# dsss_bpsk_mod_flat

===== src/rtl/dsss_bpsk_mod_if.sv =====
// Bit-input, carrier-input and modulated-output bundle of the DSSS BPSK modulator.
// The DUT uses the slave modport; the source/sink side uses master.
interface dsss_bpsk_mod_if;
    logic               bit_data;
    logic               bit_valid;
    logic               bit_ready;
    logic               car_valid;
    logic signed [15:0] car_data;
    logic               mod_valid;
    logic signed [15:0] mod_data;
    logic               chip;
    logic               sym_start;
    logic [7:0]         underrun_cnt;

    modport master (
        output bit_data, bit_valid, car_valid, car_data,
        input  bit_ready, mod_valid, mod_data, chip, sym_start, underrun_cnt
    );

    modport slave (
        input  bit_data, bit_valid, car_valid, car_data,
        output bit_ready, mod_valid, mod_data, chip, sym_start, underrun_cnt
    );
endinterface


===== src/rtl/dsss_bpsk_mod.sv =====
// DSSS BPSK modulator: each data bit is spread over a 127-chip m-sequence that sign-flips the DDS carrier.
// Optional macro DSSS_NEG_SAT_EN: negating -32768 saturates to +32767 instead of wrapping.
module dsss_bpsk_mod #(
    parameter int unsigned CHIP_DIV = 4,
    parameter logic [6:0]  POLY     = 7'b1100000,
    parameter logic [6:0]  SEED     = 7'h7F
) (
    input  logic           clk_100,
    input  logic           rstn,
    input  logic           en,
    dsss_bpsk_mod_if.slave bus
);
    localparam int DATA_W = 16;
    localparam int DIV_W  = 10;
    localparam logic [DIV_W-1:0]        DIV_LAST  = DIV_W'(CHIP_DIV - 1);
    localparam logic [6:0]              CHIP_LAST = 7'd126;
    localparam logic signed [DATA_W-1:0] MIN_VAL  = {1'b1, {(DATA_W-1){1'b0}}};
    localparam logic signed [DATA_W-1:0] MAX_VAL  = {1'b0, {(DATA_W-1){1'b1}}};

    typedef enum logic [1:0] {IDLE, LOAD, SPREAD} state_e;

    state_e                     state_q, state_d;
    logic                       bit_q, bit_d;
    logic [6:0]                 lfsr_q, lfsr_d;
    logic [6:0]                 chip_idx_q, chip_idx_d;
    logic [DIV_W-1:0]           div_cnt_q, div_cnt_d;
    logic [7:0]                 underrun_q, underrun_d;
    logic                       mod_valid_q, mod_valid_d;
    logic signed [DATA_W-1:0]   mod_data_q, mod_data_d;
    logic                       chip_q, chip_d;
    logic                       sym_start_q, sym_start_d;

    logic       advance, chip_wrap, sym_end, ready, take, pn_chip;
    logic [6:0] lfsr_step;

    function automatic logic signed [DATA_W-1:0] negate(input logic signed [DATA_W-1:0] x);
`ifdef DSSS_NEG_SAT_EN
        if (x == MIN_VAL) return MAX_VAL;
`endif
        return -x;
    endfunction

    assign advance   = (state_q == SPREAD) && bus.car_valid;
    assign chip_wrap = (div_cnt_q == DIV_LAST);
    assign sym_end   = advance && chip_wrap && (chip_idx_q == CHIP_LAST);
    // A new bit is taken in LOAD or on the last advancing cycle of a symbol, so symbols abut without a gap.
    assign ready     = en && ((state_q == LOAD) || sym_end);
    assign take      = ready && bus.bit_valid;
    assign pn_chip   = lfsr_q[6] ^ bit_q;
    assign lfsr_step = {lfsr_q[5:0], ^(lfsr_q & POLY)};

    always_ff @(posedge clk_100 or negedge rstn) begin
        if (!rstn) state_q <= IDLE;
        else       state_q <= state_d;
    end

    always_comb begin
        state_d = state_q;
        if (!en) begin
            state_d = IDLE;
        end else begin
            case (state_q)
                IDLE:    state_d = LOAD;
                LOAD:    if (take) state_d = SPREAD;
                SPREAD:  if (sym_end && !take) state_d = LOAD;
                default: state_d = IDLE;
            endcase
        end
    end

    always_comb begin
        bit_d      = bit_q;
        lfsr_d     = lfsr_q;
        chip_idx_d = chip_idx_q;
        div_cnt_d  = div_cnt_q;
        underrun_d = underrun_q;
        if (!en || state_q == IDLE) begin
            lfsr_d     = SEED;
            chip_idx_d = '0;
            div_cnt_d  = '0;
        end else if (take) begin
            bit_d      = bus.bit_data;
            lfsr_d     = SEED;
            chip_idx_d = '0;
            div_cnt_d  = '0;
        end else if (advance) begin
            if (chip_wrap) begin
                div_cnt_d  = '0;
                chip_idx_d = chip_idx_q + 7'd1;
                lfsr_d     = lfsr_step;
            end else begin
                div_cnt_d  = div_cnt_q + DIV_W'(1);
            end
            if (sym_end && underrun_q != 8'hFF) underrun_d = underrun_q + 8'd1;
        end
    end

    always_comb begin
        mod_valid_d = advance;
        mod_data_d  = '0;
        if (advance) mod_data_d = pn_chip ? negate(bus.car_data) : bus.car_data;
        chip_d      = advance && pn_chip;
        sym_start_d = advance && (chip_idx_q == '0) && (div_cnt_q == '0);
    end

    always_ff @(posedge clk_100 or negedge rstn) begin
        if (!rstn) begin
            bit_q       <= 1'b0;
            lfsr_q      <= SEED;
            chip_idx_q  <= '0;
            div_cnt_q   <= '0;
            underrun_q  <= '0;
            mod_valid_q <= 1'b0;
            mod_data_q  <= '0;
            chip_q      <= 1'b0;
            sym_start_q <= 1'b0;
        end else begin
            bit_q       <= bit_d;
            lfsr_q      <= lfsr_d;
            chip_idx_q  <= chip_idx_d;
            div_cnt_q   <= div_cnt_d;
            underrun_q  <= underrun_d;
            mod_valid_q <= mod_valid_d;
            mod_data_q  <= mod_data_d;
            chip_q      <= chip_d;
            sym_start_q <= sym_start_d;
        end
    end

    assign bus.bit_ready    = ready;
    assign bus.mod_valid    = mod_valid_q;
    assign bus.mod_data     = mod_data_q;
    assign bus.chip         = chip_q;
    assign bus.sym_start    = sym_start_q;
    assign bus.underrun_cnt = underrun_q;
endmodule


===== src/flat_wrapper.sv =====
// flat-port wrapper written by rule: the top's interface ports become plain ports
module dsss_bpsk_mod_flat 
#(
    parameter int unsigned CHIP_DIV = 4,
    parameter logic [6:0]  POLY     = 7'b1100000,
    parameter logic [6:0]  SEED     = 7'h7F
)
  (clk_100, rstn, en, bus_bit_data, bus_bit_valid, bus_car_valid, bus_car_data, bus_bit_ready, bus_mod_valid, bus_mod_data, bus_chip, bus_sym_start, bus_underrun_cnt);
  dsss_bpsk_mod_if bus_i ();
  input  logic clk_100;
  input  logic rstn;
  input  logic en;
  input wire logic [$bits(bus_i.bit_data)-1:0] bus_bit_data;
  input wire logic [$bits(bus_i.bit_valid)-1:0] bus_bit_valid;
  input wire logic [$bits(bus_i.car_valid)-1:0] bus_car_valid;
  input wire logic [$bits(bus_i.car_data)-1:0] bus_car_data;
  output wire logic [$bits(bus_i.bit_ready)-1:0] bus_bit_ready;
  output wire logic [$bits(bus_i.mod_valid)-1:0] bus_mod_valid;
  output wire logic [$bits(bus_i.mod_data)-1:0] bus_mod_data;
  output wire logic [$bits(bus_i.chip)-1:0] bus_chip;
  output wire logic [$bits(bus_i.sym_start)-1:0] bus_sym_start;
  output wire logic [$bits(bus_i.underrun_cnt)-1:0] bus_underrun_cnt;
  assign bus_i.bit_data = bus_bit_data;
  assign bus_i.bit_valid = bus_bit_valid;
  assign bus_i.car_valid = bus_car_valid;
  assign bus_i.car_data = bus_car_data;
  assign bus_bit_ready = bus_i.bit_ready;
  assign bus_mod_valid = bus_i.mod_valid;
  assign bus_mod_data = bus_i.mod_data;
  assign bus_chip = bus_i.chip;
  assign bus_sym_start = bus_i.sym_start;
  assign bus_underrun_cnt = bus_i.underrun_cnt;
  dsss_bpsk_mod #(.CHIP_DIV(CHIP_DIV), .POLY(POLY), .SEED(SEED)) u_core (.clk_100(clk_100), .rstn(rstn), .en(en), .bus(bus_i));
endmodule

===== config.mk =====
export PLATFORM = sky130hd
export DESIGN_NAME = dsss_bpsk_mod_flat
export DESIGN_NICKNAME = d
export VERILOG_FILES = /design/src/rtl/dsss_bpsk_mod_if.sv /design/src/rtl/dsss_bpsk_mod.sv /design/src/flat_wrapper.sv
export SDC_FILE = /design/constraint.sdc
export NUM_CORES = 1
export LEC_CHECK = 0
export ABC_CLOCK_PERIOD_IN_PS = 4900
export CAP_MARGIN = 40
export CELL_PAD_IN_SITES_DETAIL_PLACEMENT = 1
export CELL_PAD_IN_SITES_GLOBAL_PLACEMENT = 1
export CORE_MARGIN = 2
export CORE_UTILIZATION = 32
export CTS_CLUSTER_SIZE = 30
export DETAILED_ROUTE_END_ITERATION = 6
export PLACE_DENSITY = 0.63
export SLEW_MARGIN = 20
export SYNTH_ARGS = -nofsm -noshare
export SYNTH_HDL_FRONTEND = slang
export SYNTH_SLANG_ARGS = --single-unit
export TNS_END_PERCENT = 5

===== constraint.sdc =====
create_clock -name clk_100 -period 4.9 [get_ports clk_100]
set_clock_uncertainty 0.05 [all_clocks]
set_input_delay 0.98 -clock clk_100 [delete_from_list [all_inputs] [get_ports clk_100]]
set_output_delay 0.98 -clock clk_100 [all_outputs]
set_load 0.1 [all_outputs]

# clock_sequencer

--- src/rtl/clock_sequencer.sv ---
// clock_sequencer: generates machine-cycle timing phases, taps and a write pulse
// from a single clock, replacing a tapped delay line with a tick counter.
module clock_sequencer #(
   parameter int unsigned SHORT_LEN = 12,
   parameter int unsigned LONG_LEN  = 16,
   parameter int unsigned TAP_STEP  = 2
) (
   input  logic       clk,
   input  logic       reset_n,
   input  logic       start,
   input  logic       long_cycle,
   input  logic       hold,
   output logic [4:0] tap,
   output logic       tpclk,
   output logic       tpwp,
   output logic       busy,
   output logic       done
);

   localparam int unsigned CNT_W    = 4;
   localparam int unsigned LEN_W    = 5;
   localparam int unsigned NUM_TAPS = 5;

   // Reject parameter sets whose taps, write pulse or counter would not fit the cycle
   if ((NUM_TAPS * TAP_STEP >= SHORT_LEN) || (SHORT_LEN > LONG_LEN) ||
       (LONG_LEN > 16) || (SHORT_LEN < 6)) begin : g_param_check
      $error("clock_sequencer: illegal SHORT_LEN/LONG_LEN/TAP_STEP combination");
   end

   typedef enum logic {
      IDLE = 1'b0,
      RUN  = 1'b1
   } state_e;

   state_e             state_q, state_d;
   logic [CNT_W-1:0]   cnt_q, cnt_d;
   logic [LEN_W-1:0]   len_q, len_d;

   logic [LEN_W-1:0]   cnt_ext;
   logic [LEN_W-1:0]   last_cnt;
   logic [LEN_W-1:0]   start_len;
   logic               run;
   logic               at_last;

   // Shared decode terms; cnt is widened so it compares directly against len_q
   assign run       = (state_q == RUN);
   assign cnt_ext   = LEN_W'(cnt_q);
   assign last_cnt  = len_q - LEN_W'(1);
   assign at_last   = (cnt_ext == last_cnt);
   assign start_len = long_cycle ? LEN_W'(LONG_LEN) : LEN_W'(SHORT_LEN);

   // Next-state logic: hold freezes everything in RUN, the final tick may chain a new cycle
   always_comb begin
      state_d = state_q;
      cnt_d   = cnt_q;
      len_d   = len_q;
      case (state_q)
         IDLE: begin
            if (start) begin
               state_d = RUN;
               cnt_d   = '0;
               len_d   = start_len;
            end
         end
         RUN: begin
            if (!hold) begin
               if (at_last) begin
                  cnt_d = '0;
                  if (start) begin
                     len_d = start_len;
                  end else begin
                     state_d = IDLE;
                  end
               end else begin
                  cnt_d = cnt_q + CNT_W'(1);
               end
            end
         end
      endcase
   end

   // State, counter and cycle-length registers with synchronous active-low reset
   always_ff @(posedge clk) begin
      if (!reset_n) begin
         state_q <= IDLE;
         cnt_q   <= '0;
         len_q   <= LEN_W'(SHORT_LEN);
      end else begin
         state_q <= state_d;
         cnt_q   <= cnt_d;
         len_q   <= len_d;
      end
   end

   // Each tap goes high once the counter passes its delay-line equivalent position
   for (genvar i = 0; i < NUM_TAPS; i++) begin : g_tap
      assign tap[i] = run && (cnt_ext >= LEN_W'((i + 1) * TAP_STEP));
   end

   // Phase outputs decode only registered state, so inputs never reach them combinationally
   assign tpclk = run && (cnt_ext < (len_q >> 1));
   assign tpwp  = run && ((cnt_ext == len_q - LEN_W'(4)) || (cnt_ext == len_q - LEN_W'(3)));
   assign busy  = run;
   assign done  = run && at_last;

endmodule

--- config.mk ---
export PLATFORM = sky130hd
export DESIGN_NAME = clock_sequencer
export DESIGN_NICKNAME = d
export VERILOG_FILES = /design/src/rtl/clock_sequencer.sv
export SDC_FILE = /design/constraint.sdc
export NUM_CORES = 1
export LEC_CHECK = 0
export ABC_CLOCK_PERIOD_IN_PS = 4900
export CAP_MARGIN = 10
export CORE_UTILIZATION = 30
export CTS_CLUSTER_SIZE = 28
export DETAILED_ROUTE_END_ITERATION = 8
export MAX_ROUTING_LAYER = met4
export PLACE_DENSITY = 0.52
export SYNTH_ARGS = -nofsm -noshare
export SYNTH_HDL_FRONTEND = slang
export SYNTH_SLANG_ARGS = --single-unit
--- constraint.sdc ---
create_clock -name clk -period 4.9 [get_ports clk]
set_input_delay 0.98 -clock clk [delete_from_list [all_inputs] [get_ports clk]]
set_output_delay 0.98 -clock clk [all_outputs]
set_load 0.02 [all_outputs]
# mac_processing_element

--- config.mk ---
export PLATFORM = sky130hd
export DESIGN_NAME = mac_processing_element
export DESIGN_NICKNAME = d
export VERILOG_FILES = /design/src/rtl/mac_processing_element.sv
export SDC_FILE = /design/constraint.sdc
export NUM_CORES = 1
export LEC_CHECK = 0
export ABC_AREA = 0
export CORE_MARGIN = 2
export CORE_UTILIZATION = 55
export CTS_CLUSTER_SIZE = 25
export DETAILED_ROUTE_END_ITERATION = 10
export PLACE_DENSITY = 0.79
export RECOVER_POWER = 100
export SETUP_SLACK_MARGIN = 0.4
export SLEW_MARGIN = 25
export SYNTH_ARGS = -nofsm -noshare
export SYNTH_HDL_FRONTEND = slang
export SYNTH_SLANG_ARGS = --single-unit
--- constraint.sdc ---
create_clock -name clk -period 7.43 [get_ports clk]
set_clock_uncertainty 0.2 [all_clocks]
set_input_delay 1.1145 -clock clk [delete_from_list [all_inputs] [get_ports clk]]
set_output_delay 1.1145 -clock clk [all_outputs]
set_load 0.02 [all_outputs]
--- src/rtl/mac_processing_element.sv ---
// Pipelined signed MAC cell for weight-stationary systolic arrays: 2-cycle result latency, 1-cycle east forwarding.
// No backpressure; consumers must sample the valids. MAC_SATURATE_EN selects a saturating stage-2 add instead of wrap.
module mac_processing_element #(
   parameter int DATA_WIDTH = 8,
   parameter int SUM_WIDTH  = 2*DATA_WIDTH
) (
   input  logic                  clk,
   input  logic                  reset_n,
   input  logic                  weight_load,
   input  logic [DATA_WIDTH-1:0] weight_in,
   input  logic                  input_valid,
   input  logic [DATA_WIDTH-1:0] input_value,
   input  logic [SUM_WIDTH-1:0]  add_value,
   input  logic                  acc_mode,
   input  logic                  acc_clear,
   output logic [DATA_WIDTH-1:0] input_out,
   output logic                  input_valid_out,
   output logic [DATA_WIDTH-1:0] weight_out,
   output logic [SUM_WIDTH-1:0]  output_value,
   output logic                  output_valid
);

   localparam int PW = 2*DATA_WIDTH;

   logic signed [DATA_WIDTH-1:0] weight_q, weight_d;
   logic        [DATA_WIDTH-1:0] in_fwd_q;
   logic                         in_vld_fwd_q;
   logic signed [SUM_WIDTH-1:0]  prod_q, prod_d;
   logic signed [SUM_WIDTH-1:0]  addend_q, addend_d;
   logic                         v1_q;
   logic signed [SUM_WIDTH-1:0]  out_q, out_d;
   logic                         out_vld_q;

   logic signed [PW-1:0]         prod_full;
   logic signed [SUM_WIDTH-1:0]  prod_ext;
   logic signed [SUM_WIDTH-1:0]  base;
   logic signed [SUM_WIDTH-1:0]  sum;
   logic signed [SUM_WIDTH-1:0]  result;

   // Full-precision product; both operands sign-extended to PW before multiplying.
   assign prod_full = $signed(input_value) * weight_q;

   generate
      if (SUM_WIDTH > PW) begin : g_prod_sext
         assign prod_ext = {{(SUM_WIDTH-PW){prod_full[PW-1]}}, prod_full};
      end else if (SUM_WIDTH == PW) begin : g_prod_same
         assign prod_ext = prod_full;
      end else begin : g_prod_trunc
         assign prod_ext = prod_full[SUM_WIDTH-1:0];
      end
   endgenerate

   always_comb begin
      weight_d = weight_q;
      if (weight_load) begin
         weight_d = weight_in;
      end
   end

   always_comb begin
      prod_d   = prod_q;
      addend_d = addend_q;
      if (input_valid) begin
         prod_d   = prod_ext;
         addend_d = add_value;
      end
   end

   // A clear alongside accumulation drops the old sum but keeps the incoming product.
   always_comb begin
      base = addend_q;
      if (acc_mode) begin
         base = acc_clear ? '0 : out_q;
      end
   end

   assign sum = base + prod_q;

`ifdef MAC_SATURATE_EN
   logic ovf;
   assign ovf = (base[SUM_WIDTH-1] == prod_q[SUM_WIDTH-1]) &&
                (sum[SUM_WIDTH-1]  != base[SUM_WIDTH-1]);

   always_comb begin
      result = sum;
      if (ovf) begin
         result = base[SUM_WIDTH-1] ? {1'b1, {(SUM_WIDTH-1){1'b0}}}
                                    : {1'b0, {(SUM_WIDTH-1){1'b1}}};
      end
   end
`else
   assign result = sum;
`endif

   always_comb begin
      out_d = out_q;
      if (v1_q) begin
         out_d = result;
      end else if (acc_clear) begin
         out_d = '0;
      end
   end

   always_ff @(posedge clk or negedge reset_n) begin
      if (!reset_n) begin
         weight_q     <= '0;
         in_fwd_q     <= '0;
         in_vld_fwd_q <= 1'b0;
         prod_q       <= '0;
         addend_q     <= '0;
         v1_q         <= 1'b0;
         out_q        <= '0;
         out_vld_q    <= 1'b0;
      end else begin
         weight_q     <= weight_d;
         in_fwd_q     <= input_value;
         in_vld_fwd_q <= input_valid;
         prod_q       <= prod_d;
         addend_q     <= addend_d;
         v1_q         <= input_valid;
         out_q        <= out_d;
         out_vld_q    <= v1_q;
      end
   end

   assign input_out       = in_fwd_q;
   assign input_valid_out = in_vld_fwd_q;
   assign weight_out      = weight_q;
   assign output_value    = out_q;
   assign output_valid    = out_vld_q;

endmodule

# dl_path_gain_tdm

===== config.mk =====
export PLATFORM = sky130hd
export DESIGN_NAME = dl_path_gain_tdm
export DESIGN_NICKNAME = d
export VERILOG_FILES = /design/src/rtl/dl_path_gain_tdm.sv
export SDC_FILE = /design/constraint.sdc
export NUM_CORES = 2
export LEC_CHECK = 0
export ABC_AREA = 1
export CORE_MARGIN = 4
export CORE_UTILIZATION = 60
export DETAILED_ROUTE_END_ITERATION = 10
export GPL_ROUTABILITY_DRIVEN = 0
export MAX_ROUTING_LAYER = met4
export PLACE_DENSITY = 0.8
export SLEW_MARGIN = 30
export SYNTH_ARGS = -nofsm -noshare
export SYNTH_HDL_FRONTEND = slang
export SYNTH_SLANG_ARGS = --single-unit

===== constraint.sdc =====
create_clock -name clk -period 7.4 [get_ports clk]
set_input_delay 1.11 -clock clk [delete_from_list [all_inputs] [get_ports clk]]
set_output_delay 1.11 -clock clk [all_outputs]
set_load 0.01 [all_outputs]

===== src/rtl/dl_path_gain_tdm.sv =====
// Per-antenna complex gain for a TDM antenna-interleaved I/Q stream.
// The gain table is double-buffered and committed on frame heads. The fixed 4-cycle pipeline has a bypass path.
module dl_path_gain_tdm #(
    parameter int NANT = 8,
    parameter int CW   = 4,
    parameter int DW   = 16,
    parameter int GW   = 16,
    parameter int FRAC = 14
) (
    input  logic            clk,
    input  logic            asy_rst,
    input  logic            i_fram_hd,
    input  logic            i_ant8_sel,
    input  logic [2*DW-1:0] i_data,
    input  logic            i_data_valid,
    input  logic            i_bypass,
    input  logic            cfg_we,
    input  logic [CW-1:0]   cfg_addr,
    input  logic [2*GW-1:0] cfg_wdata,
    output logic            o_fram_hd,
    output logic            o_ant8_sel,
    output logic [CW-1:0]   o_ant_idx,
    output logic [2*DW-1:0] o_data,
    output logic            o_data_valid,
    output logic            o_sat
);

    localparam int PW  = DW + GW;
    localparam int SW  = DW + GW + 1;
    localparam int CTW = CW + 4;
    localparam logic [2*GW-1:0]   UNITY    = {GW'(2**FRAC), GW'(0)};
    localparam logic signed [SW-1:0] RND_HALF = SW'(2**(FRAC-1));
    localparam logic signed [SW-1:0] SAT_MAX  = SW'((2**(DW-1)) - 1);
    localparam logic signed [SW-1:0] SAT_MIN  = ~SAT_MAX;

    // Returns {clipped, value}.
    function automatic logic [DW:0] round_sat(input logic signed [SW-1:0] v);
        logic signed [SW-1:0] r;
        r = (v + RND_HALF) >>> FRAC;
        if (r > SAT_MAX)
            return {1'b1, SAT_MAX[DW-1:0]};
        else if (r < SAT_MIN)
            return {1'b1, SAT_MIN[DW-1:0]};
        else
            return {1'b0, r[DW-1:0]};
    endfunction

    logic [2*GW-1:0] shadow_q [NANT];
    logic [2*GW-1:0] shadow_d [NANT];
    logic [2*GW-1:0] active_q [NANT];
    logic [2*GW-1:0] active_d [NANT];
    logic [CW-1:0]   cnt_q, cnt_d, idx;
    logic            commit;
    logic [2*GW-1:0] gain_sel;

    // Control word layout: {valid, head, sel, bypass, idx}
    logic [CTW-1:0]  ctl1_q, ctl1_d, ctl2_q, ctl2_d, ctl3_q, ctl3_d;
    logic [2*DW-1:0] d1_q, d1_d, d2_q, d2_d, d3_q, d3_d;
    logic [2*GW-1:0] g1_q, g1_d;
    logic signed [PW-1:0] p_ii_q, p_ii_d, p_qq_q, p_qq_d, p_iq_q, p_iq_d, p_qi_q, p_qi_d;
    logic signed [SW-1:0] re_q, re_d, im_q, im_d;
    logic signed [DW-1:0] s1_i, s1_q;
    logic signed [GW-1:0] s1_gi, s1_gq;
    logic [DW:0]     rs_re, rs_im;

    logic            out_vld_q, out_vld_d, out_hd_q, out_hd_d, out_sel_q, out_sel_d;
    logic            out_sat_q, out_sat_d;
    logic [CW-1:0]   out_idx_q, out_idx_d;
    logic [2*DW-1:0] out_data_q, out_data_d;

    always_comb begin
        commit = i_data_valid & i_fram_hd;
        idx    = commit ? '0 : cnt_q;

        cnt_d = cnt_q;
        if (i_data_valid) begin
            if (i_fram_hd)
                cnt_d = CW'(1);
            else if (cnt_q == CW'(NANT-1))
                cnt_d = '0;
            else
                cnt_d = cnt_q + CW'(1);
        end

        // The head sample reads shadow directly because active is only loaded at this edge.
        gain_sel = shadow_q[0];
        for (int k = 0; k < NANT; k++) begin
            shadow_d[k] = (cfg_we && cfg_addr == CW'(k)) ? cfg_wdata : shadow_q[k];
            active_d[k] = commit ? shadow_q[k] : active_q[k];
            if (!commit && idx == CW'(k))
                gain_sel = active_q[k];
        end

        ctl1_d = {i_data_valid, i_fram_hd, i_ant8_sel, i_bypass, idx};
        d1_d   = i_data;
        g1_d   = gain_sel;

        s1_i   = d1_q[2*DW-1:DW];
        s1_q   = d1_q[DW-1:0];
        s1_gi  = g1_q[2*GW-1:GW];
        s1_gq  = g1_q[GW-1:0];
        p_ii_d = PW'(s1_i) * PW'(s1_gi);
        p_qq_d = PW'(s1_q) * PW'(s1_gq);
        p_iq_d = PW'(s1_i) * PW'(s1_gq);
        p_qi_d = PW'(s1_q) * PW'(s1_gi);
        ctl2_d = ctl1_q;
        d2_d   = d1_q;

        re_d   = SW'(p_ii_q) - SW'(p_qq_q);
        im_d   = SW'(p_iq_q) + SW'(p_qi_q);
        ctl3_d = ctl2_q;
        d3_d   = d2_q;

        rs_re     = round_sat(re_q);
        rs_im     = round_sat(im_q);
        out_vld_d = ctl3_q[CTW-1];
        out_hd_d  = ctl3_q[CTW-2];
        out_sel_d = ctl3_q[CTW-3];
        out_idx_d = ctl3_q[CW-1:0];
        if (ctl3_q[CTW-4]) begin
            out_data_d = d3_q;
            out_sat_d  = 1'b0;
        end else begin
            out_data_d = {rs_re[DW-1:0], rs_im[DW-1:0]};
            out_sat_d  = ctl3_q[CTW-1] & (rs_re[DW] | rs_im[DW]);
        end
    end

    always_ff @(posedge clk) begin
        if (asy_rst) begin
            cnt_q <= '0;
            for (int k = 0; k < NANT; k++) begin
                shadow_q[k] <= UNITY;
                active_q[k] <= UNITY;
            end
            ctl1_q <= '0; ctl2_q <= '0; ctl3_q <= '0;
            d1_q   <= '0; d2_q   <= '0; d3_q   <= '0;
            g1_q   <= '0;
            p_ii_q <= '0; p_qq_q <= '0; p_iq_q <= '0; p_qi_q <= '0;
            re_q   <= '0; im_q   <= '0;
            out_vld_q  <= 1'b0;
            out_hd_q   <= 1'b0;
            out_sel_q  <= 1'b0;
            out_sat_q  <= 1'b0;
            out_idx_q  <= '0;
            out_data_q <= '0;
        end else begin
            cnt_q <= cnt_d;
            for (int k = 0; k < NANT; k++) begin
                shadow_q[k] <= shadow_d[k];
                active_q[k] <= active_d[k];
            end
            ctl1_q <= ctl1_d; ctl2_q <= ctl2_d; ctl3_q <= ctl3_d;
            d1_q   <= d1_d;   d2_q   <= d2_d;   d3_q   <= d3_d;
            g1_q   <= g1_d;
            p_ii_q <= p_ii_d; p_qq_q <= p_qq_d; p_iq_q <= p_iq_d; p_qi_q <= p_qi_d;
            re_q   <= re_d;   im_q   <= im_d;
            out_vld_q  <= out_vld_d;
            out_hd_q   <= out_hd_d;
            out_sel_q  <= out_sel_d;
            out_sat_q  <= out_sat_d;
            out_idx_q  <= out_idx_d;
            out_data_q <= out_data_d;
        end
    end

    assign o_fram_hd    = out_hd_q;
    assign o_ant8_sel   = out_sel_q;
    assign o_ant_idx    = out_idx_q;
    assign o_data       = out_data_q;
    assign o_data_valid = out_vld_q;
    assign o_sat        = out_sat_q;

endmodule


==> layout pictures side by side <==
PDN straps and rails.
(a)
(4 px per um) Pins as bars on the die edge.
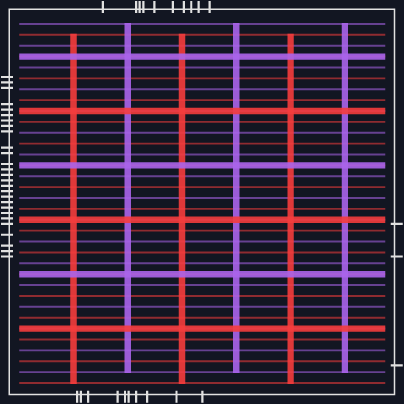
(b)
(4 px per um) Pins as bars on the die edge.
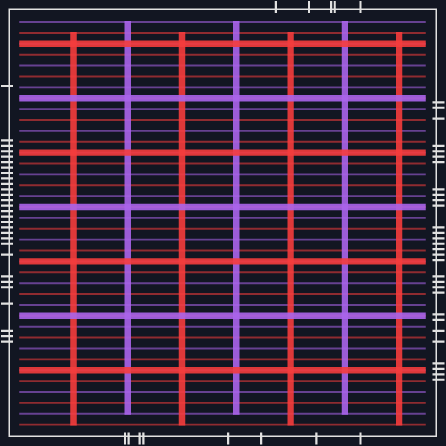
(c)
(8 px per um) Pins as bars on the die edge.
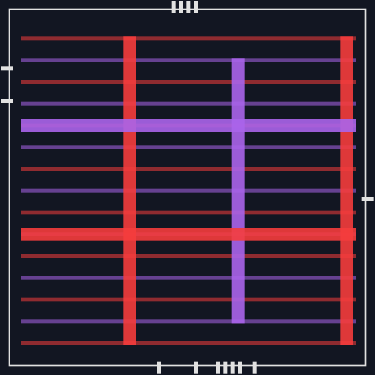
(d)
(1 px per um) Pins as bars on the die edge.
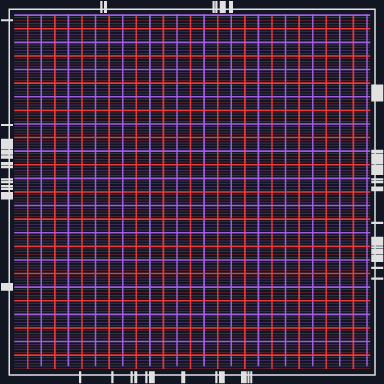
Of these, largest die: (d)
Of these, fewest pins: (c)
For dl_path_gain_tdm, see (d).
For dsss_bpsk_mod_flat, see (a).
For mac_processing_element, see (b).
For clock_sequencer, see (c).

Key to (a):
[purple] VDD
[red] VSS
signal pins: 50
met5 straps: 6
rows: 33

==> clock_sequencer/layer_met2.png <==
(8 px per um)
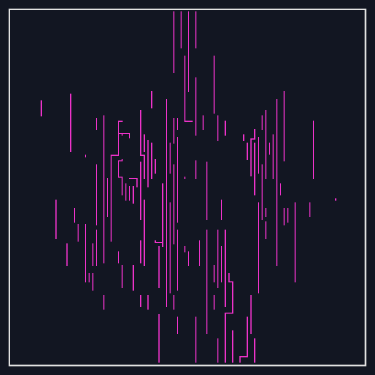
nets with wire on the layer: 75
longest straight run: 25.8 um
main direction: vertical
wire length on this layer: 515 um
share of all routed wire: 45%

==> results_slide.txt, clock_sequencer <==
Physical Implementation Snapshot

Worst setup path
  – Bufs and invs on worst path: 2
  – Critical path class: flop to output port
  – Worst r2r path cells: 6
  – R2R setup slack: 3130 ps

Floorplan
  – Chip Width: between 40 and 50 um

Status
  – Status: finished, final reports clean

Timing
  – Clk_skew: 0.970 ps
  – Slew HR: between 70% and 80%
  – Tightest Pin Transition: 333 ps
  – RSZ-0062 raised after global routing: false

Yosys
  – Largest area contributor in the netlist: dfxtp_1
  – Yosys reg bits: 7
  – Post-synth top flop: dfxtp_1
  – Cell variety after synth: 30

CTS
  – Worst skew pair latency: 260 ps
  – Clock root buffer: clkbuf_4
  – Clk slew on worst S/H paths: 50 ps

Routing
  – DRC Markers: 0

Pwr
  – Logic pwr share: 15.7%

Place
  – # placed instances: roughly 99

GRT
  – Wire length of the first global-routing pass: about 1.9 mm
-- clock_sequencer: layout make-up --
| class | count | area, um2 | share of cell area (%) |
|---|---|---|---|
| multi-input cells | 49 | 357 | 50.5 |
| flip-flops and latches | 7 | 140 | 19.9 |
| inverters | 6 | 22.5 | 3.19 |
| well taps | 24 | 30.0 | 4.26 |
| repair buffers | 13 | 130 | 18.4 |
| clock buffers | 4 | 26.3 | 3.72 |
-- clock_sequencer: through the flow --
step	cell area, um2	setup slack (ps)
floorplan	538	2450
finish	706	1770
CTS	706	1750
global placement	679	2050
detailed placement	679	2030
global route	706	1570
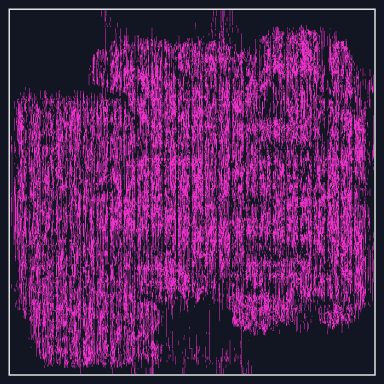
(dl_path_gain_tdm/layer_met2.png)
(1 px per um)
nets with wire on the layer: 9512
main direction: vertical
wire length on this layer: 95.2 mm
longest straight run: 81.8 um
share of all routed wire: 46%

==> results_slide.txt, dl_path_gain_tdm <==
Physical Implementation Snapshot

Routing
  – Met3 wire len: about 22 mm
  – Drt wl/cell: 17.8 um

Status
  – Status: finished, final reports clean

Worst setup path
  – Slowest-stage cell, CP: dfxtp_1
  – Crit path max-delay family: adder cells
  – Startpoint types: flop
  – Worst reg2reg path endpoint: p_ii_q[20]

Pwr
  – Pwr per Cell Area: about 230 mW/mm2
  – Maximum VDD drop: 0.199 mV

Timing
  – Final min period: 6720 ps

Yosys
  – Chip Area, Yosys: approximately 0.076 mm2
  – Synthesized cell area: 0.0761 mm2
  – Number of cells in Yosys stat: 10100

Floorplan
  – FP Core Util: 60.5%

Finish
  – Largest regs: active_q x256, shadow_q x256
  – Top logic cells by instance count in the layout: 2129 x inv_1, 1756 x nand2_1, 1394 x nor2_1
-- dl_path_gain_tdm: area by class of cell --
type / instances / area [um2] / area share (%)
Tap cell: 1650 / 2060 / 2.52
Clock inverter: 49 / 806 / 0.984
Antenna cell: 6 / 15.0 / 0.0183
Inverter: 2136 / 8030 / 9.81
Sequential cell: 876 / 17500 / 21.4
Clock buffer: 121 / 2580 / 3.16
Timing Repair Buffer: 246 / 2240 / 2.73
Multi-Input combinational cell: 6588 / 48600 / 59.3
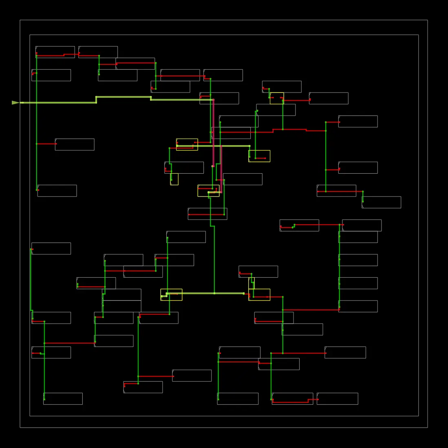
(dsss_bpsk_mod_flat/clocks.png)
clock sink count: 54
CTS buffer count: 5
Power Clock: 252 uW
registers: 54
worst skew pair latency: 310 ps

==> results_slide.txt, dsss_bpsk_mod_flat <==
Physical Implementation Snapshot

Routing
  – DRC Markers: 0
  – DRT iter0 DRCs: 43

Floorplan
  – Die Ht: 96.0 um
  – Core area: 0.00822 mm2
  – # rows: 33
  – FP Core Util: 32.9%

Status
  – Status: finished, final reports clean

Worst setup path
  – Worst Setup EP: bus_bit_ready
  – R2R setup slack: 2290 ps
  – Crit path depth: 9

Finish
  – Final Cell Area: around 0.0038 mm2
  – Filler cells: 911
  – Final Util: 46.5%
  – Signal buffers: 80
  – Share of cells above drive strength 1: 15.7%

Yosys
  – Post-synth mux share: 0.416%
  – Simple share: 23.9%
  – Post-synth top flop: dfrtp_1

Pwr
  – Sequential power: roughly 460 uW

GRT
  – Number of global-route vias before repair: 2318
  – GRT met3 Usage: 4.23%

Place
  – GP Congestion: 0.798
==> dsss_bpsk_mod_flat: sequential cells by signal, summed over array words and instances, names as in the netlist <==
signal                   count
u_core.bus.mod_data         16
u_core.div_cnt_q            10
u_core.bus.underrun_cnt      8
u_core.chip_idx_q            7
u_core.lfsr_q                7
u_core.state_q               2
u_core.bit_q                 1
u_core.bus.chip              1
u_core.bus.mod_valid         1
u_core.bus.sym_start         1
==> mac_processing_element/flops_by_reg.png <==
(4 px per um) Other sequential cells in the stronger grey, the rest of the logic in the fainter grey.
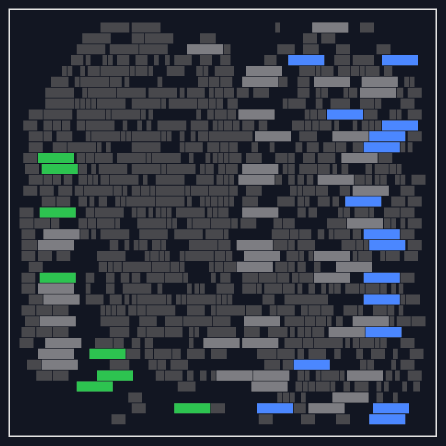
[green] input_out | placed flops: 8
[blue] addend_q | placed flops: 16
not coloured: 42

==> mac_processing_element/cell_density.png <==
(4 px per um) The die is cut into 11 by 11 equal tiles; black is low, pale yellow is high, 0 to 100% covered.
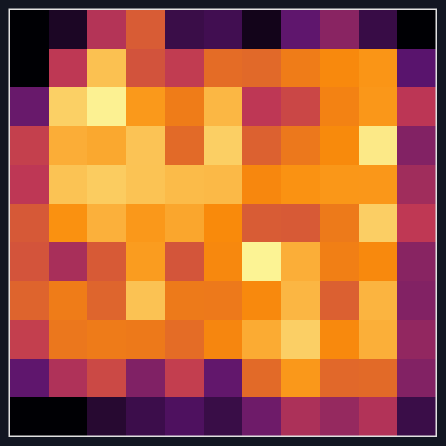
densest ninth of the die: centre
tiles over 75% full: 29%
fullest tile: 97%
emptiest ninth of the die: lower left
nearly empty tiles: 4.1%

==> results_slide.txt, mac_processing_element <==
Physical Implementation Snapshot

Pwr
  – Flop pwr share: 20.2%
  – Comb. pwr: 1.70 mW

Yosys
  – Yosys reg bits: 66
  – Top-area cell type share of the netlist area: ~29%
  – Synthesized cell area: around 0.0058 mm2
  – Post-synth mux share: 6.97%

GRT
  – GRT met3 Usage: 4.97%

Worst setup path
  – Critical Path, Cell by Cell: dlygate4sd3_1 -> and2_0 -> fa_1 -> inv_1 -> fa_1 -> inv_1 -> fa_1 -> inv_1 -> fa_1 -> inv_1 -> ha_1 -> o21ai_0 -> a21boi_0 -> o21ai_0 -> a211oi_1 -> or3_1 -> a31o_1
  – Data required, critical path: 7470 ps

Floorplan
  – # rows: 37
  – FP Core Util: 56.3%

Place
  – Area after DPL: 0.00658 mm2

Timing
  – Fin worst setup slack: 1480 ps
  – RSZ-0062 raised after global routing: false
  – Slew Limit Fails: 120
  – Final min period: 5950 ps

CTS
  – H-tree depth: 3
  – Cts hold-fix bufs: 0
  – Setup Fix Bufs, Post-CTS: 0
  – CTS tree: built
  – CTS buffer count: 9

Job
  – Max_cap viols: 2

Finish
  – Signal buffers: roughly 73
  – NonClk Buf Share: about a tenth
  – Registers: 66

Status
  – Status: finished, violations left
  – Failing checks: capacitance limit, slew limit
-- mac_processing_element: Yosys cell counts, drive strengths merged (2+ instances only) --
library cell / instances
a211oi: 3
fa: 56
or3: 2
a21boi: 2
a31oi: 3
o21ai: 41
nand2: 59
mux2i: 12
dfrtp: 66
nor3: 2
xnor2: 24
nand4: 3
a31o: 2
nor3b: 3
nor2b: 12
clkbuf: 10
and2: 43
a221oi: 2
buf: 3
xor2: 6
ha: 44
nor2: 12
nand3: 7
a21oi: 21
nand2b: 4
mux2: 25
inv: 103
a21o: 8

# pll_ctrl

==> pll_ctrl/layer_met2.png <==
(6 px per um)
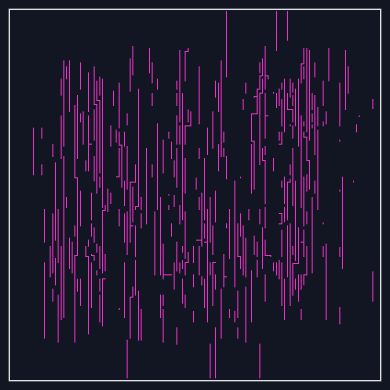

### config.mk
export PLATFORM = sky130hd
export DESIGN_NAME = pll_ctrl
export DESIGN_NICKNAME = d
export VERILOG_FILES = /design/src/rtl/pll_ctrl_pkg.sv /design/src/rtl/pll_ctrl_sync_ff.sv /design/src/rtl/pll_ctrl.sv
export SDC_FILE = /design/constraint.sdc
export NUM_CORES = 1
export LEC_CHECK = 0
export CAP_MARGIN = 20
export CORE_MARGIN = 3
export CORE_UTILIZATION = 56
export DETAILED_ROUTE_END_ITERATION = 7
export PLACE_DENSITY = 0.78
export RECOVER_POWER = 100
export SLEW_MARGIN = 20
export SYNTH_ARGS = -nofsm -noshare
export SYNTH_HDL_FRONTEND = slang
export SYNTH_SLANG_ARGS = --single-unit
### constraint.sdc
create_clock -name clk_i -period 2.6 [get_ports clk_i]
set_input_delay 0.39 -clock clk_i [delete_from_list [all_inputs] [get_ports clk_i]]
set_output_delay 0.39 -clock clk_i [all_outputs]
set_load 0.005 [all_outputs]
### src/rtl/pll_ctrl_pkg.sv
// Shared types and sizing helpers for the PLL lock supervisor.
package pll_ctrl_pkg;

   typedef enum logic [2:0] {PRST, WLOCK, STABLE, RUN, FAIL} pll_ctrl_state_t;

   localparam int RETRY_W = 8;

   function automatic int max3(input int a, input int b, input int c);
      int m;
      m = (a > b) ? a : b;
      return (m > c) ? m : c;
   endfunction

   // A single-cycle phase still needs a one-bit counter.
   function automatic int cnt_width(input int n);
      return ($clog2(n) < 1) ? 1 : $clog2(n);
   endfunction

endpackage

### src/rtl/pll_ctrl_sync_ff.sv
// Two-flop synchronizer for slow asynchronous level signals.
module sync_ff #(
   parameter int WIDTH = 1
) (
   input  logic             clk,
   input  logic             rst,
   input  logic [WIDTH-1:0] d,
   output logic [WIDTH-1:0] q
);

   logic [WIDTH-1:0] meta_reg;
   logic [WIDTH-1:0] sync_reg;

   always_ff @(posedge clk or posedge rst) begin
      if (rst) begin
         meta_reg <= '0;
         sync_reg <= '0;
      end else begin
         meta_reg <= d;
         sync_reg <= meta_reg;
      end
   end

   assign q = sync_reg;

endmodule

### src/rtl/pll_ctrl.sv
// PLL lock supervisor: holds the PLL in reset, waits for stable lock with
// bounded retries, then releases the downstream reset.
module pll_ctrl
   import pll_ctrl_pkg::*;
#(
   parameter int PLL_RST_CYCLES = 16,
   parameter int LOCK_TIMEOUT   = 100000,
   parameter int LOCK_STABLE    = 1024,
   parameter int MAX_RETRY      = 3
) (
   input  logic               clk_i,
   input  logic               rst_i,
   input  logic               lock_i,
   input  logic               restart_i,
   output logic               pll_rst_o,
   output logic               rst_n_o,
   output logic               locked_o,
   output logic               lock_lost_o,
   output logic               fail_o,
   output logic [RETRY_W-1:0] retry_cnt_o
);

   localparam int CNT_W = cnt_width(max3(PLL_RST_CYCLES, LOCK_TIMEOUT, LOCK_STABLE));
   localparam logic [CNT_W-1:0]   RST_LAST     = CNT_W'(PLL_RST_CYCLES - 1);
   localparam logic [CNT_W-1:0]   TIMEOUT_LAST = CNT_W'(LOCK_TIMEOUT - 1);
   localparam logic [CNT_W-1:0]   STABLE_LAST  = CNT_W'(LOCK_STABLE - 1);
   localparam logic [RETRY_W-1:0] RETRY_MAX    = RETRY_W'(MAX_RETRY);

   pll_ctrl_state_t    state_reg, state_next;
   logic [CNT_W-1:0]   cnt_reg, cnt_next;
   logic [RETRY_W-1:0] retry_reg, retry_next;
   logic               pll_rst_reg, pll_rst_next;
   logic               rst_n_reg, rst_n_next;
   logic               lock_lost_reg, lock_lost_next;
   logic               fail_reg, fail_next;
   logic               lock_s;

   sync_ff #(
      .WIDTH(1)
   ) u_lock_sync (
      .clk(clk_i),
      .rst(rst_i),
      .d  (lock_i),
      .q  (lock_s)
   );

   always_comb begin
      state_next     = state_reg;
      retry_next     = retry_reg;
      lock_lost_next = 1'b0;

      if (restart_i) begin
         state_next = PRST;
         retry_next = '0;
      end else begin
         unique case (state_reg)
            PRST: begin
               if (cnt_reg == RST_LAST) state_next = WLOCK;
            end
            WLOCK: begin
               if (lock_s) begin
                  state_next = STABLE;
               end else if (cnt_reg == TIMEOUT_LAST) begin
                  if (retry_reg >= RETRY_MAX) begin
                     state_next = FAIL;
                  end else begin
                     state_next = PRST;
                     retry_next = retry_reg + 1'b1;
                  end
               end
            end
            STABLE: begin
               // A lock glitch counts as a failed attempt, even on the final count.
               if (!lock_s) begin
                  if (retry_reg >= RETRY_MAX) begin
                     state_next = FAIL;
                  end else begin
                     state_next = PRST;
                     retry_next = retry_reg + 1'b1;
                  end
               end else if (cnt_reg == STABLE_LAST) begin
                  state_next = RUN;
               end
            end
            RUN: begin
               if (!lock_s) begin
                  state_next     = PRST;
                  retry_next     = '0;
                  lock_lost_next = 1'b1;
               end
            end
            FAIL: begin
               state_next = FAIL;
            end
            default: begin
               state_next = PRST;
               retry_next = '0;
            end
         endcase
      end

      if (restart_i || (state_next != state_reg) || (state_reg == RUN) || (state_reg == FAIL))
         cnt_next = '0;
      else
         cnt_next = cnt_reg + 1'b1;

      pll_rst_next = (state_next == PRST) || (state_next == FAIL);
      rst_n_next   = (state_next == RUN);
      fail_next    = (state_next == FAIL);
   end

   always_ff @(posedge clk_i or posedge rst_i) begin
      if (rst_i) begin
         state_reg     <= PRST;
         cnt_reg       <= '0;
         retry_reg     <= '0;
         pll_rst_reg   <= 1'b1;
         rst_n_reg     <= 1'b0;
         lock_lost_reg <= 1'b0;
         fail_reg      <= 1'b0;
      end else begin
         state_reg     <= state_next;
         cnt_reg       <= cnt_next;
         retry_reg     <= retry_next;
         pll_rst_reg   <= pll_rst_next;
         rst_n_reg     <= rst_n_next;
         lock_lost_reg <= lock_lost_next;
         fail_reg      <= fail_next;
      end
   end

   assign pll_rst_o   = pll_rst_reg;
   assign rst_n_o     = rst_n_reg;
   assign locked_o    = lock_s;
   assign lock_lost_o = lock_lost_reg;
   assign fail_o      = fail_reg;
   assign retry_cnt_o = retry_reg;

endmodule

# alu_stack_seq_flat

### src/rtl/alu_stack_seq_if.sv
// Command channel from instruction decode into the stack/ALU execute sequencer.
// The master side offers the commands and the slave side accepts them.
interface alu_stack_seq_if #(
  parameter int unsigned W = 16
);
  logic         cmd_valid;
  logic         cmd_ready;
  logic         cmd_lit;
  logic [4:0]   cmd_op;
  logic [W-1:0] cmd_data;

  modport master (
    output cmd_valid,
    output cmd_lit,
    output cmd_op,
    output cmd_data,
    input  cmd_ready
  );

  modport slave (
    input  cmd_valid,
    input  cmd_lit,
    input  cmd_op,
    input  cmd_data,
    output cmd_ready
  );
endinterface

### src/rtl/alu_stack_seq.sv
// Execute sequencer for the stack CPU: owns the data stack and steps each command through
// read, ALU and writeback phases according to the opcode's fixed stack effect.
module alu_stack_seq #(
  parameter int unsigned W     = 16,
  parameter int unsigned DEPTH = 8,
  parameter int unsigned DW    = $clog2(DEPTH + 1)
) (
  input  logic                 clk,
  input  logic                 rst,
  alu_stack_seq_if.slave       cmd,
  output logic [4:0]           alu_op,
  output logic [W-1:0]         alu_in0,
  output logic [W-1:0]         alu_in1,
  input  logic [W-1:0]         alu_out0,
  input  logic [W-1:0]         alu_out1,
  output logic [W-1:0]         tos,
  output logic [DW-1:0]        depth,
  output logic                 done,
  output logic                 err,
  input  logic                 err_clr
);

  localparam int unsigned AW  = $clog2(DEPTH);
  localparam int unsigned DW1 = DW + 1;

  typedef enum logic [1:0] {StIdle, StRd, StEx, StWb} state_e;

  state_e         state_q;
  logic [W-1:0]   stack_q [DEPTH];
  logic [DW-1:0]  depth_q;
  logic [W-1:0]   tos_q;
  logic           err_q;
  logic           done_q;
  logic [4:0]     op_q;
  logic [W-1:0]   r0_q;
  logic [W-1:0]   r1_q;
  logic [1:0]     npop_q;
  logic [1:0]     npush_q;
  logic [4:0]     alu_op_q;
  logic [W-1:0]   alu_in0_q;
  logic [W-1:0]   alu_in1_q;

  logic [1:0]     eff_pop;
  logic [1:0]     eff_push;
  logic [DW1-1:0] depth_after;
  logic           underflow;
  logic           overflow;
  logic           full;
  logic [DW-1:0]  wb_base;

  // Stack effect of the latched opcode; undefined opcodes retire as no-ops.
  always_comb begin
    eff_pop  = 2'd0;
    eff_push = 2'd0;
    case (op_q)
      5'd0, 5'd1: begin
        eff_pop  = 2'd0;
        eff_push = 2'd1;
      end
      5'd2, 5'd3, 5'd4, 5'd5, 5'd6, 5'd7, 5'd9, 5'd13, 5'd14, 5'd15: begin
        eff_pop  = 2'd2;
        eff_push = 2'd1;
      end
      5'd8, 5'd12, 5'd17, 5'd18: begin
        eff_pop  = 2'd1;
        eff_push = 2'd1;
      end
      5'd10, 5'd16: begin
        eff_pop  = 2'd2;
        eff_push = 2'd2;
      end
      5'd11: begin
        eff_pop  = 2'd1;
        eff_push = 2'd2;
      end
      default: begin
        eff_pop  = 2'd0;
        eff_push = 2'd0;
      end
    endcase
  end

  always_comb begin
    underflow   = depth_q < DW'(eff_pop);
    depth_after = {1'b0, depth_q} - DW1'(eff_pop) + DW1'(eff_push);
    overflow    = !underflow && (depth_after > DW1'(DEPTH));
    full        = depth_q == DW'(DEPTH);
    wb_base     = depth_q - DW'(npop_q);
  end

  always_ff @(posedge clk) begin
    if (rst) begin
      state_q   <= StIdle;
      depth_q   <= '0;
      tos_q     <= '0;
      err_q     <= 1'b0;
      done_q    <= 1'b0;
      alu_op_q  <= '0;
      alu_in0_q <= '0;
      alu_in1_q <= '0;
    end else begin
      done_q <= 1'b0;
      // A later set in this same cycle overrides the clear.
      if (err_clr) err_q <= 1'b0;
      unique case (state_q)
        StIdle: begin
          if (cmd.cmd_valid) begin
            op_q   <= cmd.cmd_op;
            r0_q   <= cmd.cmd_data;
            npop_q <= 2'd0;
            if (cmd.cmd_lit) begin
              state_q <= StWb;
              if (full) begin
                npush_q <= 2'd0;
                err_q   <= 1'b1;
              end else begin
                npush_q <= 2'd1;
              end
            end else begin
              state_q <= StRd;
            end
          end
        end
        StRd: begin
          if (underflow || overflow) begin
            err_q   <= 1'b1;
            done_q  <= 1'b1;
            state_q <= StIdle;
          end else begin
            npop_q  <= eff_pop;
            npush_q <= eff_push;
            if (eff_push == 2'd0) begin
              state_q <= StWb;
            end else begin
              state_q   <= StEx;
              alu_op_q  <= op_q;
              alu_in0_q <= (depth_q >= DW'(1)) ? stack_q[AW'(depth_q - DW'(1))] : '0;
              alu_in1_q <= (depth_q >= DW'(2)) ? stack_q[AW'(depth_q - DW'(2))] : '0;
            end
          end
        end
        StEx: begin
          r0_q    <= alu_out0;
          r1_q    <= alu_out1;
          state_q <= StWb;
        end
        StWb: begin
          // Two-result ops push r1 below r0 so r0 lands on top.
          if (npush_q == 2'd2) begin
            stack_q[AW'(wb_base)]          <= r1_q;
            stack_q[AW'(wb_base + DW'(1))] <= r0_q;
          end else if (npush_q == 2'd1) begin
            stack_q[AW'(wb_base)] <= r0_q;
          end
          if (npush_q != 2'd0) tos_q <= r0_q;
          depth_q <= wb_base + DW'(npush_q);
          done_q  <= 1'b1;
          state_q <= StIdle;
        end
        default: state_q <= StIdle;
      endcase
    end
  end

  assign cmd.cmd_ready = (state_q == StIdle);
  assign alu_op        = alu_op_q;
  assign alu_in0       = alu_in0_q;
  assign alu_in1       = alu_in1_q;
  assign tos           = tos_q;
  assign depth         = depth_q;
  assign done          = done_q;
  assign err           = err_q;

endmodule

### src/flat_wrapper.sv
// flat-port wrapper written by rule: the top's interface ports become plain ports
module alu_stack_seq_flat 
#(
  parameter int unsigned W     = 16,
  parameter int unsigned DEPTH = 8,
  parameter int unsigned DW    = $clog2(DEPTH + 1)
)
  (clk, rst, alu_op, alu_in0, alu_in1, alu_out0, alu_out1, tos, depth, done, err, err_clr, cmd_cmd_valid, cmd_cmd_lit, cmd_cmd_op, cmd_cmd_data, cmd_cmd_ready);
  alu_stack_seq_if #(.W(W)) cmd_i ();
  input  logic clk;
  input  logic rst;
  output logic [4:0] alu_op;
  output logic [W-1:0] alu_in0;
  output logic [W-1:0] alu_in1;
  input  logic [W-1:0] alu_out0;
  input  logic [W-1:0] alu_out1;
  output logic [W-1:0] tos;
  output logic [DW-1:0] depth;
  output logic done;
  output logic err;
  input  logic err_clr;
  input wire logic [$bits(cmd_i.cmd_valid)-1:0] cmd_cmd_valid;
  input wire logic [$bits(cmd_i.cmd_lit)-1:0] cmd_cmd_lit;
  input wire logic [$bits(cmd_i.cmd_op)-1:0] cmd_cmd_op;
  input wire logic [$bits(cmd_i.cmd_data)-1:0] cmd_cmd_data;
  output wire logic [$bits(cmd_i.cmd_ready)-1:0] cmd_cmd_ready;
  assign cmd_i.cmd_valid = cmd_cmd_valid;
  assign cmd_i.cmd_lit = cmd_cmd_lit;
  assign cmd_i.cmd_op = cmd_cmd_op;
  assign cmd_i.cmd_data = cmd_cmd_data;
  assign cmd_cmd_ready = cmd_i.cmd_ready;
  alu_stack_seq #(.W(W), .DEPTH(DEPTH), .DW(DW)) u_core (.clk(clk), .rst(rst), .cmd(cmd_i), .alu_op(alu_op), .alu_in0(alu_in0), .alu_in1(alu_in1), .alu_out0(alu_out0), .alu_out1(alu_out1), .tos(tos), .depth(depth), .done(done), .err(err), .err_clr(err_clr));
endmodule
### config.mk
export PLATFORM = sky130hd
export DESIGN_NAME = alu_stack_seq_flat
export DESIGN_NICKNAME = d
export VERILOG_FILES = /design/src/rtl/alu_stack_seq_if.sv /design/src/rtl/alu_stack_seq.sv /design/src/flat_wrapper.sv
export SDC_FILE = /design/constraint.sdc
export NUM_CORES = 1
export LEC_CHECK = 0
export CORE_UTILIZATION = 51
export CTS_CLUSTER_SIZE = 14
export DETAILED_ROUTE_END_ITERATION = 6
export PLACE_DENSITY = 0.69
export SLEW_MARGIN = 30
export SYNTH_ARGS = -nofsm -noshare
export SYNTH_HDL_FRONTEND = slang
export SYNTH_SLANG_ARGS = --single-unit
### constraint.sdc
create_clock -name clk -period 4.71 [get_ports clk]
set_input_delay 1.413 -clock clk [delete_from_list [all_inputs] [get_ports clk]]
set_output_delay 1.413 -clock clk [all_outputs]
set_load 0.005 [all_outputs]
# brew_sequencer

### config.mk
export PLATFORM = sky130hd
export DESIGN_NAME = brew_sequencer
export DESIGN_NICKNAME = d
export VERILOG_FILES = /design/src/rtl/brew_sequencer.sv
export SDC_FILE = /design/constraint.sdc
export NUM_CORES = 1
export LEC_CHECK = 0
export CORE_ASPECT_RATIO = 0.5
export CORE_UTILIZATION = 40
export DETAILED_ROUTE_END_ITERATION = 16
export GPL_TIMING_DRIVEN = 0
export SLEW_MARGIN = 10
export SYNTH_ARGS = -nofsm -noshare
export SYNTH_HDL_FRONTEND = slang
export SYNTH_SLANG_ARGS = --single-unit
### constraint.sdc
create_clock -name clk -period 3.03 [get_ports clk]
set_clock_uncertainty 0.15 [all_clocks]
set_input_delay 0.606 -clock clk [delete_from_list [all_inputs] [get_ports clk]]
set_output_delay 0.606 -clock clk [all_outputs]
set_load 0.05 [all_outputs]
### src/rtl/brew_sequencer.sv
// Coffee brew sequencer. Walks ingredients 1..5 for the selected coffee type.
// For each ingredient it reads a dispense time (in units) from an external
// lookup table and holds that ingredient's valve open for
// t_value * TICKS_PER_UNIT cycles.
//
// Ports:
//   clk, rst_n   - clock, synchronous active-low reset
//   start        - brew request, accepted only in IDLE
//   cancel       - abort the current brew, ignored in IDLE
//   c_type       - coffee type (1..4), sampled together with start
//   sel_c_type   - latched coffee type, drives the lookup table
//   ing_type     - current ingredient (0 when idle, 1..5 while brewing)
//   t_value      - dispense time in units, from the lookup table (combinational)
//   valve        - one-hot ingredient valves
//   busy         - high whenever the sequencer is not idle
//   done/aborted/err - one-cycle status pulses
module brew_sequencer #(
    parameter int unsigned TICKS_PER_UNIT = 4
) (
    input  logic       clk,
    input  logic       rst_n,
    input  logic       start,
    input  logic       cancel,
    input  logic [2:0] c_type,
    output logic [2:0] sel_c_type,
    output logic [2:0] ing_type,
    input  logic [1:0] t_value,
    output logic [4:0] valve,
    output logic       busy,
    output logic       done,
    output logic       aborted,
    output logic       err
);

    localparam int unsigned PRESC_W = 16;
    localparam int unsigned UNITS_W = 2;
    localparam logic [PRESC_W-1:0] PRESC_LAST = PRESC_W'(TICKS_PER_UNIT - 1);
    localparam logic [2:0] LAST_ING = 3'd5;

    typedef enum logic [1:0] {
        S_IDLE,
        S_LOOKUP,
        S_DISPENSE,
        S_DONE
    } state_t;

    state_t             state, state_nx;
    logic [PRESC_W-1:0] presc, presc_nx;
    logic [UNITS_W-1:0] units, units_nx;
    logic [2:0]         sel_nx, ing_nx;
    logic [4:0]         valve_nx;
    logic               busy_nx, done_nx, aborted_nx, err_nx;

    // State, counters and all registered outputs
    always_ff @(posedge clk) begin
        if (!rst_n) begin
            state      <= S_IDLE;
            presc      <= '0;
            units      <= '0;
            sel_c_type <= '0;
            ing_type   <= '0;
            valve      <= '0;
            busy       <= 1'b0;
            done       <= 1'b0;
            aborted    <= 1'b0;
            err        <= 1'b0;
        end else begin
            state      <= state_nx;
            presc      <= presc_nx;
            units      <= units_nx;
            sel_c_type <= sel_nx;
            ing_type   <= ing_nx;
            valve      <= valve_nx;
            busy       <= busy_nx;
            done       <= done_nx;
            aborted    <= aborted_nx;
            err        <= err_nx;
        end
    end

    // Next-state and next-output logic
    always_comb begin
        state_nx   = state;
        presc_nx   = presc;
        units_nx   = units;
        sel_nx     = sel_c_type;
        ing_nx     = ing_type;
        valve_nx   = valve;
        aborted_nx = 1'b0;
        err_nx     = 1'b0;

        case (state)
            S_IDLE: begin
                if (start) begin
                    if (c_type >= 3'd1 && c_type <= 3'd4) begin
                        sel_nx   = c_type;
                        ing_nx   = 3'd1;
                        state_nx = S_LOOKUP;
                    end else begin
                        err_nx = 1'b1;
                    end
                end
            end
            S_LOOKUP: begin
                if (t_value == 2'd0) begin
                    // Zero time: skip this ingredient without opening a valve
                    if (ing_type == LAST_ING) begin
                        state_nx = S_DONE;
                    end else begin
                        ing_nx = ing_type + 3'd1;
                    end
                end else begin
                    units_nx = t_value;
                    presc_nx = '0;
                    valve_nx = 5'(5'd1 << (ing_type - 3'd1));
                    state_nx = S_DISPENSE;
                end
            end
            S_DISPENSE: begin
                if (presc == PRESC_LAST) begin
                    presc_nx = '0;
                    units_nx = units - UNITS_W'(1);
                    // Last unit just elapsed: close valve and move on
                    if (units == UNITS_W'(1)) begin
                        valve_nx = '0;
                        if (ing_type == LAST_ING) begin
                            state_nx = S_DONE;
                        end else begin
                            ing_nx   = ing_type + 3'd1;
                            state_nx = S_LOOKUP;
                        end
                    end
                end else begin
                    presc_nx = presc + PRESC_W'(1);
                end
            end
            S_DONE: begin
                ing_nx   = '0;
                state_nx = S_IDLE;
            end
            default: begin
                state_nx = S_IDLE;
            end
        endcase

        // Cancel overrides every other transition while brewing
        if (cancel && state != S_IDLE) begin
            state_nx   = S_IDLE;
            valve_nx   = '0;
            ing_nx     = '0;
            presc_nx   = '0;
            units_nx   = '0;
            aborted_nx = 1'b1;
        end

        done_nx = (state_nx == S_DONE);
        busy_nx = (state_nx != S_IDLE);
    end

endmodule

# instr_fetch

--- config.mk ---
export PLATFORM = sky130hd
export DESIGN_NAME = instr_fetch
export DESIGN_NICKNAME = d
export VERILOG_FILES = /design/src/rtl/cpu_pkg.sv /design/src/rtl/ifetch_mem.sv /design/src/rtl/instr_fetch.sv
export SDC_FILE = /design/constraint.sdc
export NUM_CORES = 1
export LEC_CHECK = 0
export CORE_MARGIN = 1
export CORE_UTILIZATION = 59
export CTS_CLUSTER_SIZE = 40
export DETAILED_ROUTE_END_ITERATION = 8
export PLACE_DENSITY = 0.79
export SYNTH_ARGS = -nofsm -noshare
export SYNTH_HDL_FRONTEND = slang
export SYNTH_HIERARCHICAL = 1
export SYNTH_SLANG_ARGS = --single-unit
export TNS_END_PERCENT = 50
--- constraint.sdc ---
create_clock -name clk -period 3 [get_ports clk]
set_input_delay 0.6 -clock clk [delete_from_list [all_inputs] [get_ports clk]]
set_output_delay 0.6 -clock clk [all_outputs]
set_load 0.05 [all_outputs]
--- src/rtl/cpu_pkg.sv ---
// Shared CPU definitions: word/address widths, opcode field position and
// the instruction-fetch FSM state encoding.
package cpu_pkg;

  localparam int INSTR_W = 16;
  localparam int PC_W    = 3;

  // Opcode field lives in ir[8:6]
  localparam int OPC_LSB = 6;
  localparam int OPC_MSB = 8;
  localparam int OPC_W   = OPC_MSB - OPC_LSB + 1;

  // Fetch FSM encoding, kept as plain vectors so older tools and checkers
  // can compare against the constants directly.
  typedef logic [1:0] fetch_state_t;
  localparam fetch_state_t ST_IDLE  = 2'd0;
  localparam fetch_state_t ST_WAIT  = 2'd1;
  localparam fetch_state_t ST_VALID = 2'd2;

  function automatic logic [OPC_W-1:0] get_opcode(input logic [INSTR_W-1:0] word);
    return word[OPC_MSB:OPC_LSB];
  endfunction

  // Even-parity bit: makes the total number of ones (word + bit) even.
  function automatic logic even_parity(input logic [INSTR_W-1:0] word);
    return ^word;
  endfunction

endpackage

--- src/rtl/ifetch_mem.sv ---
// Instruction storage: MEM_DEPTH x INSTR_W words, one synchronous write
// port, one asynchronous read port. Synchronous active-high reset clears
// every word. Optional parity column enabled by macro IFETCH_PARITY_EN.
import cpu_pkg::*;

module ifetch_mem #(
  parameter int MEM_DEPTH = 8
) (
  input  logic               clk_i,
  input  logic               rst_i,
  input  logic               we_i,
  input  logic [PC_W-1:0]    waddr_i,
  input  logic [INSTR_W-1:0] wdata_i,
  input  logic [PC_W-1:0]    raddr_i,
`ifdef IFETCH_PARITY_EN
  output logic               rpar_o,
`endif
  output logic [INSTR_W-1:0] rdata_o
);

  logic [INSTR_W-1:0] mem_q [MEM_DEPTH];

  // Word array: reset clears all entries and wins over a pending write
  always_ff @(posedge clk_i) begin
    if (rst_i) begin
      for (int i = 0; i < MEM_DEPTH; i++) begin
        mem_q[i] <= '0;
      end
    end else if (we_i) begin
      mem_q[waddr_i] <= wdata_i;
    end
  end

  assign rdata_o = mem_q[raddr_i];

`ifdef IFETCH_PARITY_EN
  logic par_q [MEM_DEPTH];

  // Parity column: bit is computed from the data at write time
  always_ff @(posedge clk_i) begin
    if (rst_i) begin
      for (int i = 0; i < MEM_DEPTH; i++) begin
        par_q[i] <= 1'b0;
      end
    end else if (we_i) begin
      par_q[waddr_i] <= even_parity(wdata_i);
    end
  end

  assign rpar_o = par_q[raddr_i];
`endif

endmodule

--- src/rtl/instr_fetch.sv ---
// Instruction fetch unit. Captures pc_addr, waits FETCH_LAT cycles, then
// issues ir/instr_valid. Any address change or a program-load write to
// the address being fetched restarts the fetch so the issued word is
// always current. Optional parity check enabled by macro IFETCH_PARITY_EN.
//
// Handshake: there is no ready; instr_valid is a level meaning "ir holds
// mem[pc_addr] and is current". It drops on the edge after pc_addr moves
// or the fetched word is rewritten, and rises again once the new fetch
// has waited out its latency.
import cpu_pkg::*;

module instr_fetch #(
  parameter int FETCH_LAT = 2,
  parameter int MEM_DEPTH = 8
) (
  input  logic               clk,
  input  logic               rst,
  input  logic [PC_W-1:0]    pc_addr,
  input  logic               ld_en,
  input  logic [PC_W-1:0]    ld_addr,
  input  logic [INSTR_W-1:0] ld_data,
  output logic [INSTR_W-1:0] ir,
  output logic               instr_valid,
  output logic               parity_err,
  output fetch_state_t       dbg_state_o
);

  localparam logic [2:0] LAT = 3'(FETCH_LAT);

  fetch_state_t       state_q, state_d;
  logic [2:0]         cnt_q, cnt_d;
  logic [PC_W-1:0]    cur_addr_q, cur_addr_d;
  logic [INSTR_W-1:0] ir_q, ir_d;
  logic               valid_q, valid_d;
  logic [INSTR_W-1:0] rd_data;
  logic               restart;
`ifdef IFETCH_PARITY_EN
  logic               rd_par;
  logic               perr_q, perr_d;
`endif

  ifetch_mem #(
    .MEM_DEPTH (MEM_DEPTH)
  ) u_mem (
    .clk_i   (clk),
    .rst_i   (rst),
    .we_i    (ld_en),
    .waddr_i (ld_addr),
    .wdata_i (ld_data),
    .raddr_i (cur_addr_q),
`ifdef IFETCH_PARITY_EN
    .rpar_o  (rd_par),
`endif
    .rdata_o (rd_data)
  );

  // A fetch in flight or already issued is stale if the address moved or
  // its word is being overwritten this cycle.
  assign restart = (pc_addr != cur_addr_q) || (ld_en && (ld_addr == cur_addr_q));

  // Next-state logic for the fetch FSM, latency counter and issue registers
  always_comb begin
    state_d    = state_q;
    cnt_d      = cnt_q;
    cur_addr_d = cur_addr_q;
    ir_d       = ir_q;
    valid_d    = valid_q;
`ifdef IFETCH_PARITY_EN
    perr_d     = perr_q;
`endif
    case (state_q)
      ST_IDLE: begin
        cur_addr_d = pc_addr;
        cnt_d      = LAT;
        state_d    = ST_WAIT;
      end
      ST_WAIT: begin
        if (restart) begin
          cur_addr_d = pc_addr;
          cnt_d      = LAT;
        end else if (cnt_q == 3'd1) begin
          // Memory read is asynchronous, so this is the newest data
          ir_d    = rd_data;
          valid_d = 1'b1;
          cnt_d   = 3'd0;
          state_d = ST_VALID;
`ifdef IFETCH_PARITY_EN
          perr_d  = rd_par ^ (^rd_data);
`endif
        end else begin
          cnt_d = cnt_q - 3'd1;
        end
      end
      ST_VALID: begin
        if (restart) begin
          cur_addr_d = pc_addr;
          cnt_d      = LAT;
          valid_d    = 1'b0;
          state_d    = ST_WAIT;
`ifdef IFETCH_PARITY_EN
          perr_d     = 1'b0;
`endif
        end
      end
      default: begin
        state_d = ST_IDLE;
        cnt_d   = 3'd0;
        valid_d = 1'b0;
      end
    endcase
  end

  // State registers with synchronous active-high reset
  always_ff @(posedge clk) begin
    if (rst) begin
      state_q    <= ST_IDLE;
      cnt_q      <= 3'd0;
      cur_addr_q <= '0;
      ir_q       <= '0;
      valid_q    <= 1'b0;
    end else begin
      state_q    <= state_d;
      cnt_q      <= cnt_d;
      cur_addr_q <= cur_addr_d;
      ir_q       <= ir_d;
      valid_q    <= valid_d;
    end
  end

`ifdef IFETCH_PARITY_EN
  // Parity error flag, registered alongside instr_valid
  always_ff @(posedge clk) begin
    if (rst) begin
      perr_q <= 1'b0;
    end else begin
      perr_q <= perr_d;
    end
  end

  assign parity_err = perr_q;
`else
  assign parity_err = 1'b0;
`endif

  assign ir          = ir_q;
  assign instr_valid = valid_q;
  assign dbg_state_o = state_q;

endmodule

==> pll_ctrl/flops_by_reg.png <==
(6 px per um) Other sequential cells in the stronger grey, the rest of the logic in the fainter grey.
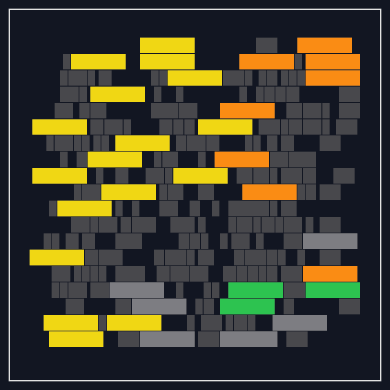
[orange] retry_cnt_o | placed flops: 8
[yellow] cnt_reg | placed flops: 17
[green] state_reg | placed flops: 3
not coloured: 6

==> pll_ctrl/clocks.png <==
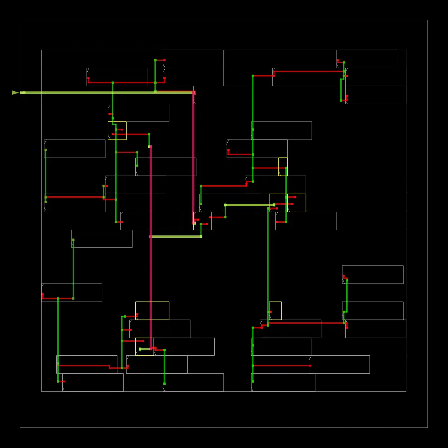
worst skew pair latency: 320 ps
registers: 34

Notes on pll_ctrl/layer_met2.png above:
main direction: vertical
wire length on this layer: 1560 um
nets with wire on the layer: 181
longest straight run: 26.9 um
share of all routed wire: 49%

==> results_slide.txt, pll_ctrl <==
Physical Implementation Snapshot

Routing
  – Met3 wire len: between 80 and 90 um

Yosys
  – Xor+xnor area frac: 8.08%
  – Avg Cell Area, Syn: ~9.5 um2
  – Chip Area, Yosys: 0.00173 mm2
  – Most frequent cells after synthesis: 44 x nor2_1, 33 x dfrtp_1, 12 x nand2_1
  – Simple share: between 20 and 30%

Pwr
  – Maximum VDD drop: 0.301 mV
  – NetSw: roughly 200 uW
  – Logic pwr share: about 4.6%

Status
  – Status: finished, violations left
  – Failing checks: capacitance limit, slew limit

Timing
  – Slew Limit Fails: 35
  – Final setup vio count: 0

Hold path
  – Hold Path Stages: 0

Worst setup path
  – WP data arrival: 2620 ps

Job
  – Max_cap viols: 1

CTS
  – Cts hold-fix bufs: 0

Finish
  – Top logic cells by instance count in the layout: 44 x nor2_1, 33 x dfrtp_1, 16 x dlygate4sd3_1
-- pll_ctrl: stage by stage --
| stage | total power, mW | worst slack [ps] | utilization [%] | hold WS [ps] | instance area, um2 |
|---|---|---|---|---|---|
| floorplan | 0.577 | 332 | - | 331 | 1730 |
| global placement | 0.593 | 188 | 67.9 | 335 | 1940 |
| detailed placement | 0.594 | 168 | 67.9 | 342 | 1940 |
| CTS | 0.891 | 152 | 70.0 | 364 | 2000 |
| global route | 0.920 | 71.8 | 69.1 | 378 | 1970 |
| finish | 0.879 | 184 | 69.1 | 360 | 1970 |
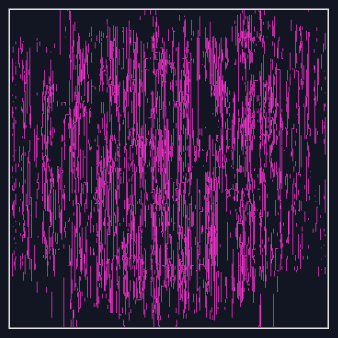
(alu_stack_seq_flat/layer_met2.png)
(2 px per um)
nets with wire on the layer: 945
main direction: vertical
wire length on this layer: 14300 um
share of all routed wire: 45%

==> results_slide.txt, alu_stack_seq_flat <==
Physical Implementation Snapshot

Worst setup path
  – Worst r2r path cells: 9
  – Critical Path, Cell by Cell: inv_1 -> ha_1 -> inv_1 -> fa_1 -> xnor2_1 -> xnor2_2 -> nand4b_2 -> buf_4 -> mux2_2

Place
  – DP HPWL: 20.9 mm
  – # placed instances: between 1000 and 1500
  – Setup WS pre-CTS: 986 ps

Finish
  – Clk tree area frac: 5.60%
  – FF/Latch Area: 0.00638 mm2
  – Nets@finish: 1133
  – Signal buffers: ~150
  – Top logic cells by instance count in the layout: 178 x mux2_2, 169 x edfxtp_1, 137 x nand2_1
  – MI comb cells: 618

Timing
  – Setup TNS: 0 ps
  – Final min period: approximately 3700 ps

Yosys
  – Yosys reg bits: approximately 230
  – Synth Warn #: 0
  – Synthesized cell area: 0.0125 mm2
  – Xor+xnor area frac: 0.888%
  – Simple share: 9.46%

CTS
  – Clock sink count: about 230
  – Clock root buffer: clkbuf_16

Status
  – Status: finished, final reports clean

GRT
  – Largest net degree at the start of global routing: 46

Job
  – Max_cap viols: 0
## alu_stack_seq_flat: routing by layer
layer,part of all wire (%),track usage (%),routed length (um),up-vias
li1,-,-,-,3715
met1,43,36.4,13600,4005
met2,45,38.9,14300,393
met3,8.4,4.31,2640,59
met4,3.0,9.00,944,2
met5,0.032,0,10,-
## alu_stack_seq_flat: power by group
part	leakage (nW)	switching (mW)	internal [mW]
Sequential	2.05	0.0581	2.25
Clock	0.424	0.823	1.18
Combinational	2.73	0.300	0.271
Total	5.21	1.18	3.70
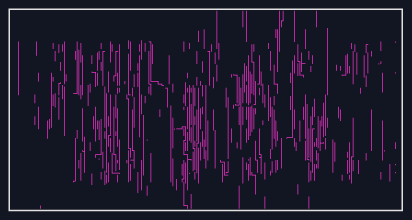
(brew_sequencer/layer_met2.png)
(4 px per um)
nets with wire on the layer: 205
longest straight run: 20.4 um
main direction: vertical

==> results_slide.txt, brew_sequencer <==
Physical Implementation Snapshot

CTS
  – Cts hold-fix bufs: 0

Job
  – Max_cap viols: 0

Timing
  – RSZ-0062 raised after global routing: false
  – Slew Limit Fails: 0
  – Slew HR: 39.8%

Routing
  – Met3 wire len: 176 um
  – DRC Markers: 4
  – Routed via count: 1593

Place
  – Setup WS pre-CTS: 106 ps

Finish
  – Flop share of the area: 31.3%
  – Top cell category: multi-input combinational cells
  – Top logic cells by instance count in the layout: 35 x dfxtp_1, 32 x nor2_1, 23 x clkdlybuf4s50_1
  – Clk tree area frac: under 10%

Yosys
  – Top cells by area: dfxtp_1 38%, ha_1 8.2%, nor2_1 6.5%
  – Synth Warn #: 0
  – Cell variety after synth: 48
  – Number of cells in Yosys stat: 210

GRT
  – Most used routing layer: met2
  – Met1 Use GR: 24.6%
  – GRT met3 Usage: 4.96%
  – Largest net degree at the start of global routing: 11

Worst setup path
  – Slowest-stage cell, CP: a2111oi_0
  – Crit path max-delay family: simple AND/OR/NAND/NOR gates
  – Worst r2r path cells: 6
  – WP data arrival: 2790 ps
  – Critical path class: flop to flop
  – RR Startpoint: presc[0]

Status
  – Failing checks: DRC
  – Status: finished, violations left

Pwr
  – Lkg Pwr: 0.806 nW
## brew_sequencer: registers in the layout (all words and copies together), names as in the netlist
name        cells
presc          16
ing_type        3
done            1
busy            1
valve           5
err             1
aborted         1
units           2
sel_c_type      3
state           2
## brew_sequencer: cells by family (layout without fill, tap and decap cells)
logic type	after synthesis	in the layout	synth area share [%]
flops	35	35	38.1
fa+ha+maj	12	12	8.16
compound gates	37	37	14.0
xor+xnor	14	14	6.67
buf+inv	15	46	4.08
mux	5	5	2.79
simple gates	92	92	26.2
==> instr_fetch/clocks.png <==
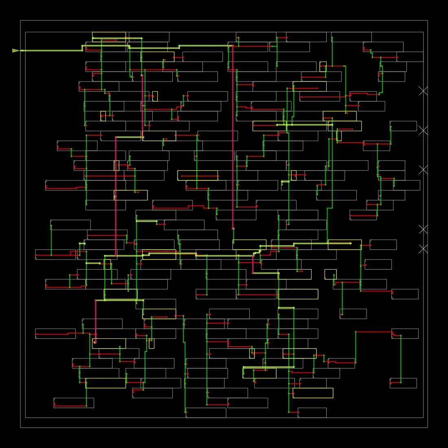
clk_skew: 6.54 ps
CTS buffer count: 17

==> results_slide.txt, instr_fetch <==
Physical Implementation Snapshot

Finish
  – Final Util: 71.9%
  – Inverters: 21
  – Top cell category: sequential cells
  – Max reg flops: 128

Pwr
  – Flop pwr share: approximately 45%
  – Power Clock: 2.16 mW
  – Comb. pwr: 821 uW

CTS
  – H-tree depth: 4

Yosys
  – Largest area contributor in the netlist: edfxtp_1
  – Simple share: 13.5%
  – Yosys reg bits: around 150
  – Syn Inst Count: roughly 530

Timing
  – Slew Limit Fails: 0
  – Post-route clock period utilization: between 80% and 90%
  – Setup TNS: 0 ps
  – Peak Freq: 400 MHz

Routing
  – DRC Markers: 5
  – M1 wire length: 6.37 mm
  – Routed via count: around 4700

Status
  – Failing checks: DRC
  – Status: finished, violations left

GRT
  – GRT Total Usage: 27.1%

Worst setup path
  – Critical path class: flop to flop
  – Slowest-stage cell, CP: or4_1

Hold path
  – HP Start: ir[3]
instr_fetch: worst max-delay path by stage:
stage                        start                 end  slack (ps)  cells after the start
global route        dbg_state_o[0]      dbg_state_o[1]         360                      5
floorplan               ld_addr[0]   u_mem/mem_q[2][0]         420                      5
CTS                 dbg_state_o[0]      dbg_state_o[1]         550                      5
detailed placement           ld_en  u_mem/mem_q[2][12]         380                      4
finish              dbg_state_o[0]      dbg_state_o[1]         500                      5
global placement             ld_en  u_mem/mem_q[0][12]         440                      4

# highscore_ctrl

==> highscore_ctrl/clocks.png <==
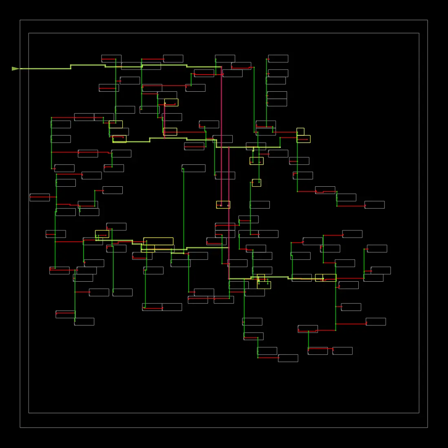

**src/rtl/highscore_pkg.sv**
```systemverilog
// Shared types and constants for the high-score sequencer.
//   RES_W     : result width (6 packed BCD digits)
//   NO_RECORD : value held by a record slot that has never been beaten
//   state_t   : sequencer states
//   bcd_ok()  : true when every nibble of a result is a legal BCD digit
package highscore_pkg;

  localparam int RES_W = 24;
  localparam logic [RES_W-1:0] NO_RECORD = 24'h999999;

  typedef enum logic [1:0] {
    IDLE    = 2'd0,
    CMP     = 2'd1,
    SHOW_HS = 2'd2
  } state_t;

  function automatic logic bcd_ok(input logic [RES_W-1:0] v);
    logic ok;
    ok = 1'b1;
    for (int i = 0; i < RES_W / 4; i++) begin
      if (v[i*4 +: 4] > 4'd9) ok = 1'b0;
    end
    return ok;
  endfunction

endpackage

```
**src/rtl/highscore_ctrl_hold_timer.sv**
```systemverilog
// Down-counter that sets how long the high score stays on the display.
//   clk, resetn : clock, synchronous active-low reset
//   load        : load HOLD_CYCLES-1 (takes priority over dec)
//   dec         : decrement by one
//   zero        : count is zero
// Loading HOLD_CYCLES-1 and leaving on the cycle that sees zero gives a
// dwell of exactly HOLD_CYCLES cycles.
module hold_timer #(
  parameter int HOLD_CYCLES = 50_000_000,
  localparam int CW = (HOLD_CYCLES > 1) ? $clog2(HOLD_CYCLES) : 1
) (
  input  logic clk,
  input  logic resetn,
  input  logic load,
  input  logic dec,
  output logic zero
);

  logic [CW-1:0] count;

  always_ff @(posedge clk) begin
    if (!resetn) begin
      count <= '0;
    end else if (load) begin
      count <= CW'(HOLD_CYCLES - 1);
    end else if (dec && (count != '0)) begin
      count <= count - 1'b1;
    end
  end

  assign zero = (count == '0);

endmodule

```
**src/rtl/highscore_ctrl.sv**
```systemverilog
// Score display sequencer: keeps the best (lowest) reaction time of two
// games, drives the high-score mux select and the live/high-score display
// select, and holds the high score on the display after a new record or a
// show request.
//   clk, resetn        : clock, synchronous active-low reset
//   result_valid       : pulse, result_time holds a finished measurement
//   result_time        : reaction time, packed BCD
//   game_sel           : game owning the result / targeted by show/clear
//   show_req, clear_req: pulses, show / clear the record of game_sel
//   hs_game0, hs_game1 : stored records
//   hs_sel, disp_sel   : mux selects (game1 / high score when 1)
//   new_record         : pulse, a record was just written
//   busy               : high in CMP and SHOW_HS
//   dbg_state          : current sequencer state
// Handshake: all request inputs are single-cycle pulses with no ready;
// a pulse arriving where it is ignored (in CMP, or clear in SHOW_HS) is
// dropped, never queued.
module highscore_ctrl
  import highscore_pkg::*;
#(
  parameter int HOLD_CYCLES = 50_000_000,
  parameter int TW          = RES_W
) (
  input  logic          clk,
  input  logic          resetn,
  input  logic          result_valid,
  input  logic [TW-1:0] result_time,
  input  logic          game_sel,
  input  logic          show_req,
  input  logic          clear_req,
  output logic [TW-1:0] hs_game0,
  output logic [TW-1:0] hs_game1,
  output logic          hs_sel,
  output logic          disp_sel,
  output logic          new_record,
  output logic          busy,
  output state_t        dbg_state
);

  state_t        state, next_state;
  logic [TW-1:0] cand, cand_d;
  logic          cand_g, cand_g_d;
  logic [TW-1:0] hs_game0_d, hs_game1_d;
  logic          hs_sel_d, disp_sel_d, new_record_d, busy_d;
  logic          capture, clear_hit, show_hit, upd;
  logic          timer_load, timer_dec, timer_zero;
  logic [TW-1:0] cand_rec;

  // Packed BCD digits are aligned, so a plain unsigned compare orders them.
  assign cand_rec = cand_g ? hs_game1 : hs_game0;
  assign upd      = (state == CMP) && bcd_ok(cand) && (cand < cand_rec);

  hold_timer #(.HOLD_CYCLES(HOLD_CYCLES)) u_timer (
    .clk    (clk),
    .resetn (resetn),
    .load   (timer_load),
    .dec    (timer_dec),
    .zero   (timer_zero)
  );

  // State and output registers.
  always_ff @(posedge clk) begin
    if (!resetn) begin
      state      <= IDLE;
      cand       <= '0;
      cand_g     <= 1'b0;
      hs_game0   <= TW'(NO_RECORD);
      hs_game1   <= TW'(NO_RECORD);
      hs_sel     <= 1'b0;
      disp_sel   <= 1'b0;
      new_record <= 1'b0;
      busy       <= 1'b0;
    end else begin
      state      <= next_state;
      cand       <= cand_d;
      cand_g     <= cand_g_d;
      hs_game0   <= hs_game0_d;
      hs_game1   <= hs_game1_d;
      hs_sel     <= hs_sel_d;
      disp_sel   <= disp_sel_d;
      new_record <= new_record_d;
      busy       <= busy_d;
    end
  end

  // Next-state and control decode.
  always_comb begin
    next_state = state;
    capture    = 1'b0;
    clear_hit  = 1'b0;
    show_hit   = 1'b0;
    timer_dec  = 1'b0;
    case (state)
      IDLE: begin
        if (result_valid) begin
          capture    = 1'b1;
          next_state = CMP;
        end else if (clear_req) begin
          clear_hit  = 1'b1;
        end else if (show_req) begin
          show_hit   = 1'b1;
          next_state = SHOW_HS;
        end
      end
      CMP: begin
        next_state = upd ? SHOW_HS : IDLE;
      end
      SHOW_HS: begin
        if (result_valid) begin
          capture    = 1'b1;
          next_state = CMP;
        end else if (show_req) begin
          show_hit   = 1'b1;
        end else if (timer_zero) begin
          next_state = IDLE;
        end else begin
          timer_dec  = 1'b1;
        end
      end
      default: next_state = IDLE;
    endcase
    timer_load = show_hit || upd;
  end

  // Output next-values; selects follow the state being entered so the
  // registered outputs line up with the registered state.
  always_comb begin
    cand_d       = cand;
    cand_g_d     = cand_g;
    hs_game0_d   = hs_game0;
    hs_game1_d   = hs_game1;
    hs_sel_d     = hs_sel;
    new_record_d = 1'b0;
    disp_sel_d   = (next_state == SHOW_HS);
    busy_d       = (next_state != IDLE);
    if (capture) begin
      cand_d   = result_time;
      cand_g_d = game_sel;
    end
    if (clear_hit) begin
      if (game_sel) hs_game1_d = TW'(NO_RECORD);
      else          hs_game0_d = TW'(NO_RECORD);
    end
    if (show_hit) hs_sel_d = game_sel;
    if (upd) begin
      if (cand_g) hs_game1_d = cand;
      else        hs_game0_d = cand;
      hs_sel_d     = cand_g;
      new_record_d = 1'b1;
    end
  end

  assign dbg_state = state;

endmodule

```
**config.mk**
```make
export PLATFORM = sky130hd
export DESIGN_NAME = highscore_ctrl
export DESIGN_NICKNAME = d
export VERILOG_FILES = /design/src/rtl/highscore_pkg.sv /design/src/rtl/highscore_ctrl_hold_timer.sv /design/src/rtl/highscore_ctrl.sv
export SDC_FILE = /design/constraint.sdc
export NUM_CORES = 1
export LEC_CHECK = 0
export CAP_MARGIN = 25
export CORE_MARGIN = 3
export CORE_UTILIZATION = 25
export CTS_BUF_LIST = sky130_fd_sc_hd__clkbuf_4 sky130_fd_sc_hd__clkbuf_8
export CTS_CLUSTER_DIAMETER = 100
export DETAILED_ROUTE_END_ITERATION = 6
export GPL_TIMING_DRIVEN = 1
export PLACE_DENSITY = 0.55
export SLEW_MARGIN = 20
export SYNTH_ARGS = -nofsm -noshare
export SYNTH_HDL_FRONTEND = slang
export SYNTH_SLANG_ARGS = --single-unit
```
**constraint.sdc**
```tcl
create_clock -name clk -period 2.74 [get_ports clk]
set_input_delay 0.685 -clock clk [delete_from_list [all_inputs] [get_ports clk]]
set_output_delay 0.685 -clock clk [all_outputs]
set_load 0.03 [all_outputs]
```
# eusci_uart_tx

$ cat config.mk
export PLATFORM = sky130hd
export DESIGN_NAME = eusci_uart_tx
export DESIGN_NICKNAME = d
export VERILOG_FILES = /design/src/rtl/eusci_uart_pkg.sv /design/src/rtl/uart_tick_detect.sv /design/src/rtl/eusci_uart_tx.sv
export SDC_FILE = /design/constraint.sdc
export NUM_CORES = 1
export LEC_CHECK = 0
export CORE_ASPECT_RATIO = 0.5
export CORE_MARGIN = 2
export CORE_UTILIZATION = 55
export CTS_CLUSTER_SIZE = 28
export DETAILED_ROUTE_END_ITERATION = 7
export PLACE_DENSITY = 0.81
export SKIP_LAST_GASP = 1
export SYNTH_ARGS = -nofsm -noshare
export SYNTH_HDL_FRONTEND = slang
export SYNTH_SLANG_ARGS = --single-unit
$ cat constraint.sdc
create_clock -name BRCLK -period 2.8 [get_ports BRCLK]
set_input_delay 0.28 -clock BRCLK [delete_from_list [all_inputs] [get_ports BRCLK]]
set_output_delay 0.28 -clock BRCLK [all_outputs]
set_load 0.05 [all_outputs]
$ cat src/rtl/eusci_uart_pkg.sv
// Shared eUSCI_A UART definitions for the TX engine and the future RX engine.
// StPar exists only when UART_TX_PARITY_EN is defined.
package eusci_uart_pkg;

    localparam int unsigned BITS_8 = 8;
    localparam int unsigned BITS_7 = 7;

    localparam logic STOP_1 = 1'b0;
    localparam logic STOP_2 = 1'b1;

    typedef enum logic [2:0] {
        StIdle  = 3'd0,
        StStart = 3'd1,
        StData  = 3'd2,
`ifdef UART_TX_PARITY_EN
        StPar   = 3'd3,
`endif
        StStop1 = 3'd4,
        StStop2 = 3'd5
    } uart_state_e;

endpackage

$ cat src/rtl/uart_tick_detect.sv
// Bit-period tick from the prescaler: rising edge of ScaleCLK, or every cycle in passthrough.
module uart_tick_detect (
    input  logic i_clk,
    input  logic i_reset,
    input  logic i_scale_clk,
    input  logic i_brpass,
    output logic o_tick
);

    logic r_scale_q;

    always_ff @(posedge i_clk) begin
        if (i_reset) begin
            r_scale_q <= 1'b0;
        end else begin
            r_scale_q <= i_scale_clk;
        end
    end

    assign o_tick = i_brpass | (i_scale_clk & ~r_scale_q);

endmodule

$ cat src/rtl/eusci_uart_tx.sv
// eUSCI_A UART transmitter: one-byte buffer feeding start/data/[parity]/stop frames on UCA0TXD.
// Parity framing is built only when UART_TX_PARITY_EN is defined.
module eusci_uart_tx
    import eusci_uart_pkg::*;
#(
    parameter int unsigned DATA_W = 8
) (
    input  logic              BRCLK,
    input  logic              reset,
    input  logic              UCABEN,
    input  logic              ScaleCLK,
    input  logic              BRPASS,
    input  logic [DATA_W-1:0] txbuf_data,
    input  logic              txbuf_wr,
    input  logic              UC7BIT,
    input  logic              UCMSB,
    input  logic              UCSPB,
    input  logic              UCPEN,
    input  logic              UCPAR,
    output logic              UCA0TXD,
    output logic              UCTXIFG,
    output logic              UCBUSY,
    output logic              tx_done
);

    localparam int unsigned    CNT_W     = $clog2(DATA_W + 1);
    localparam logic [CNT_W-1:0] CNT_FULL  = CNT_W'(DATA_W);
    localparam logic [CNT_W-1:0] CNT_SHORT = CNT_W'(DATA_W - 1);

    uart_state_e       r_state, w_state_next;
    logic [DATA_W-1:0] r_buf, r_shift, w_shift_next;
    logic [CNT_W-1:0]  r_cnt, w_cnt_next;
    logic              r_buf_full, r_txd, w_txd_next, r_done, r_msb, r_spb;
    logic              w_tick, w_wr_ok, w_frame_end, w_load, w_send, w_bit;
    logic              w_par_en, w_par_bit;

    uart_tick_detect u_tick (
        .i_clk       (BRCLK),
        .i_reset     (reset),
        .i_scale_clk (ScaleCLK),
        .i_brpass    (BRPASS),
        .o_tick      (w_tick)
    );

    assign w_wr_ok     = txbuf_wr & ~r_buf_full;
    assign w_frame_end = w_tick & (((r_state == StStop1) && (r_spb == STOP_1))
                                   || (r_state == StStop2));
    // A buffered byte starts on an idle tick or chains straight off the closing stop tick.
    assign w_load      = r_buf_full & ((w_tick & (r_state == StIdle)) | w_frame_end);
    assign w_send      = w_tick & ~w_load
                         & ((r_state == StStart) | ((r_state == StData) & (r_cnt != '0)));
    assign w_bit       = r_msb ? r_shift[DATA_W-1] : r_shift[0];

`ifdef UART_TX_PARITY_EN
    logic r_pen, r_par_sel, r_par_acc;

    always_ff @(posedge BRCLK) begin
        if (reset || !UCABEN) begin
            r_pen     <= 1'b0;
            r_par_sel <= 1'b0;
            r_par_acc <= 1'b0;
        end else if (w_load) begin
            r_pen     <= UCPEN;
            r_par_sel <= UCPAR;
            r_par_acc <= 1'b0;
        end else if (w_send) begin
            r_par_acc <= r_par_acc ^ w_bit;
        end
    end

    assign w_par_en  = r_pen;
    assign w_par_bit = r_par_acc ^ ~r_par_sel;
`else
    logic w_unused_par;
    assign w_unused_par = UCPEN ^ UCPAR;
    assign w_par_en     = 1'b0;
    assign w_par_bit    = 1'b1;
`endif

    always_ff @(posedge BRCLK) begin
        if (reset || !UCABEN) begin
            r_state    <= StIdle;
            r_buf      <= '0;
            r_buf_full <= 1'b0;
            r_shift    <= '0;
            r_cnt      <= '0;
            r_txd      <= 1'b1;
            r_done     <= 1'b0;
            r_msb      <= 1'b0;
            r_spb      <= STOP_1;
        end else begin
            r_state <= w_state_next;
            r_shift <= w_shift_next;
            r_cnt   <= w_cnt_next;
            r_txd   <= w_txd_next;
            r_done  <= w_frame_end;
            if (w_wr_ok) begin
                r_buf      <= txbuf_data;
                r_buf_full <= 1'b1;
            end else if (w_load) begin
                r_buf_full <= 1'b0;
            end
            if (w_load) begin
                r_msb <= UCMSB;
                r_spb <= UCSPB;
            end
        end
    end

    always_comb begin
        w_state_next = r_state;
        if (w_load) begin
            w_state_next = StStart;
        end else if (w_tick) begin
            unique case (r_state)
                StStart: w_state_next = StData;
`ifdef UART_TX_PARITY_EN
                StData:  if (r_cnt == '0) w_state_next = w_par_en ? StPar : StStop1;
                StPar:   w_state_next = StStop1;
`else
                StData:  if (r_cnt == '0) w_state_next = StStop1;
`endif
                StStop1: w_state_next = (r_spb == STOP_2) ? StStop2 : StIdle;
                StStop2: w_state_next = StIdle;
                default: w_state_next = r_state;
            endcase
        end
    end

    always_comb begin
        w_txd_next   = r_txd;
        w_shift_next = r_shift;
        w_cnt_next   = r_cnt;
        if (w_load) begin
            w_txd_next   = 1'b0;
            // 7-bit MSB-first: left-align so bit 6 leaves first from the top.
            w_shift_next = (UCMSB & UC7BIT) ? {r_buf[DATA_W-2:0], 1'b0} : r_buf;
            w_cnt_next   = UC7BIT ? CNT_SHORT : CNT_FULL;
        end else if (w_send) begin
            w_txd_next   = w_bit;
            w_shift_next = r_msb ? {r_shift[DATA_W-2:0], 1'b0} : {1'b0, r_shift[DATA_W-1:1]};
            w_cnt_next   = r_cnt - 1'b1;
        end else if (w_tick) begin
            w_txd_next = ((r_state == StData) && w_par_en) ? w_par_bit : 1'b1;
        end
    end

    assign UCA0TXD = r_txd;
    assign UCTXIFG = ~r_buf_full;
    assign UCBUSY  = (r_state != StIdle) | r_buf_full;
    assign tx_done = r_done;

endmodule

# lza_norm_pipe

## src/rtl/lza_norm_pipe.sv

```systemverilog
// Three-stage pipelined leading-zero anticipator and normaliser, placed between significand adder and rounder.
// Define LZA_NORM_STICKY_EN to add the out_sticky port (OR of the bits dropped below out_mant).
module lza_norm_pipe #(
    parameter int MAN_W = 24,
    parameter int IN_W  = MAN_W + 3,
    parameter int SHW   = $clog2(IN_W)
) (
    input  logic              clk,
    input  logic              rst_n,
    input  logic              flush,
    input  logic              in_valid,
    output logic              in_ready,
    input  logic [IN_W-1:0]   in_a,
    input  logic [IN_W-1:0]   in_b,
    input  logic [IN_W-1:0]   in_sum,
    output logic              out_valid,
    input  logic              out_ready,
    output logic [MAN_W-1:0]  out_mant,
    output logic [SHW-1:0]    out_shl,
    output logic              out_zero
`ifdef LZA_NORM_STICKY_EN
    ,
    output logic              out_sticky
`endif
);

`ifdef LZA_NORM_STICKY_EN
    localparam int SH2_W = IN_W;
`else
    localparam int SH2_W = MAN_W + 1;
`endif

    logic              v1, v2;
    logic              ld1, ld2, ld3;
    logic [IN_W-1:0]   t_hi, g, z, g_lo, z_lo, e;
    logic [IN_W-1:0]   e1, sum1;
    logic              zero1;
    logic [SHW-1:0]    lz;
    logic [SH2_W-1:0]  sh2;
    logic [SHW-1:0]    l2;
    logic              zero2;
    logic              corr;
    logic [MAN_W-1:0]  mant_n;
    logic [SHW-1:0]    shl_n;

    assign ld3      = !out_valid || out_ready;
    assign ld2      = !v2 || ld3;
    assign ld1      = !v1 || ld2;
    assign in_ready = ld1;

    // Neighbour vectors carry the T[IN_W]=0 and G[-1]=Z[-1]=0 boundary terms.
    assign t_hi = {1'b0, in_a[IN_W-1:1] ^ in_b[IN_W-1:1]};
    assign g    = in_a & in_b;
    assign z    = ~in_a & ~in_b;
    assign g_lo = {g[IN_W-2:0], 1'b0};
    assign z_lo = {z[IN_W-2:0], 1'b0};
    assign e    = (t_hi & ((g & ~z_lo) | (z & ~g_lo)))
                | (~t_hi & ((z & ~z_lo) | (g & ~g_lo)));

    always_comb begin
        logic found;
        lz    = '0;
        found = 1'b0;
        for (int unsigned i = 0; i < IN_W; i++) begin
            if (!found && e1[IN_W-1-i]) begin
                lz    = SHW'(i);
                found = 1'b1;
            end
        end
    end

    assign corr   = !sh2[SH2_W-1] && !zero2;
    assign mant_n = corr ? sh2[SH2_W-2 -: MAN_W] : sh2[SH2_W-1 -: MAN_W];
    assign shl_n  = corr ? l2 + SHW'(1) : l2;

    always_ff @(posedge clk or negedge rst_n) begin
        if (!rst_n) begin
            v1        <= 1'b0;
            v2        <= 1'b0;
            out_valid <= 1'b0;
        end else if (flush) begin
            v1        <= 1'b0;
            v2        <= 1'b0;
            out_valid <= 1'b0;
        end else begin
            if (ld1) v1        <= in_valid;
            if (ld2) v2        <= v1;
            if (ld3) out_valid <= v2;
        end
    end

    always_ff @(posedge clk or negedge rst_n) begin
        if (!rst_n) begin
            e1    <= '0;
            sum1  <= '0;
            zero1 <= 1'b0;
            sh2   <= '0;
            l2    <= '0;
            zero2 <= 1'b0;
        end else begin
            if (ld1 && in_valid) begin
                e1    <= e;
                sum1  <= in_sum;
                zero1 <= (in_sum == '0);
            end
            if (ld2 && v1) begin
                // Only the bits that can reach out_mant (or sticky) are kept past the coarse shift.
                sh2   <= SH2_W'((sum1 << lz) >> (IN_W - SH2_W));
                l2    <= lz;
                zero2 <= zero1;
            end
        end
    end

    always_ff @(posedge clk or negedge rst_n) begin
        if (!rst_n) begin
            out_mant   <= '0;
            out_shl    <= '0;
            out_zero   <= 1'b0;
`ifdef LZA_NORM_STICKY_EN
            out_sticky <= 1'b0;
`endif
        end else if (ld3 && v2) begin
            out_mant   <= zero2 ? '0 : mant_n;
            out_shl    <= zero2 ? '0 : shl_n;
            out_zero   <= zero2;
`ifdef LZA_NORM_STICKY_EN
            out_sticky <= zero2 ? 1'b0
                        : corr ? |sh2[IN_W-MAN_W-2:0] : |sh2[IN_W-MAN_W-1:0];
`endif
        end
    end

endmodule

```

## config.mk

```make
export PLATFORM = sky130hd
export DESIGN_NAME = lza_norm_pipe
export DESIGN_NICKNAME = d
export VERILOG_FILES = /design/src/rtl/lza_norm_pipe.sv
export SDC_FILE = /design/constraint.sdc
export NUM_CORES = 1
export LEC_CHECK = 0
export CAP_MARGIN = 10
export CORE_ASPECT_RATIO = 1.2
export CORE_MARGIN = 3
export CORE_UTILIZATION = 56
export CTS_CLUSTER_DIAMETER = 60
export CTS_CLUSTER_SIZE = 20
export DETAILED_ROUTE_END_ITERATION = 16
export HOLD_SLACK_MARGIN = 0.1
export PLACE_DENSITY = 0.82
export SLEW_MARGIN = 10
export SYNTH_ARGS = -nofsm -noshare
export SYNTH_HDL_FRONTEND = slang
export SYNTH_SLANG_ARGS = --single-unit
export TNS_END_PERCENT = 1
```

## constraint.sdc

```tcl
create_clock -name clk -period 3.2 [get_ports clk]
set_clock_uncertainty 0.1 [all_clocks]
set_input_delay 0.32 -clock clk [delete_from_list [all_inputs] [get_ports clk]]
set_output_delay 0.32 -clock clk [all_outputs]
set_load 0.01 [all_outputs]
```

==> lza_norm_pipe/cell_density.png <==
(3 px per um) The die is cut into 12 by 14 equal tiles; black is low, pale yellow is high, 0 to 100% covered.
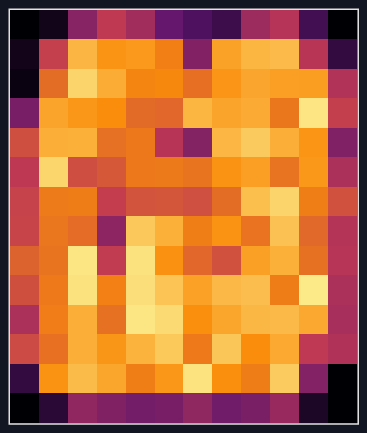
fullest tile: 95%
nearly empty tiles: 3.0%
mean over tiles: 63%
tiles over 75% full: 41%

==> results_slide.txt, lza_norm_pipe <==
Physical Implementation Snapshot

Status
  – Status: finished, final reports clean

GRT
  – Initial antenna violation count: 0
  – Largest net degree at the start of global routing: 53

Place
  – Area after DPL: 0.00959 mm2

Floorplan
  – # rows: 47
  – Num tapcells: 171

Worst setup path
  – Worst r2r path cells: 9
  – WP data arrival: 3210 ps

Yosys
  – Chip Area, Yosys: 0.00810 mm2
  – Yosys reg bits: 119
  – Number of enable flip-flop cells: 0

Finish
  – Clk tree area frac: 5.85%
  – Final Cell Area: 0.0102 mm2
  – Number of diodes: 0

Timing
  – Final setup vio count: 0

Routing
  – DRT iter0 DRCs: 599

CTS
  – H-tree depth: 4
lza_norm_pipe: metal layers:
| metal | vias up | part of all wire [%] |
|---|---|---|
| li1 | 3425 | - |
| met1 | 3473 | 41 |
| met2 | 289 | 50 |
| met3 | 44 | 6.3 |
| met4 | 0 | 2.2 |
| met5 | - | 0 |
lza_norm_pipe: stage by stage:
| step | worst slack (ps) | instances |
|---|---|---|
| after floorplan | 250 | 859 |
| after global placement | 186 | 1136 |
| after detailed placement | 132 | 1136 |
| after CTS | 62.5 | 1169 |
| after global routing | 34.3 | 1171 |
| final | 180 | 1171 |
==> eusci_uart_tx/layer_met2.png <==
(6 px per um)
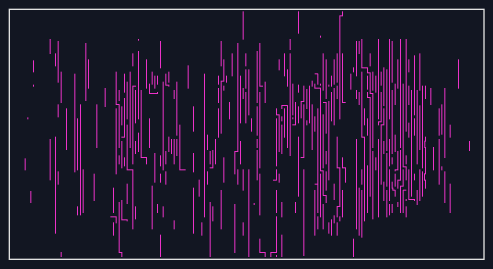
share of all routed wire: 47%
wire length on this layer: 1540 um
longest straight run: 23.8 um
main direction: vertical
nets with wire on the layer: 169

==> eusci_uart_tx/clk_routes.png <==
(4 px per um)
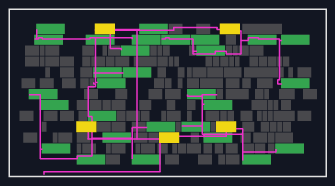
[yellow] clock drivers | count: 5
[green] flip-flops | count: 29
[magenta] clock wires | length: 393 um
flops lie: widely spread
routed clock nets: 6

==> results_slide.txt, eusci_uart_tx <==
Physical Implementation Snapshot

Worst setup path
  – Worst reg2reg path endpoint: r_cnt[2]
  – Endpoint class of the critical path: output port
  – RR Startpoint: r_cnt[0]
  – Bufs and invs on worst path: 1
  – R2R setup slack: 910 ps
  – Critical path class: flop to output port
  – Critical Path Fanout Max: 11

Place
  – # port buffers: 20

Finish
  – Clk tree area frac: about 4.5%
  – Filler cells: 203
  – Signal buffers: 23
  – NonClk Buf Share: around an eighth
  – Registers: 29

Routing
  – DRT Wirelength: 3.29 mm
  – Drt wl/cell: 15.0 um

Status
  – Status: finished, final reports clean

Floorplan
  – Chip area: approximately 0.0033 mm2

Pwr
  – Post-layout power: around 870 uW
  – Maximum VDD drop: 0.337 mV

Yosys
  – Floorplan Nets: between 150 and 200

Timing
  – Final setup vio count: 0
[eusci_uart_tx: worst max-delay path by stage]
stage	slack, ps	depth (start not counted)	to	from
after floorplan	1090	6	r_cnt[3]	r_cnt[0]
after detailed placement	730	2	UCBUSY	r_state[2]
final	410	2	UCBUSY	r_state[2]
after CTS	410	2	UCBUSY	r_state[2]
after global routing	360	2	UCBUSY	r_state[2]
after global placement	750	2	UCBUSY	r_state[2]
==> highscore_ctrl/cell_density.png <==
(2 px per um) The die is cut into 15 by 15 equal tiles; black is low, pale yellow is high, 0 to 100% covered.
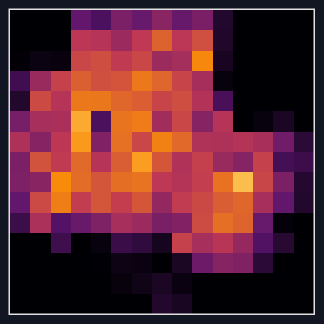
densest ninth of the die: centre
emptiest ninth of the die: upper right
tiles over 75% full: 1.8%
mean over tiles: 29%
nearly empty tiles: 30%

Notes on highscore_ctrl/clocks.png above:
clk_skew: 14.1 ps
CTS buffer count: 9
Power Clock: 1.06 mW
clock sink count: 105

==> results_slide.txt, highscore_ctrl <==
Physical Implementation Snapshot

Status
  – Status: finished, final reports clean

Worst setup path
  – Startpoint types: flop
  – Critical path class: flop to flop
  – R2R setup slack: 40 ps
  – Bufs and invs on worst path: 3
  – Worst Setup SP: cand_g

Pwr
  – Pint: 2.44 mW
  – Flop pwr share: between 40% and 50%
  – Sequential power: approximately 1.7 mW

Yosys
  – Xor+xnor area frac: 3.96%
  – Floorplan Nets: 667
  – Synthesized cell area: 0.00531 mm2
  – Synth Warn #: 0
  – Share of flip-flops with an asynchronous set or reset: 0%

GRT
  – GRT Total Usage: between 10% and 20%
  – M2 GR Usage: 22.0%
  – GRT met3 Usage: 3.42%

Floorplan
  – Die Ht: approximately 150 um
  – I/O pins: 84

Finish
  – Share of cells above drive strength 1: 12.3%
  – Filler cells: 2200

CTS
  – Clock root buffer: clkbuf_8

Routing
  – M1 wire length: 7.98 mm
  – Antenna Nets Post-Route: 0
  – DRT Wirelength: 16.3 mm
## highscore_ctrl: through the flow
| stage | utilization, % | TNS [ps] |
|---|---|---|
| after floorplan | - | 0 |
| after detailed placement | 32.1 | -15.1 |
| after global placement | 32.1 | 0 |
| after CTS | 33.2 | 0 |
| after global routing | 34.2 | -820 |
| final | 34.2 | 0 |
## highscore_ctrl: what timing repair did
| item | in CTS | in global routing |
|---|---|---|
| hold buffers | 0 | 0 |
| endpoints found under the setup margin | 11 | 71 |
| gates cloned | 0 | 3 |
| setup buffers | 0 | 6 |
| pin swaps | 0 | 5 |
| resized | 1 | 13 |

# spike_rate_encoder

==> spike_rate_encoder/clocks.png <==
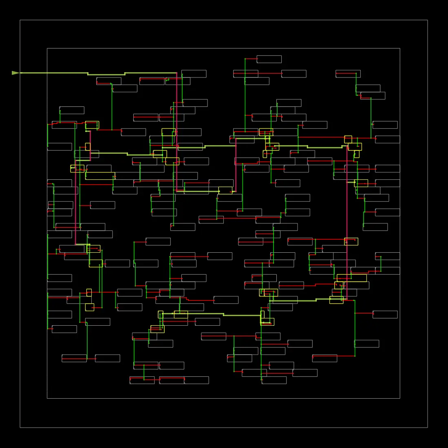

==> config.mk <==
export PLATFORM = sky130hd
export DESIGN_NAME = spike_rate_encoder
export DESIGN_NICKNAME = d
export VERILOG_FILES = /design/src/rtl/snn_pkg.sv /design/src/rtl/rate_accum.sv /design/src/rtl/spike_rate_encoder.sv
export SDC_FILE = /design/constraint.sdc
export NUM_CORES = 1
export LEC_CHECK = 0
export CORE_MARGIN = 10
export CORE_UTILIZATION = 51
export CTS_BUF_LIST = sky130_fd_sc_hd__clkbuf_8
export DETAILED_ROUTE_END_ITERATION = 16
export PLACE_DENSITY = 0.68
export SKIP_CTS_REPAIR_TIMING = 1
export SLEW_MARGIN = 30
export SYNTH_ARGS = -nofsm -noshare
export SYNTH_HDL_FRONTEND = slang
export SYNTH_HIERARCHICAL = 1
export SYNTH_SLANG_ARGS = --single-unit
==> constraint.sdc <==
create_clock -name clk -period 3.59 [get_ports clk]
set_input_delay 0.718 -clock clk [delete_from_list [all_inputs] [get_ports clk]]
set_output_delay 0.718 -clock clk [all_outputs]
set_load 0.02 [all_outputs]
==> src/rtl/snn_pkg.sv <==
// ---------------------------------------------------------------------------
// snn_pkg
// Definitions shared by the spiking-network blocks. It holds the encoder FSM
// state type and the default network dimensions. The multilayer core uses the
// same dimensions, so the input stage and the core agree on vector width and
// presentation length.
// ---------------------------------------------------------------------------
package snn_pkg;

    // Default network dimensions
    localparam int SNN_N_INPUTS = 8;   // input channels (spike vector width)
    localparam int SNN_INT_W    = 8;   // intensity / accumulator width
    localparam int SNN_T_STEPS  = 16;  // time steps per presentation

    // Rate encoder control states
    typedef enum logic [1:0] {
        IDLE  = 2'd0,
        RUN   = 2'd1,
        DRAIN = 2'd2,
        DONE  = 2'd3
    } enc_state_t;

endpackage

==> src/rtl/rate_accum.sv <==
// ---------------------------------------------------------------------------
// rate_accum
// Phase accumulator for one input channel. On each advance the channel
// intensity is added to the accumulator. The accumulator wraps, and the
// overflow of the (INT_W+1)-bit sum is the spike for that step. The carry
// output is combinational from the current accumulator and intensity, so the
// parent registers it in the same cycle as it asserts advance.
//
// Ports:
//   clk        system clock
//   rst_n      asynchronous active-low reset (accumulator to 0)
//   intensity  channel intensity (INT_W bits)
//   clear      zero the accumulator at the start of a presentation
//   advance    commit acc + intensity (wrapping)
//   carry      overflow of acc + intensity; this is the spike for this step
// ---------------------------------------------------------------------------
module rate_accum
    import snn_pkg::*;
#(
    parameter int INT_W = SNN_INT_W
) (
    input  logic             clk,
    input  logic             rst_n,
    input  logic [INT_W-1:0] intensity,
    input  logic             clear,
    input  logic             advance,
    output logic             carry
);

    logic [INT_W-1:0] acc;
    logic [INT_W:0]   sum;

    assign sum   = {1'b0, acc} + {1'b0, intensity};
    assign carry = sum[INT_W];

    always_ff @(posedge clk or negedge rst_n) begin
        if (!rst_n) begin
            acc <= '0;
        end else if (clear) begin
            acc <= '0;
        end else if (advance) begin
            acc <= sum[INT_W-1:0];
        end
    end

endmodule

==> src/rtl/spike_rate_encoder.sv <==
// ---------------------------------------------------------------------------
// spike_rate_encoder
// Input stage of the spiking network. It stores one intensity per channel.
// On start it emits T_STEPS spike vectors that use a phase-accumulator rate
// code: over a run, channel i fires floor(I*T_STEPS/2^INT_W) times. Vectors
// are sent over a valid/ready handshake, and the downstream can stall it.
//
// Ports:
//   clk          system clock
//   rst_n        asynchronous active-low reset
//   load_en      write intensity[load_addr] <= load_data (IDLE only)
//   load_addr    channel index; out-of-range indices are ignored
//   load_data    intensity value
//   start        begin a presentation (IDLE only)
//   abort        return to IDLE from any state
//   spike_valid  spikes/step_idx hold a valid vector
//   spike_ready  downstream accepts the vector
//   spikes       spike vector, bit i = channel i
//   step_idx     time step of the presented vector
//   busy         high in RUN and DRAIN
//   done         one-cycle pulse at the end of a presentation
// ---------------------------------------------------------------------------
module spike_rate_encoder
    import snn_pkg::*;
#(
    parameter int  N_INPUTS = SNN_N_INPUTS,
    parameter int  INT_W    = SNN_INT_W,
    parameter int  T_STEPS  = SNN_T_STEPS,
    localparam int ADDR_W   = (N_INPUTS > 1) ? $clog2(N_INPUTS) : 1,
    localparam int STEP_W   = $clog2(T_STEPS)
) (
    input  logic                clk,
    input  logic                rst_n,
    input  logic                load_en,
    input  logic [ADDR_W-1:0]   load_addr,
    input  logic [INT_W-1:0]    load_data,
    input  logic                start,
    input  logic                abort,
    output logic                spike_valid,
    input  logic                spike_ready,
    output logic [N_INPUTS-1:0] spikes,
    output logic [STEP_W-1:0]   step_idx,
    output logic                busy,
    output logic                done
);

    enc_state_t          state;
    enc_state_t          state_next;

    logic [INT_W-1:0]    intensity [N_INPUTS];
    logic [STEP_W-1:0]   counter;
    logic [N_INPUTS-1:0] carry;

    logic                write_en;
    logic                start_run;
    logic                issue;
    logic                last_issue;

    // Loads are accepted in IDLE. abort only blocks start, because the
    // intensities are not touched by abort.
    assign write_en   = (state == IDLE) && load_en;
    assign start_run  = (state == IDLE) && start && !abort;

    // The output register is free when it is empty or its vector is being
    // taken in this cycle. That lets back-to-back vectors go out at full rate.
    assign issue      = (state == RUN) && !abort && (!spike_valid || spike_ready);
    assign last_issue = issue && (counter == STEP_W'(T_STEPS - 1));

    // ------------------------------------------------------------------
    // Per-channel phase accumulators
    // ------------------------------------------------------------------
    for (genvar g = 0; g < N_INPUTS; g++) begin : g_chan
        rate_accum #(
            .INT_W (INT_W)
        ) u_accum (
            .clk       (clk),
            .rst_n     (rst_n),
            .intensity (intensity[g]),
            .clear     (start_run),
            .advance   (issue),
            .carry     (carry[g])
        );
    end

    // ------------------------------------------------------------------
    // FSM state register
    // ------------------------------------------------------------------
    always_ff @(posedge clk or negedge rst_n) begin
        if (!rst_n) begin
            state <= IDLE;
        end else begin
            state <= state_next;
        end
    end

    // ------------------------------------------------------------------
    // Next-state logic and status outputs
    // busy and done decode the state register only. This keeps spike_ready
    // off every combinational path to an output.
    // ------------------------------------------------------------------
    always_comb begin
        state_next = state;
        busy       = 1'b0;
        done       = 1'b0;

        if (abort) begin
            state_next = IDLE;
        end else begin
            case (state)
                IDLE:    if (start)                      state_next = RUN;
                RUN:     if (last_issue)                 state_next = DRAIN;
                DRAIN:   if (spike_valid && spike_ready) state_next = DONE;
                DONE:                                    state_next = IDLE;
                default:                                 state_next = IDLE;
            endcase
        end

        case (state)
            RUN, DRAIN: busy = 1'b1;
            DONE:       done = 1'b1;
            default:    ;
        endcase
    end

    // ------------------------------------------------------------------
    // Intensity registers
    // Any index that matches no channel writes nothing.
    // ------------------------------------------------------------------
    always_ff @(posedge clk or negedge rst_n) begin
        if (!rst_n) begin
            for (int i = 0; i < N_INPUTS; i++) begin
                intensity[i] <= '0;
            end
        end else if (write_en) begin
            for (int i = 0; i < N_INPUTS; i++) begin
                if (load_addr == ADDR_W'(i)) begin
                    intensity[i] <= load_data;
                end
            end
        end
    end

    // ------------------------------------------------------------------
    // Step counter and output register
    // The counter and accumulators are not cleared by abort. They are cleared
    // by the next start instead.
    // ------------------------------------------------------------------
    always_ff @(posedge clk or negedge rst_n) begin
        if (!rst_n) begin
            counter     <= '0;
            spikes      <= '0;
            step_idx    <= '0;
            spike_valid <= 1'b0;
        end else if (abort) begin
            spike_valid <= 1'b0;
        end else if (start_run) begin
            counter     <= '0;
        end else if (issue) begin
            spikes      <= carry;
            step_idx    <= counter;
            spike_valid <= 1'b1;
            counter     <= counter + 1'b1;
        end else if (state == DRAIN && spike_valid && spike_ready) begin
            spike_valid <= 1'b0;
        end
    end

endmodule

# seg7_scan_ctrl

<file path="src/rtl/seg7_scan_ctrl.sv">
// Multiplexed 7-segment scan controller: double-buffered BCD word, one-hot digit
// enables with a dark gap before each digit, frame_done at the end of every full scan.
module seg7_scan_ctrl #(
  parameter int DIGITS       = 4,
  parameter int REFRESH_DIV  = 16,
  parameter int BLANK_CYCLES = 2
) (
  input  logic                  clk,
  input  logic                  rst,
  input  logic                  en,
  input  logic                  load,
  input  logic [4*DIGITS-1:0]   value,
  input  logic                  lz_blank,
  output logic [3:0]            number,
  output logic [DIGITS-1:0]     dig_en,
  output logic                  frame_done
);

  // state | meaning
  // IDLE  | scan stopped, all digits dark, number holds
  // BLANK | all digits dark, number already shows the upcoming digit
  // SHOW  | digit idx lit (unless invalid BCD or a suppressed leading zero)
  typedef enum logic [1:0] {IDLE, BLANK, SHOW} state_t;

  localparam int CNT_MAX = (BLANK_CYCLES > REFRESH_DIV) ? BLANK_CYCLES : REFRESH_DIV;
  localparam int CW      = $clog2(CNT_MAX + 1);
  localparam int IW      = $clog2(DIGITS);

  state_t                state, state_nxt;
  logic [IW-1:0]         idx, idx_nxt;
  logic [CW-1:0]         cnt, cnt_nxt;
  logic [4*DIGITS-1:0]   active, active_nxt, shadow;
  logic                  pending;
  logic                  frame_end;
  logic [DIGITS-1:0]     lit;
  logic [DIGITS-1:0]     dig_en_nxt;
  logic [3:0]            number_nxt;

  always_comb begin
    state_nxt = state;
    idx_nxt   = idx;
    cnt_nxt   = cnt + 1'b1;
    frame_end = 1'b0;
    case (state)
      IDLE: begin
        cnt_nxt = '0;
        if (en) begin
          state_nxt = BLANK;
          idx_nxt   = '0;
        end
      end
      BLANK: begin
        if (cnt == CW'(BLANK_CYCLES - 1)) begin
          state_nxt = SHOW;
          cnt_nxt   = '0;
        end
      end
      SHOW: begin
        if (cnt == CW'(REFRESH_DIV - 1)) begin
          state_nxt = BLANK;
          cnt_nxt   = '0;
          if (idx == IW'(DIGITS - 1)) begin
            idx_nxt   = '0;
            frame_end = 1'b1;
          end else begin
            idx_nxt = idx + 1'b1;
          end
        end
      end
      default: begin
        state_nxt = IDLE;
        idx_nxt   = '0;
        cnt_nxt   = '0;
      end
    endcase
    // Dropping en aborts the frame: no frame_done and no buffer swap.
    if (!en) begin
      state_nxt = IDLE;
      idx_nxt   = '0;
      cnt_nxt   = '0;
      frame_end = 1'b0;
    end
  end

  always_comb begin
    active_nxt = active;
    if (frame_end) begin
      if (load)
        active_nxt = value;
      else if (pending)
        active_nxt = shadow;
    end
  end

  always_comb begin
    lit = '0;
    for (int k = 0; k < DIGITS; k++) begin
      lit[k] = (active_nxt[4*k +: 4] <= 4'd9) &&
               !(lz_blank && (k > 0) && ((active_nxt >> (4*k)) == '0));
    end
  end

  // Outputs are registered from next-state values so they line up with the state.
  always_comb begin
    dig_en_nxt = '0;
    number_nxt = number;
    if (state_nxt != IDLE)
      number_nxt = active_nxt[{idx_nxt, 2'b00} +: 4];
    if (state_nxt == SHOW && lit[idx_nxt])
      dig_en_nxt[idx_nxt] = 1'b1;
  end

  always_ff @(posedge clk or negedge rst) begin
    if (!rst) begin
      state      <= IDLE;
      idx        <= '0;
      cnt        <= '0;
      active     <= '0;
      shadow     <= '0;
      pending    <= 1'b0;
      number     <= '0;
      dig_en     <= '0;
      frame_done <= 1'b0;
    end else begin
      state      <= state_nxt;
      idx        <= idx_nxt;
      cnt        <= cnt_nxt;
      active     <= active_nxt;
      number     <= number_nxt;
      dig_en     <= dig_en_nxt;
      frame_done <= frame_end;
      if (frame_end) begin
        pending <= 1'b0;
        if (load)
          shadow <= value;
      end else if (load) begin
        shadow  <= value;
        pending <= 1'b1;
      end
    end
  end

endmodule
</file>
<file path="config.mk">
export PLATFORM = sky130hd
export DESIGN_NAME = seg7_scan_ctrl
export DESIGN_NICKNAME = d
export VERILOG_FILES = /design/src/rtl/seg7_scan_ctrl.sv
export SDC_FILE = /design/constraint.sdc
export NUM_CORES = 1
export LEC_CHECK = 0
export CAP_MARGIN = 20
export CORE_ASPECT_RATIO = 0.5
export CORE_MARGIN = 8
export CORE_UTILIZATION = 59
export CTS_CLUSTER_SIZE = 40
export DETAILED_ROUTE_END_ITERATION = 8
export PLACE_DENSITY = 0.88
export SLEW_MARGIN = 20
export SYNTH_ARGS = -nofsm -noshare
export SYNTH_HDL_FRONTEND = slang
export SYNTH_SLANG_ARGS = --single-unit
export TNS_END_PERCENT = 1
</file>
<file path="constraint.sdc">
create_clock -name clk -period 4.8 [get_ports clk]
set_input_delay 0.96 -clock clk [delete_from_list [all_inputs] [get_ports clk]]
set_output_delay 0.96 -clock clk [all_outputs]
set_load 0.02 [all_outputs]
</file>
==> spike_rate_encoder/power_grid.png <==
(2 px per um) Pins as bars on the die edge.
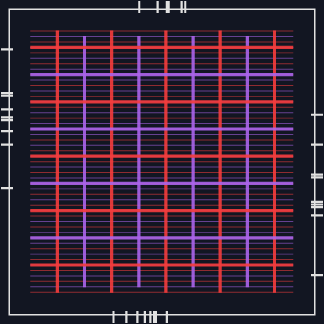
[red] VSS
[purple] VDD
rows: 48
signal pins: 32
met4 straps: 9

About spike_rate_encoder/clocks.png:
worst skew pair latency: 460 ps
clock sink count: 147

==> results_slide.txt, spike_rate_encoder <==
Physical Implementation Snapshot

Hold path
  – Min-Delay Path Class: input port to asynchronous set/reset pin

Status
  – Status: finished, final reports clean

Worst setup path
  – Worst Setup SP: state[0]

Pwr
  – Maximum VDD drop: 0.464 mV
  – Power Clock: 1.24 mW
  – Flop pwr share: between 30% and 40%
  – NetSw: 3.44 mW

Finish
  – NonClk Buf Share: 4.02%
  – Area grow syn2layout: 10.3%
  – Top cell excl fill/tap: dfrtp_1

Floorplan
  – Chip Width: 152 um
  – Chip area: approximately 0.023 mm2

Timing
  – Post-route clock period utilization: 72.3%
  – Final min period: 2600 ps
  – Final setup vio count: 0
==> spike_rate_encoder: state kept, by name (all words and copies together) (netlist names) <==
signal	flops
step_idx	4
state	2
spike_valid	1
counter	4
g_chan.u_accum/acc	64
intensity	64
spikes	8
==> spike_rate_encoder: cells by family after synthesis <==
group	after synthesis	synth area share, %
AND-OR/OR-AND	191	13.8
XOR/XNOR	34	3.35
adder cells (fa/ha/maj)	77	11.5
buffers and inverters	46	2.77
flip-flops	147	41.4
multiplexers	100	12.4
AND/OR/NAND/NOR	236	14.7
==> seg7_scan_ctrl/flops_by_reg.png <==
(4 px per um) Other sequential cells in the stronger grey, the rest of the logic in the fainter grey.
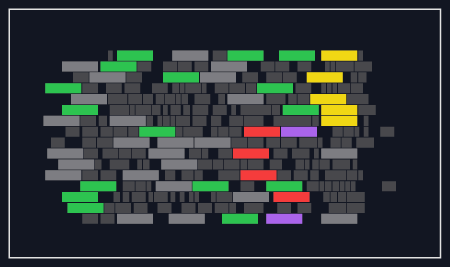
[yellow] cnt | placed flops: 5
[purple] idx | placed flops: 2
[green] shadow | placed flops: 16
[red] dig_en | placed flops: 4
not coloured: 24

==> results_slide.txt, seg7_scan_ctrl <==
Physical Implementation Snapshot

Floorplan
  – I/O pins: 30
  – Chip Width: roughly 110 um
  – FP Core Util: between 60% and 70%
  – Num tapcells: 54

CTS
  – H-tree depth: 2
  – Worst skew pair latency: ~300 ps

Status
  – Status: finished, final reports clean

Pwr
  – Pwr per Cell Area: between 200 and 300 mW/mm2
  – Logic pwr share: 9.0%

Yosys
  – Top-area cell type share of the netlist area: between 50% and 60%
  – Largest area contributor in the netlist: dfrtp_1

Timing
  – Slew HR: 57.3%

Finish
  – Clk tree area frac: 3.45%
  – Top logic cells by instance count in the layout: 51 x dfrtp_1, 28 x clkdlybuf4s50_1, 27 x mux2_2
  – Top cell category: sequential cells
  – Clkbuf count: 8

Place
  – GP Congestion: roughly 0.8

Worst setup path
  – Worst r2r path cells: 8
==> seg7_scan_ctrl: power by group through the flow <==
stage                     clock network (mW)  logic, mW  registers (mW)
after floorplan                            0     0.0368           0.457
after global placement                     0     0.0685           0.458
after detailed placement                   0     0.0712           0.459
after CTS                              0.269     0.0719           0.451
after global routing                   0.295     0.0795           0.453
final                                  0.267     0.0714           0.451
==> seg7_scan_ctrl: worst min-delay path: stages (launching register included) <==
cell and delay [ps]:
dfrtp_1 330, mux2i_1 70, inv_1 60

==> gallery <==
Local utilization.
image #1
(4 px per um) The die is cut into 11 by 6 equal tiles; black is low, pale yellow is high, 0 to 100% covered.
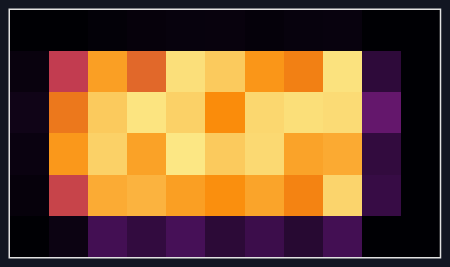
image #2
(2 px per um) The die is cut into 15 by 15 equal tiles; black is low, pale yellow is high, 0 to 100% covered.
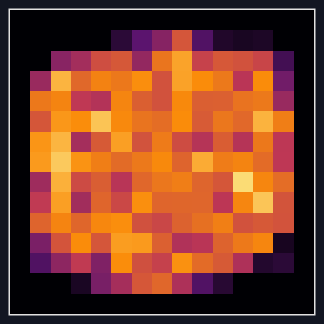
Image #2 comes from spike_rate_encoder.
Image #1 comes from seg7_scan_ctrl.



==> layout pictures side by side <==
Local utilization.
picture 1
(8 px per um) The die is cut into 9 by 9 equal tiles; black is low, pale yellow is high, 0 to 100% covered.
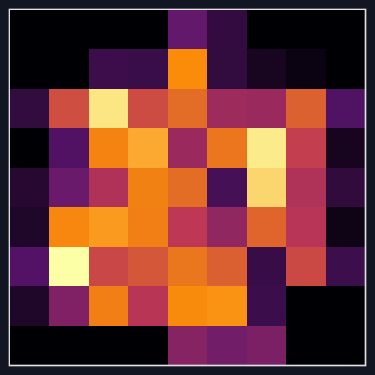
picture 2
(4 px per um) The die is cut into 10 by 5 equal tiles; black is low, pale yellow is high, 0 to 100% covered.
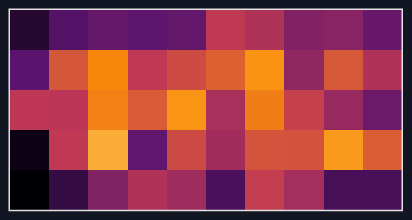
picture 3
(3 px per um) The die is cut into 11 by 11 equal tiles; black is low, pale yellow is high, 0 to 100% covered.
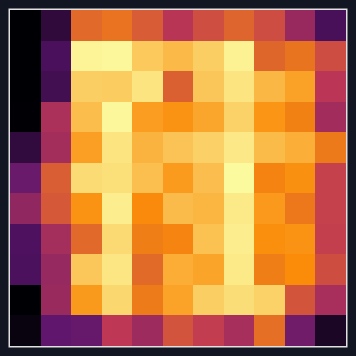
picture 4
(1 px per um) The die is cut into 36 by 36 equal tiles; black is low, pale yellow is high, 0 to 100% covered.
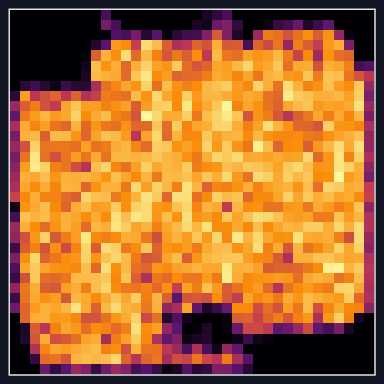
picture 5
(4 px per um) The die is cut into 10 by 10 equal tiles; black is low, pale yellow is high, 0 to 100% covered.
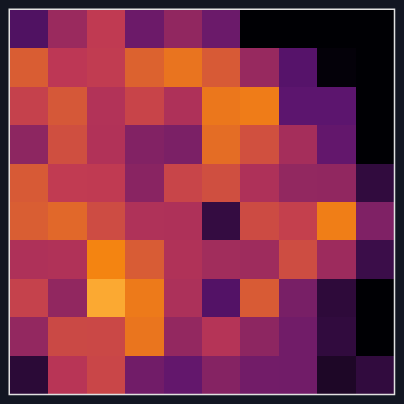
picture 6
(2 px per um) The die is cut into 16 by 16 equal tiles; black is low, pale yellow is high, 0 to 100% covered.
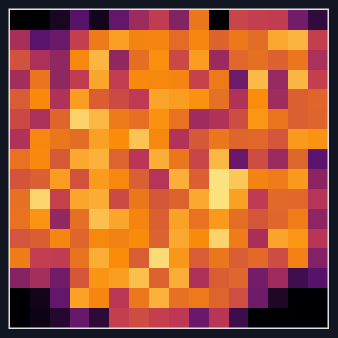
picture 2 -> brew_sequencer
picture 1 -> clock_sequencer
picture 4 -> dl_path_gain_tdm
picture 6 -> alu_stack_seq_flat
picture 5 -> dsss_bpsk_mod_flat
picture 3 -> instr_fetch
- largest die: picture 4
- smallest die: picture 1


==> notes/layouts.md <==
Pictures saved along the way, in no particular order.

The metal 2 layer.
panel A
(4 px per um)
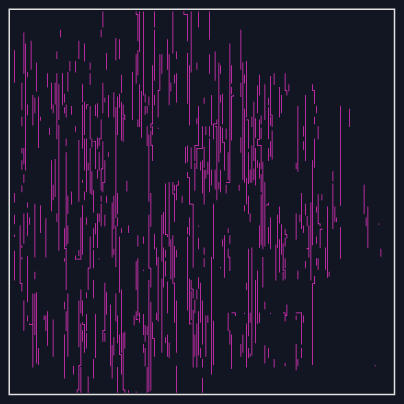
panel B
(4 px per um)
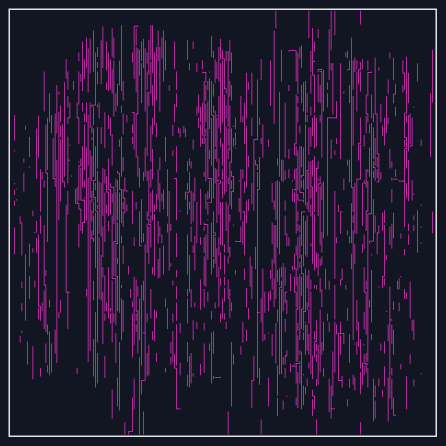
panel C
(2 px per um)
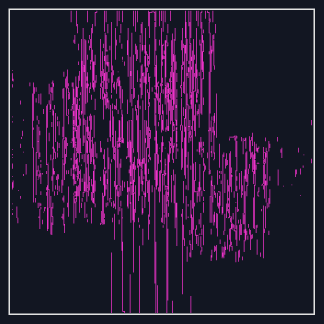
panel D
(3 px per um)
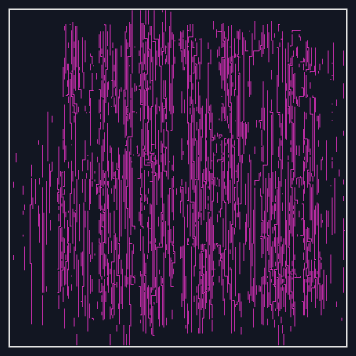
panel E
(3 px per um)
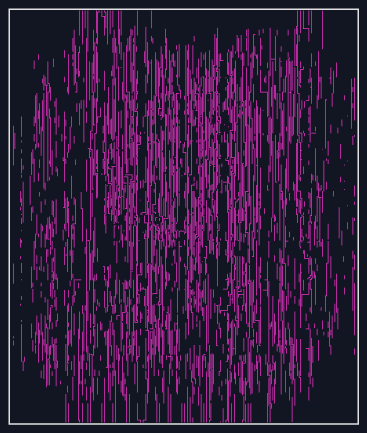
panel F
(2 px per um)
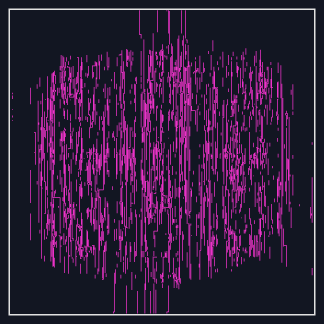
- dsss_bpsk_mod_flat = panel A
- spike_rate_encoder = panel F
- lza_norm_pipe = panel E
- mac_processing_element = panel B
- instr_fetch = panel D
- highscore_ctrl = panel C
Of these, smallest die: panel A

Power figures rest on the tool's default switching activity, not on a simulated workload.
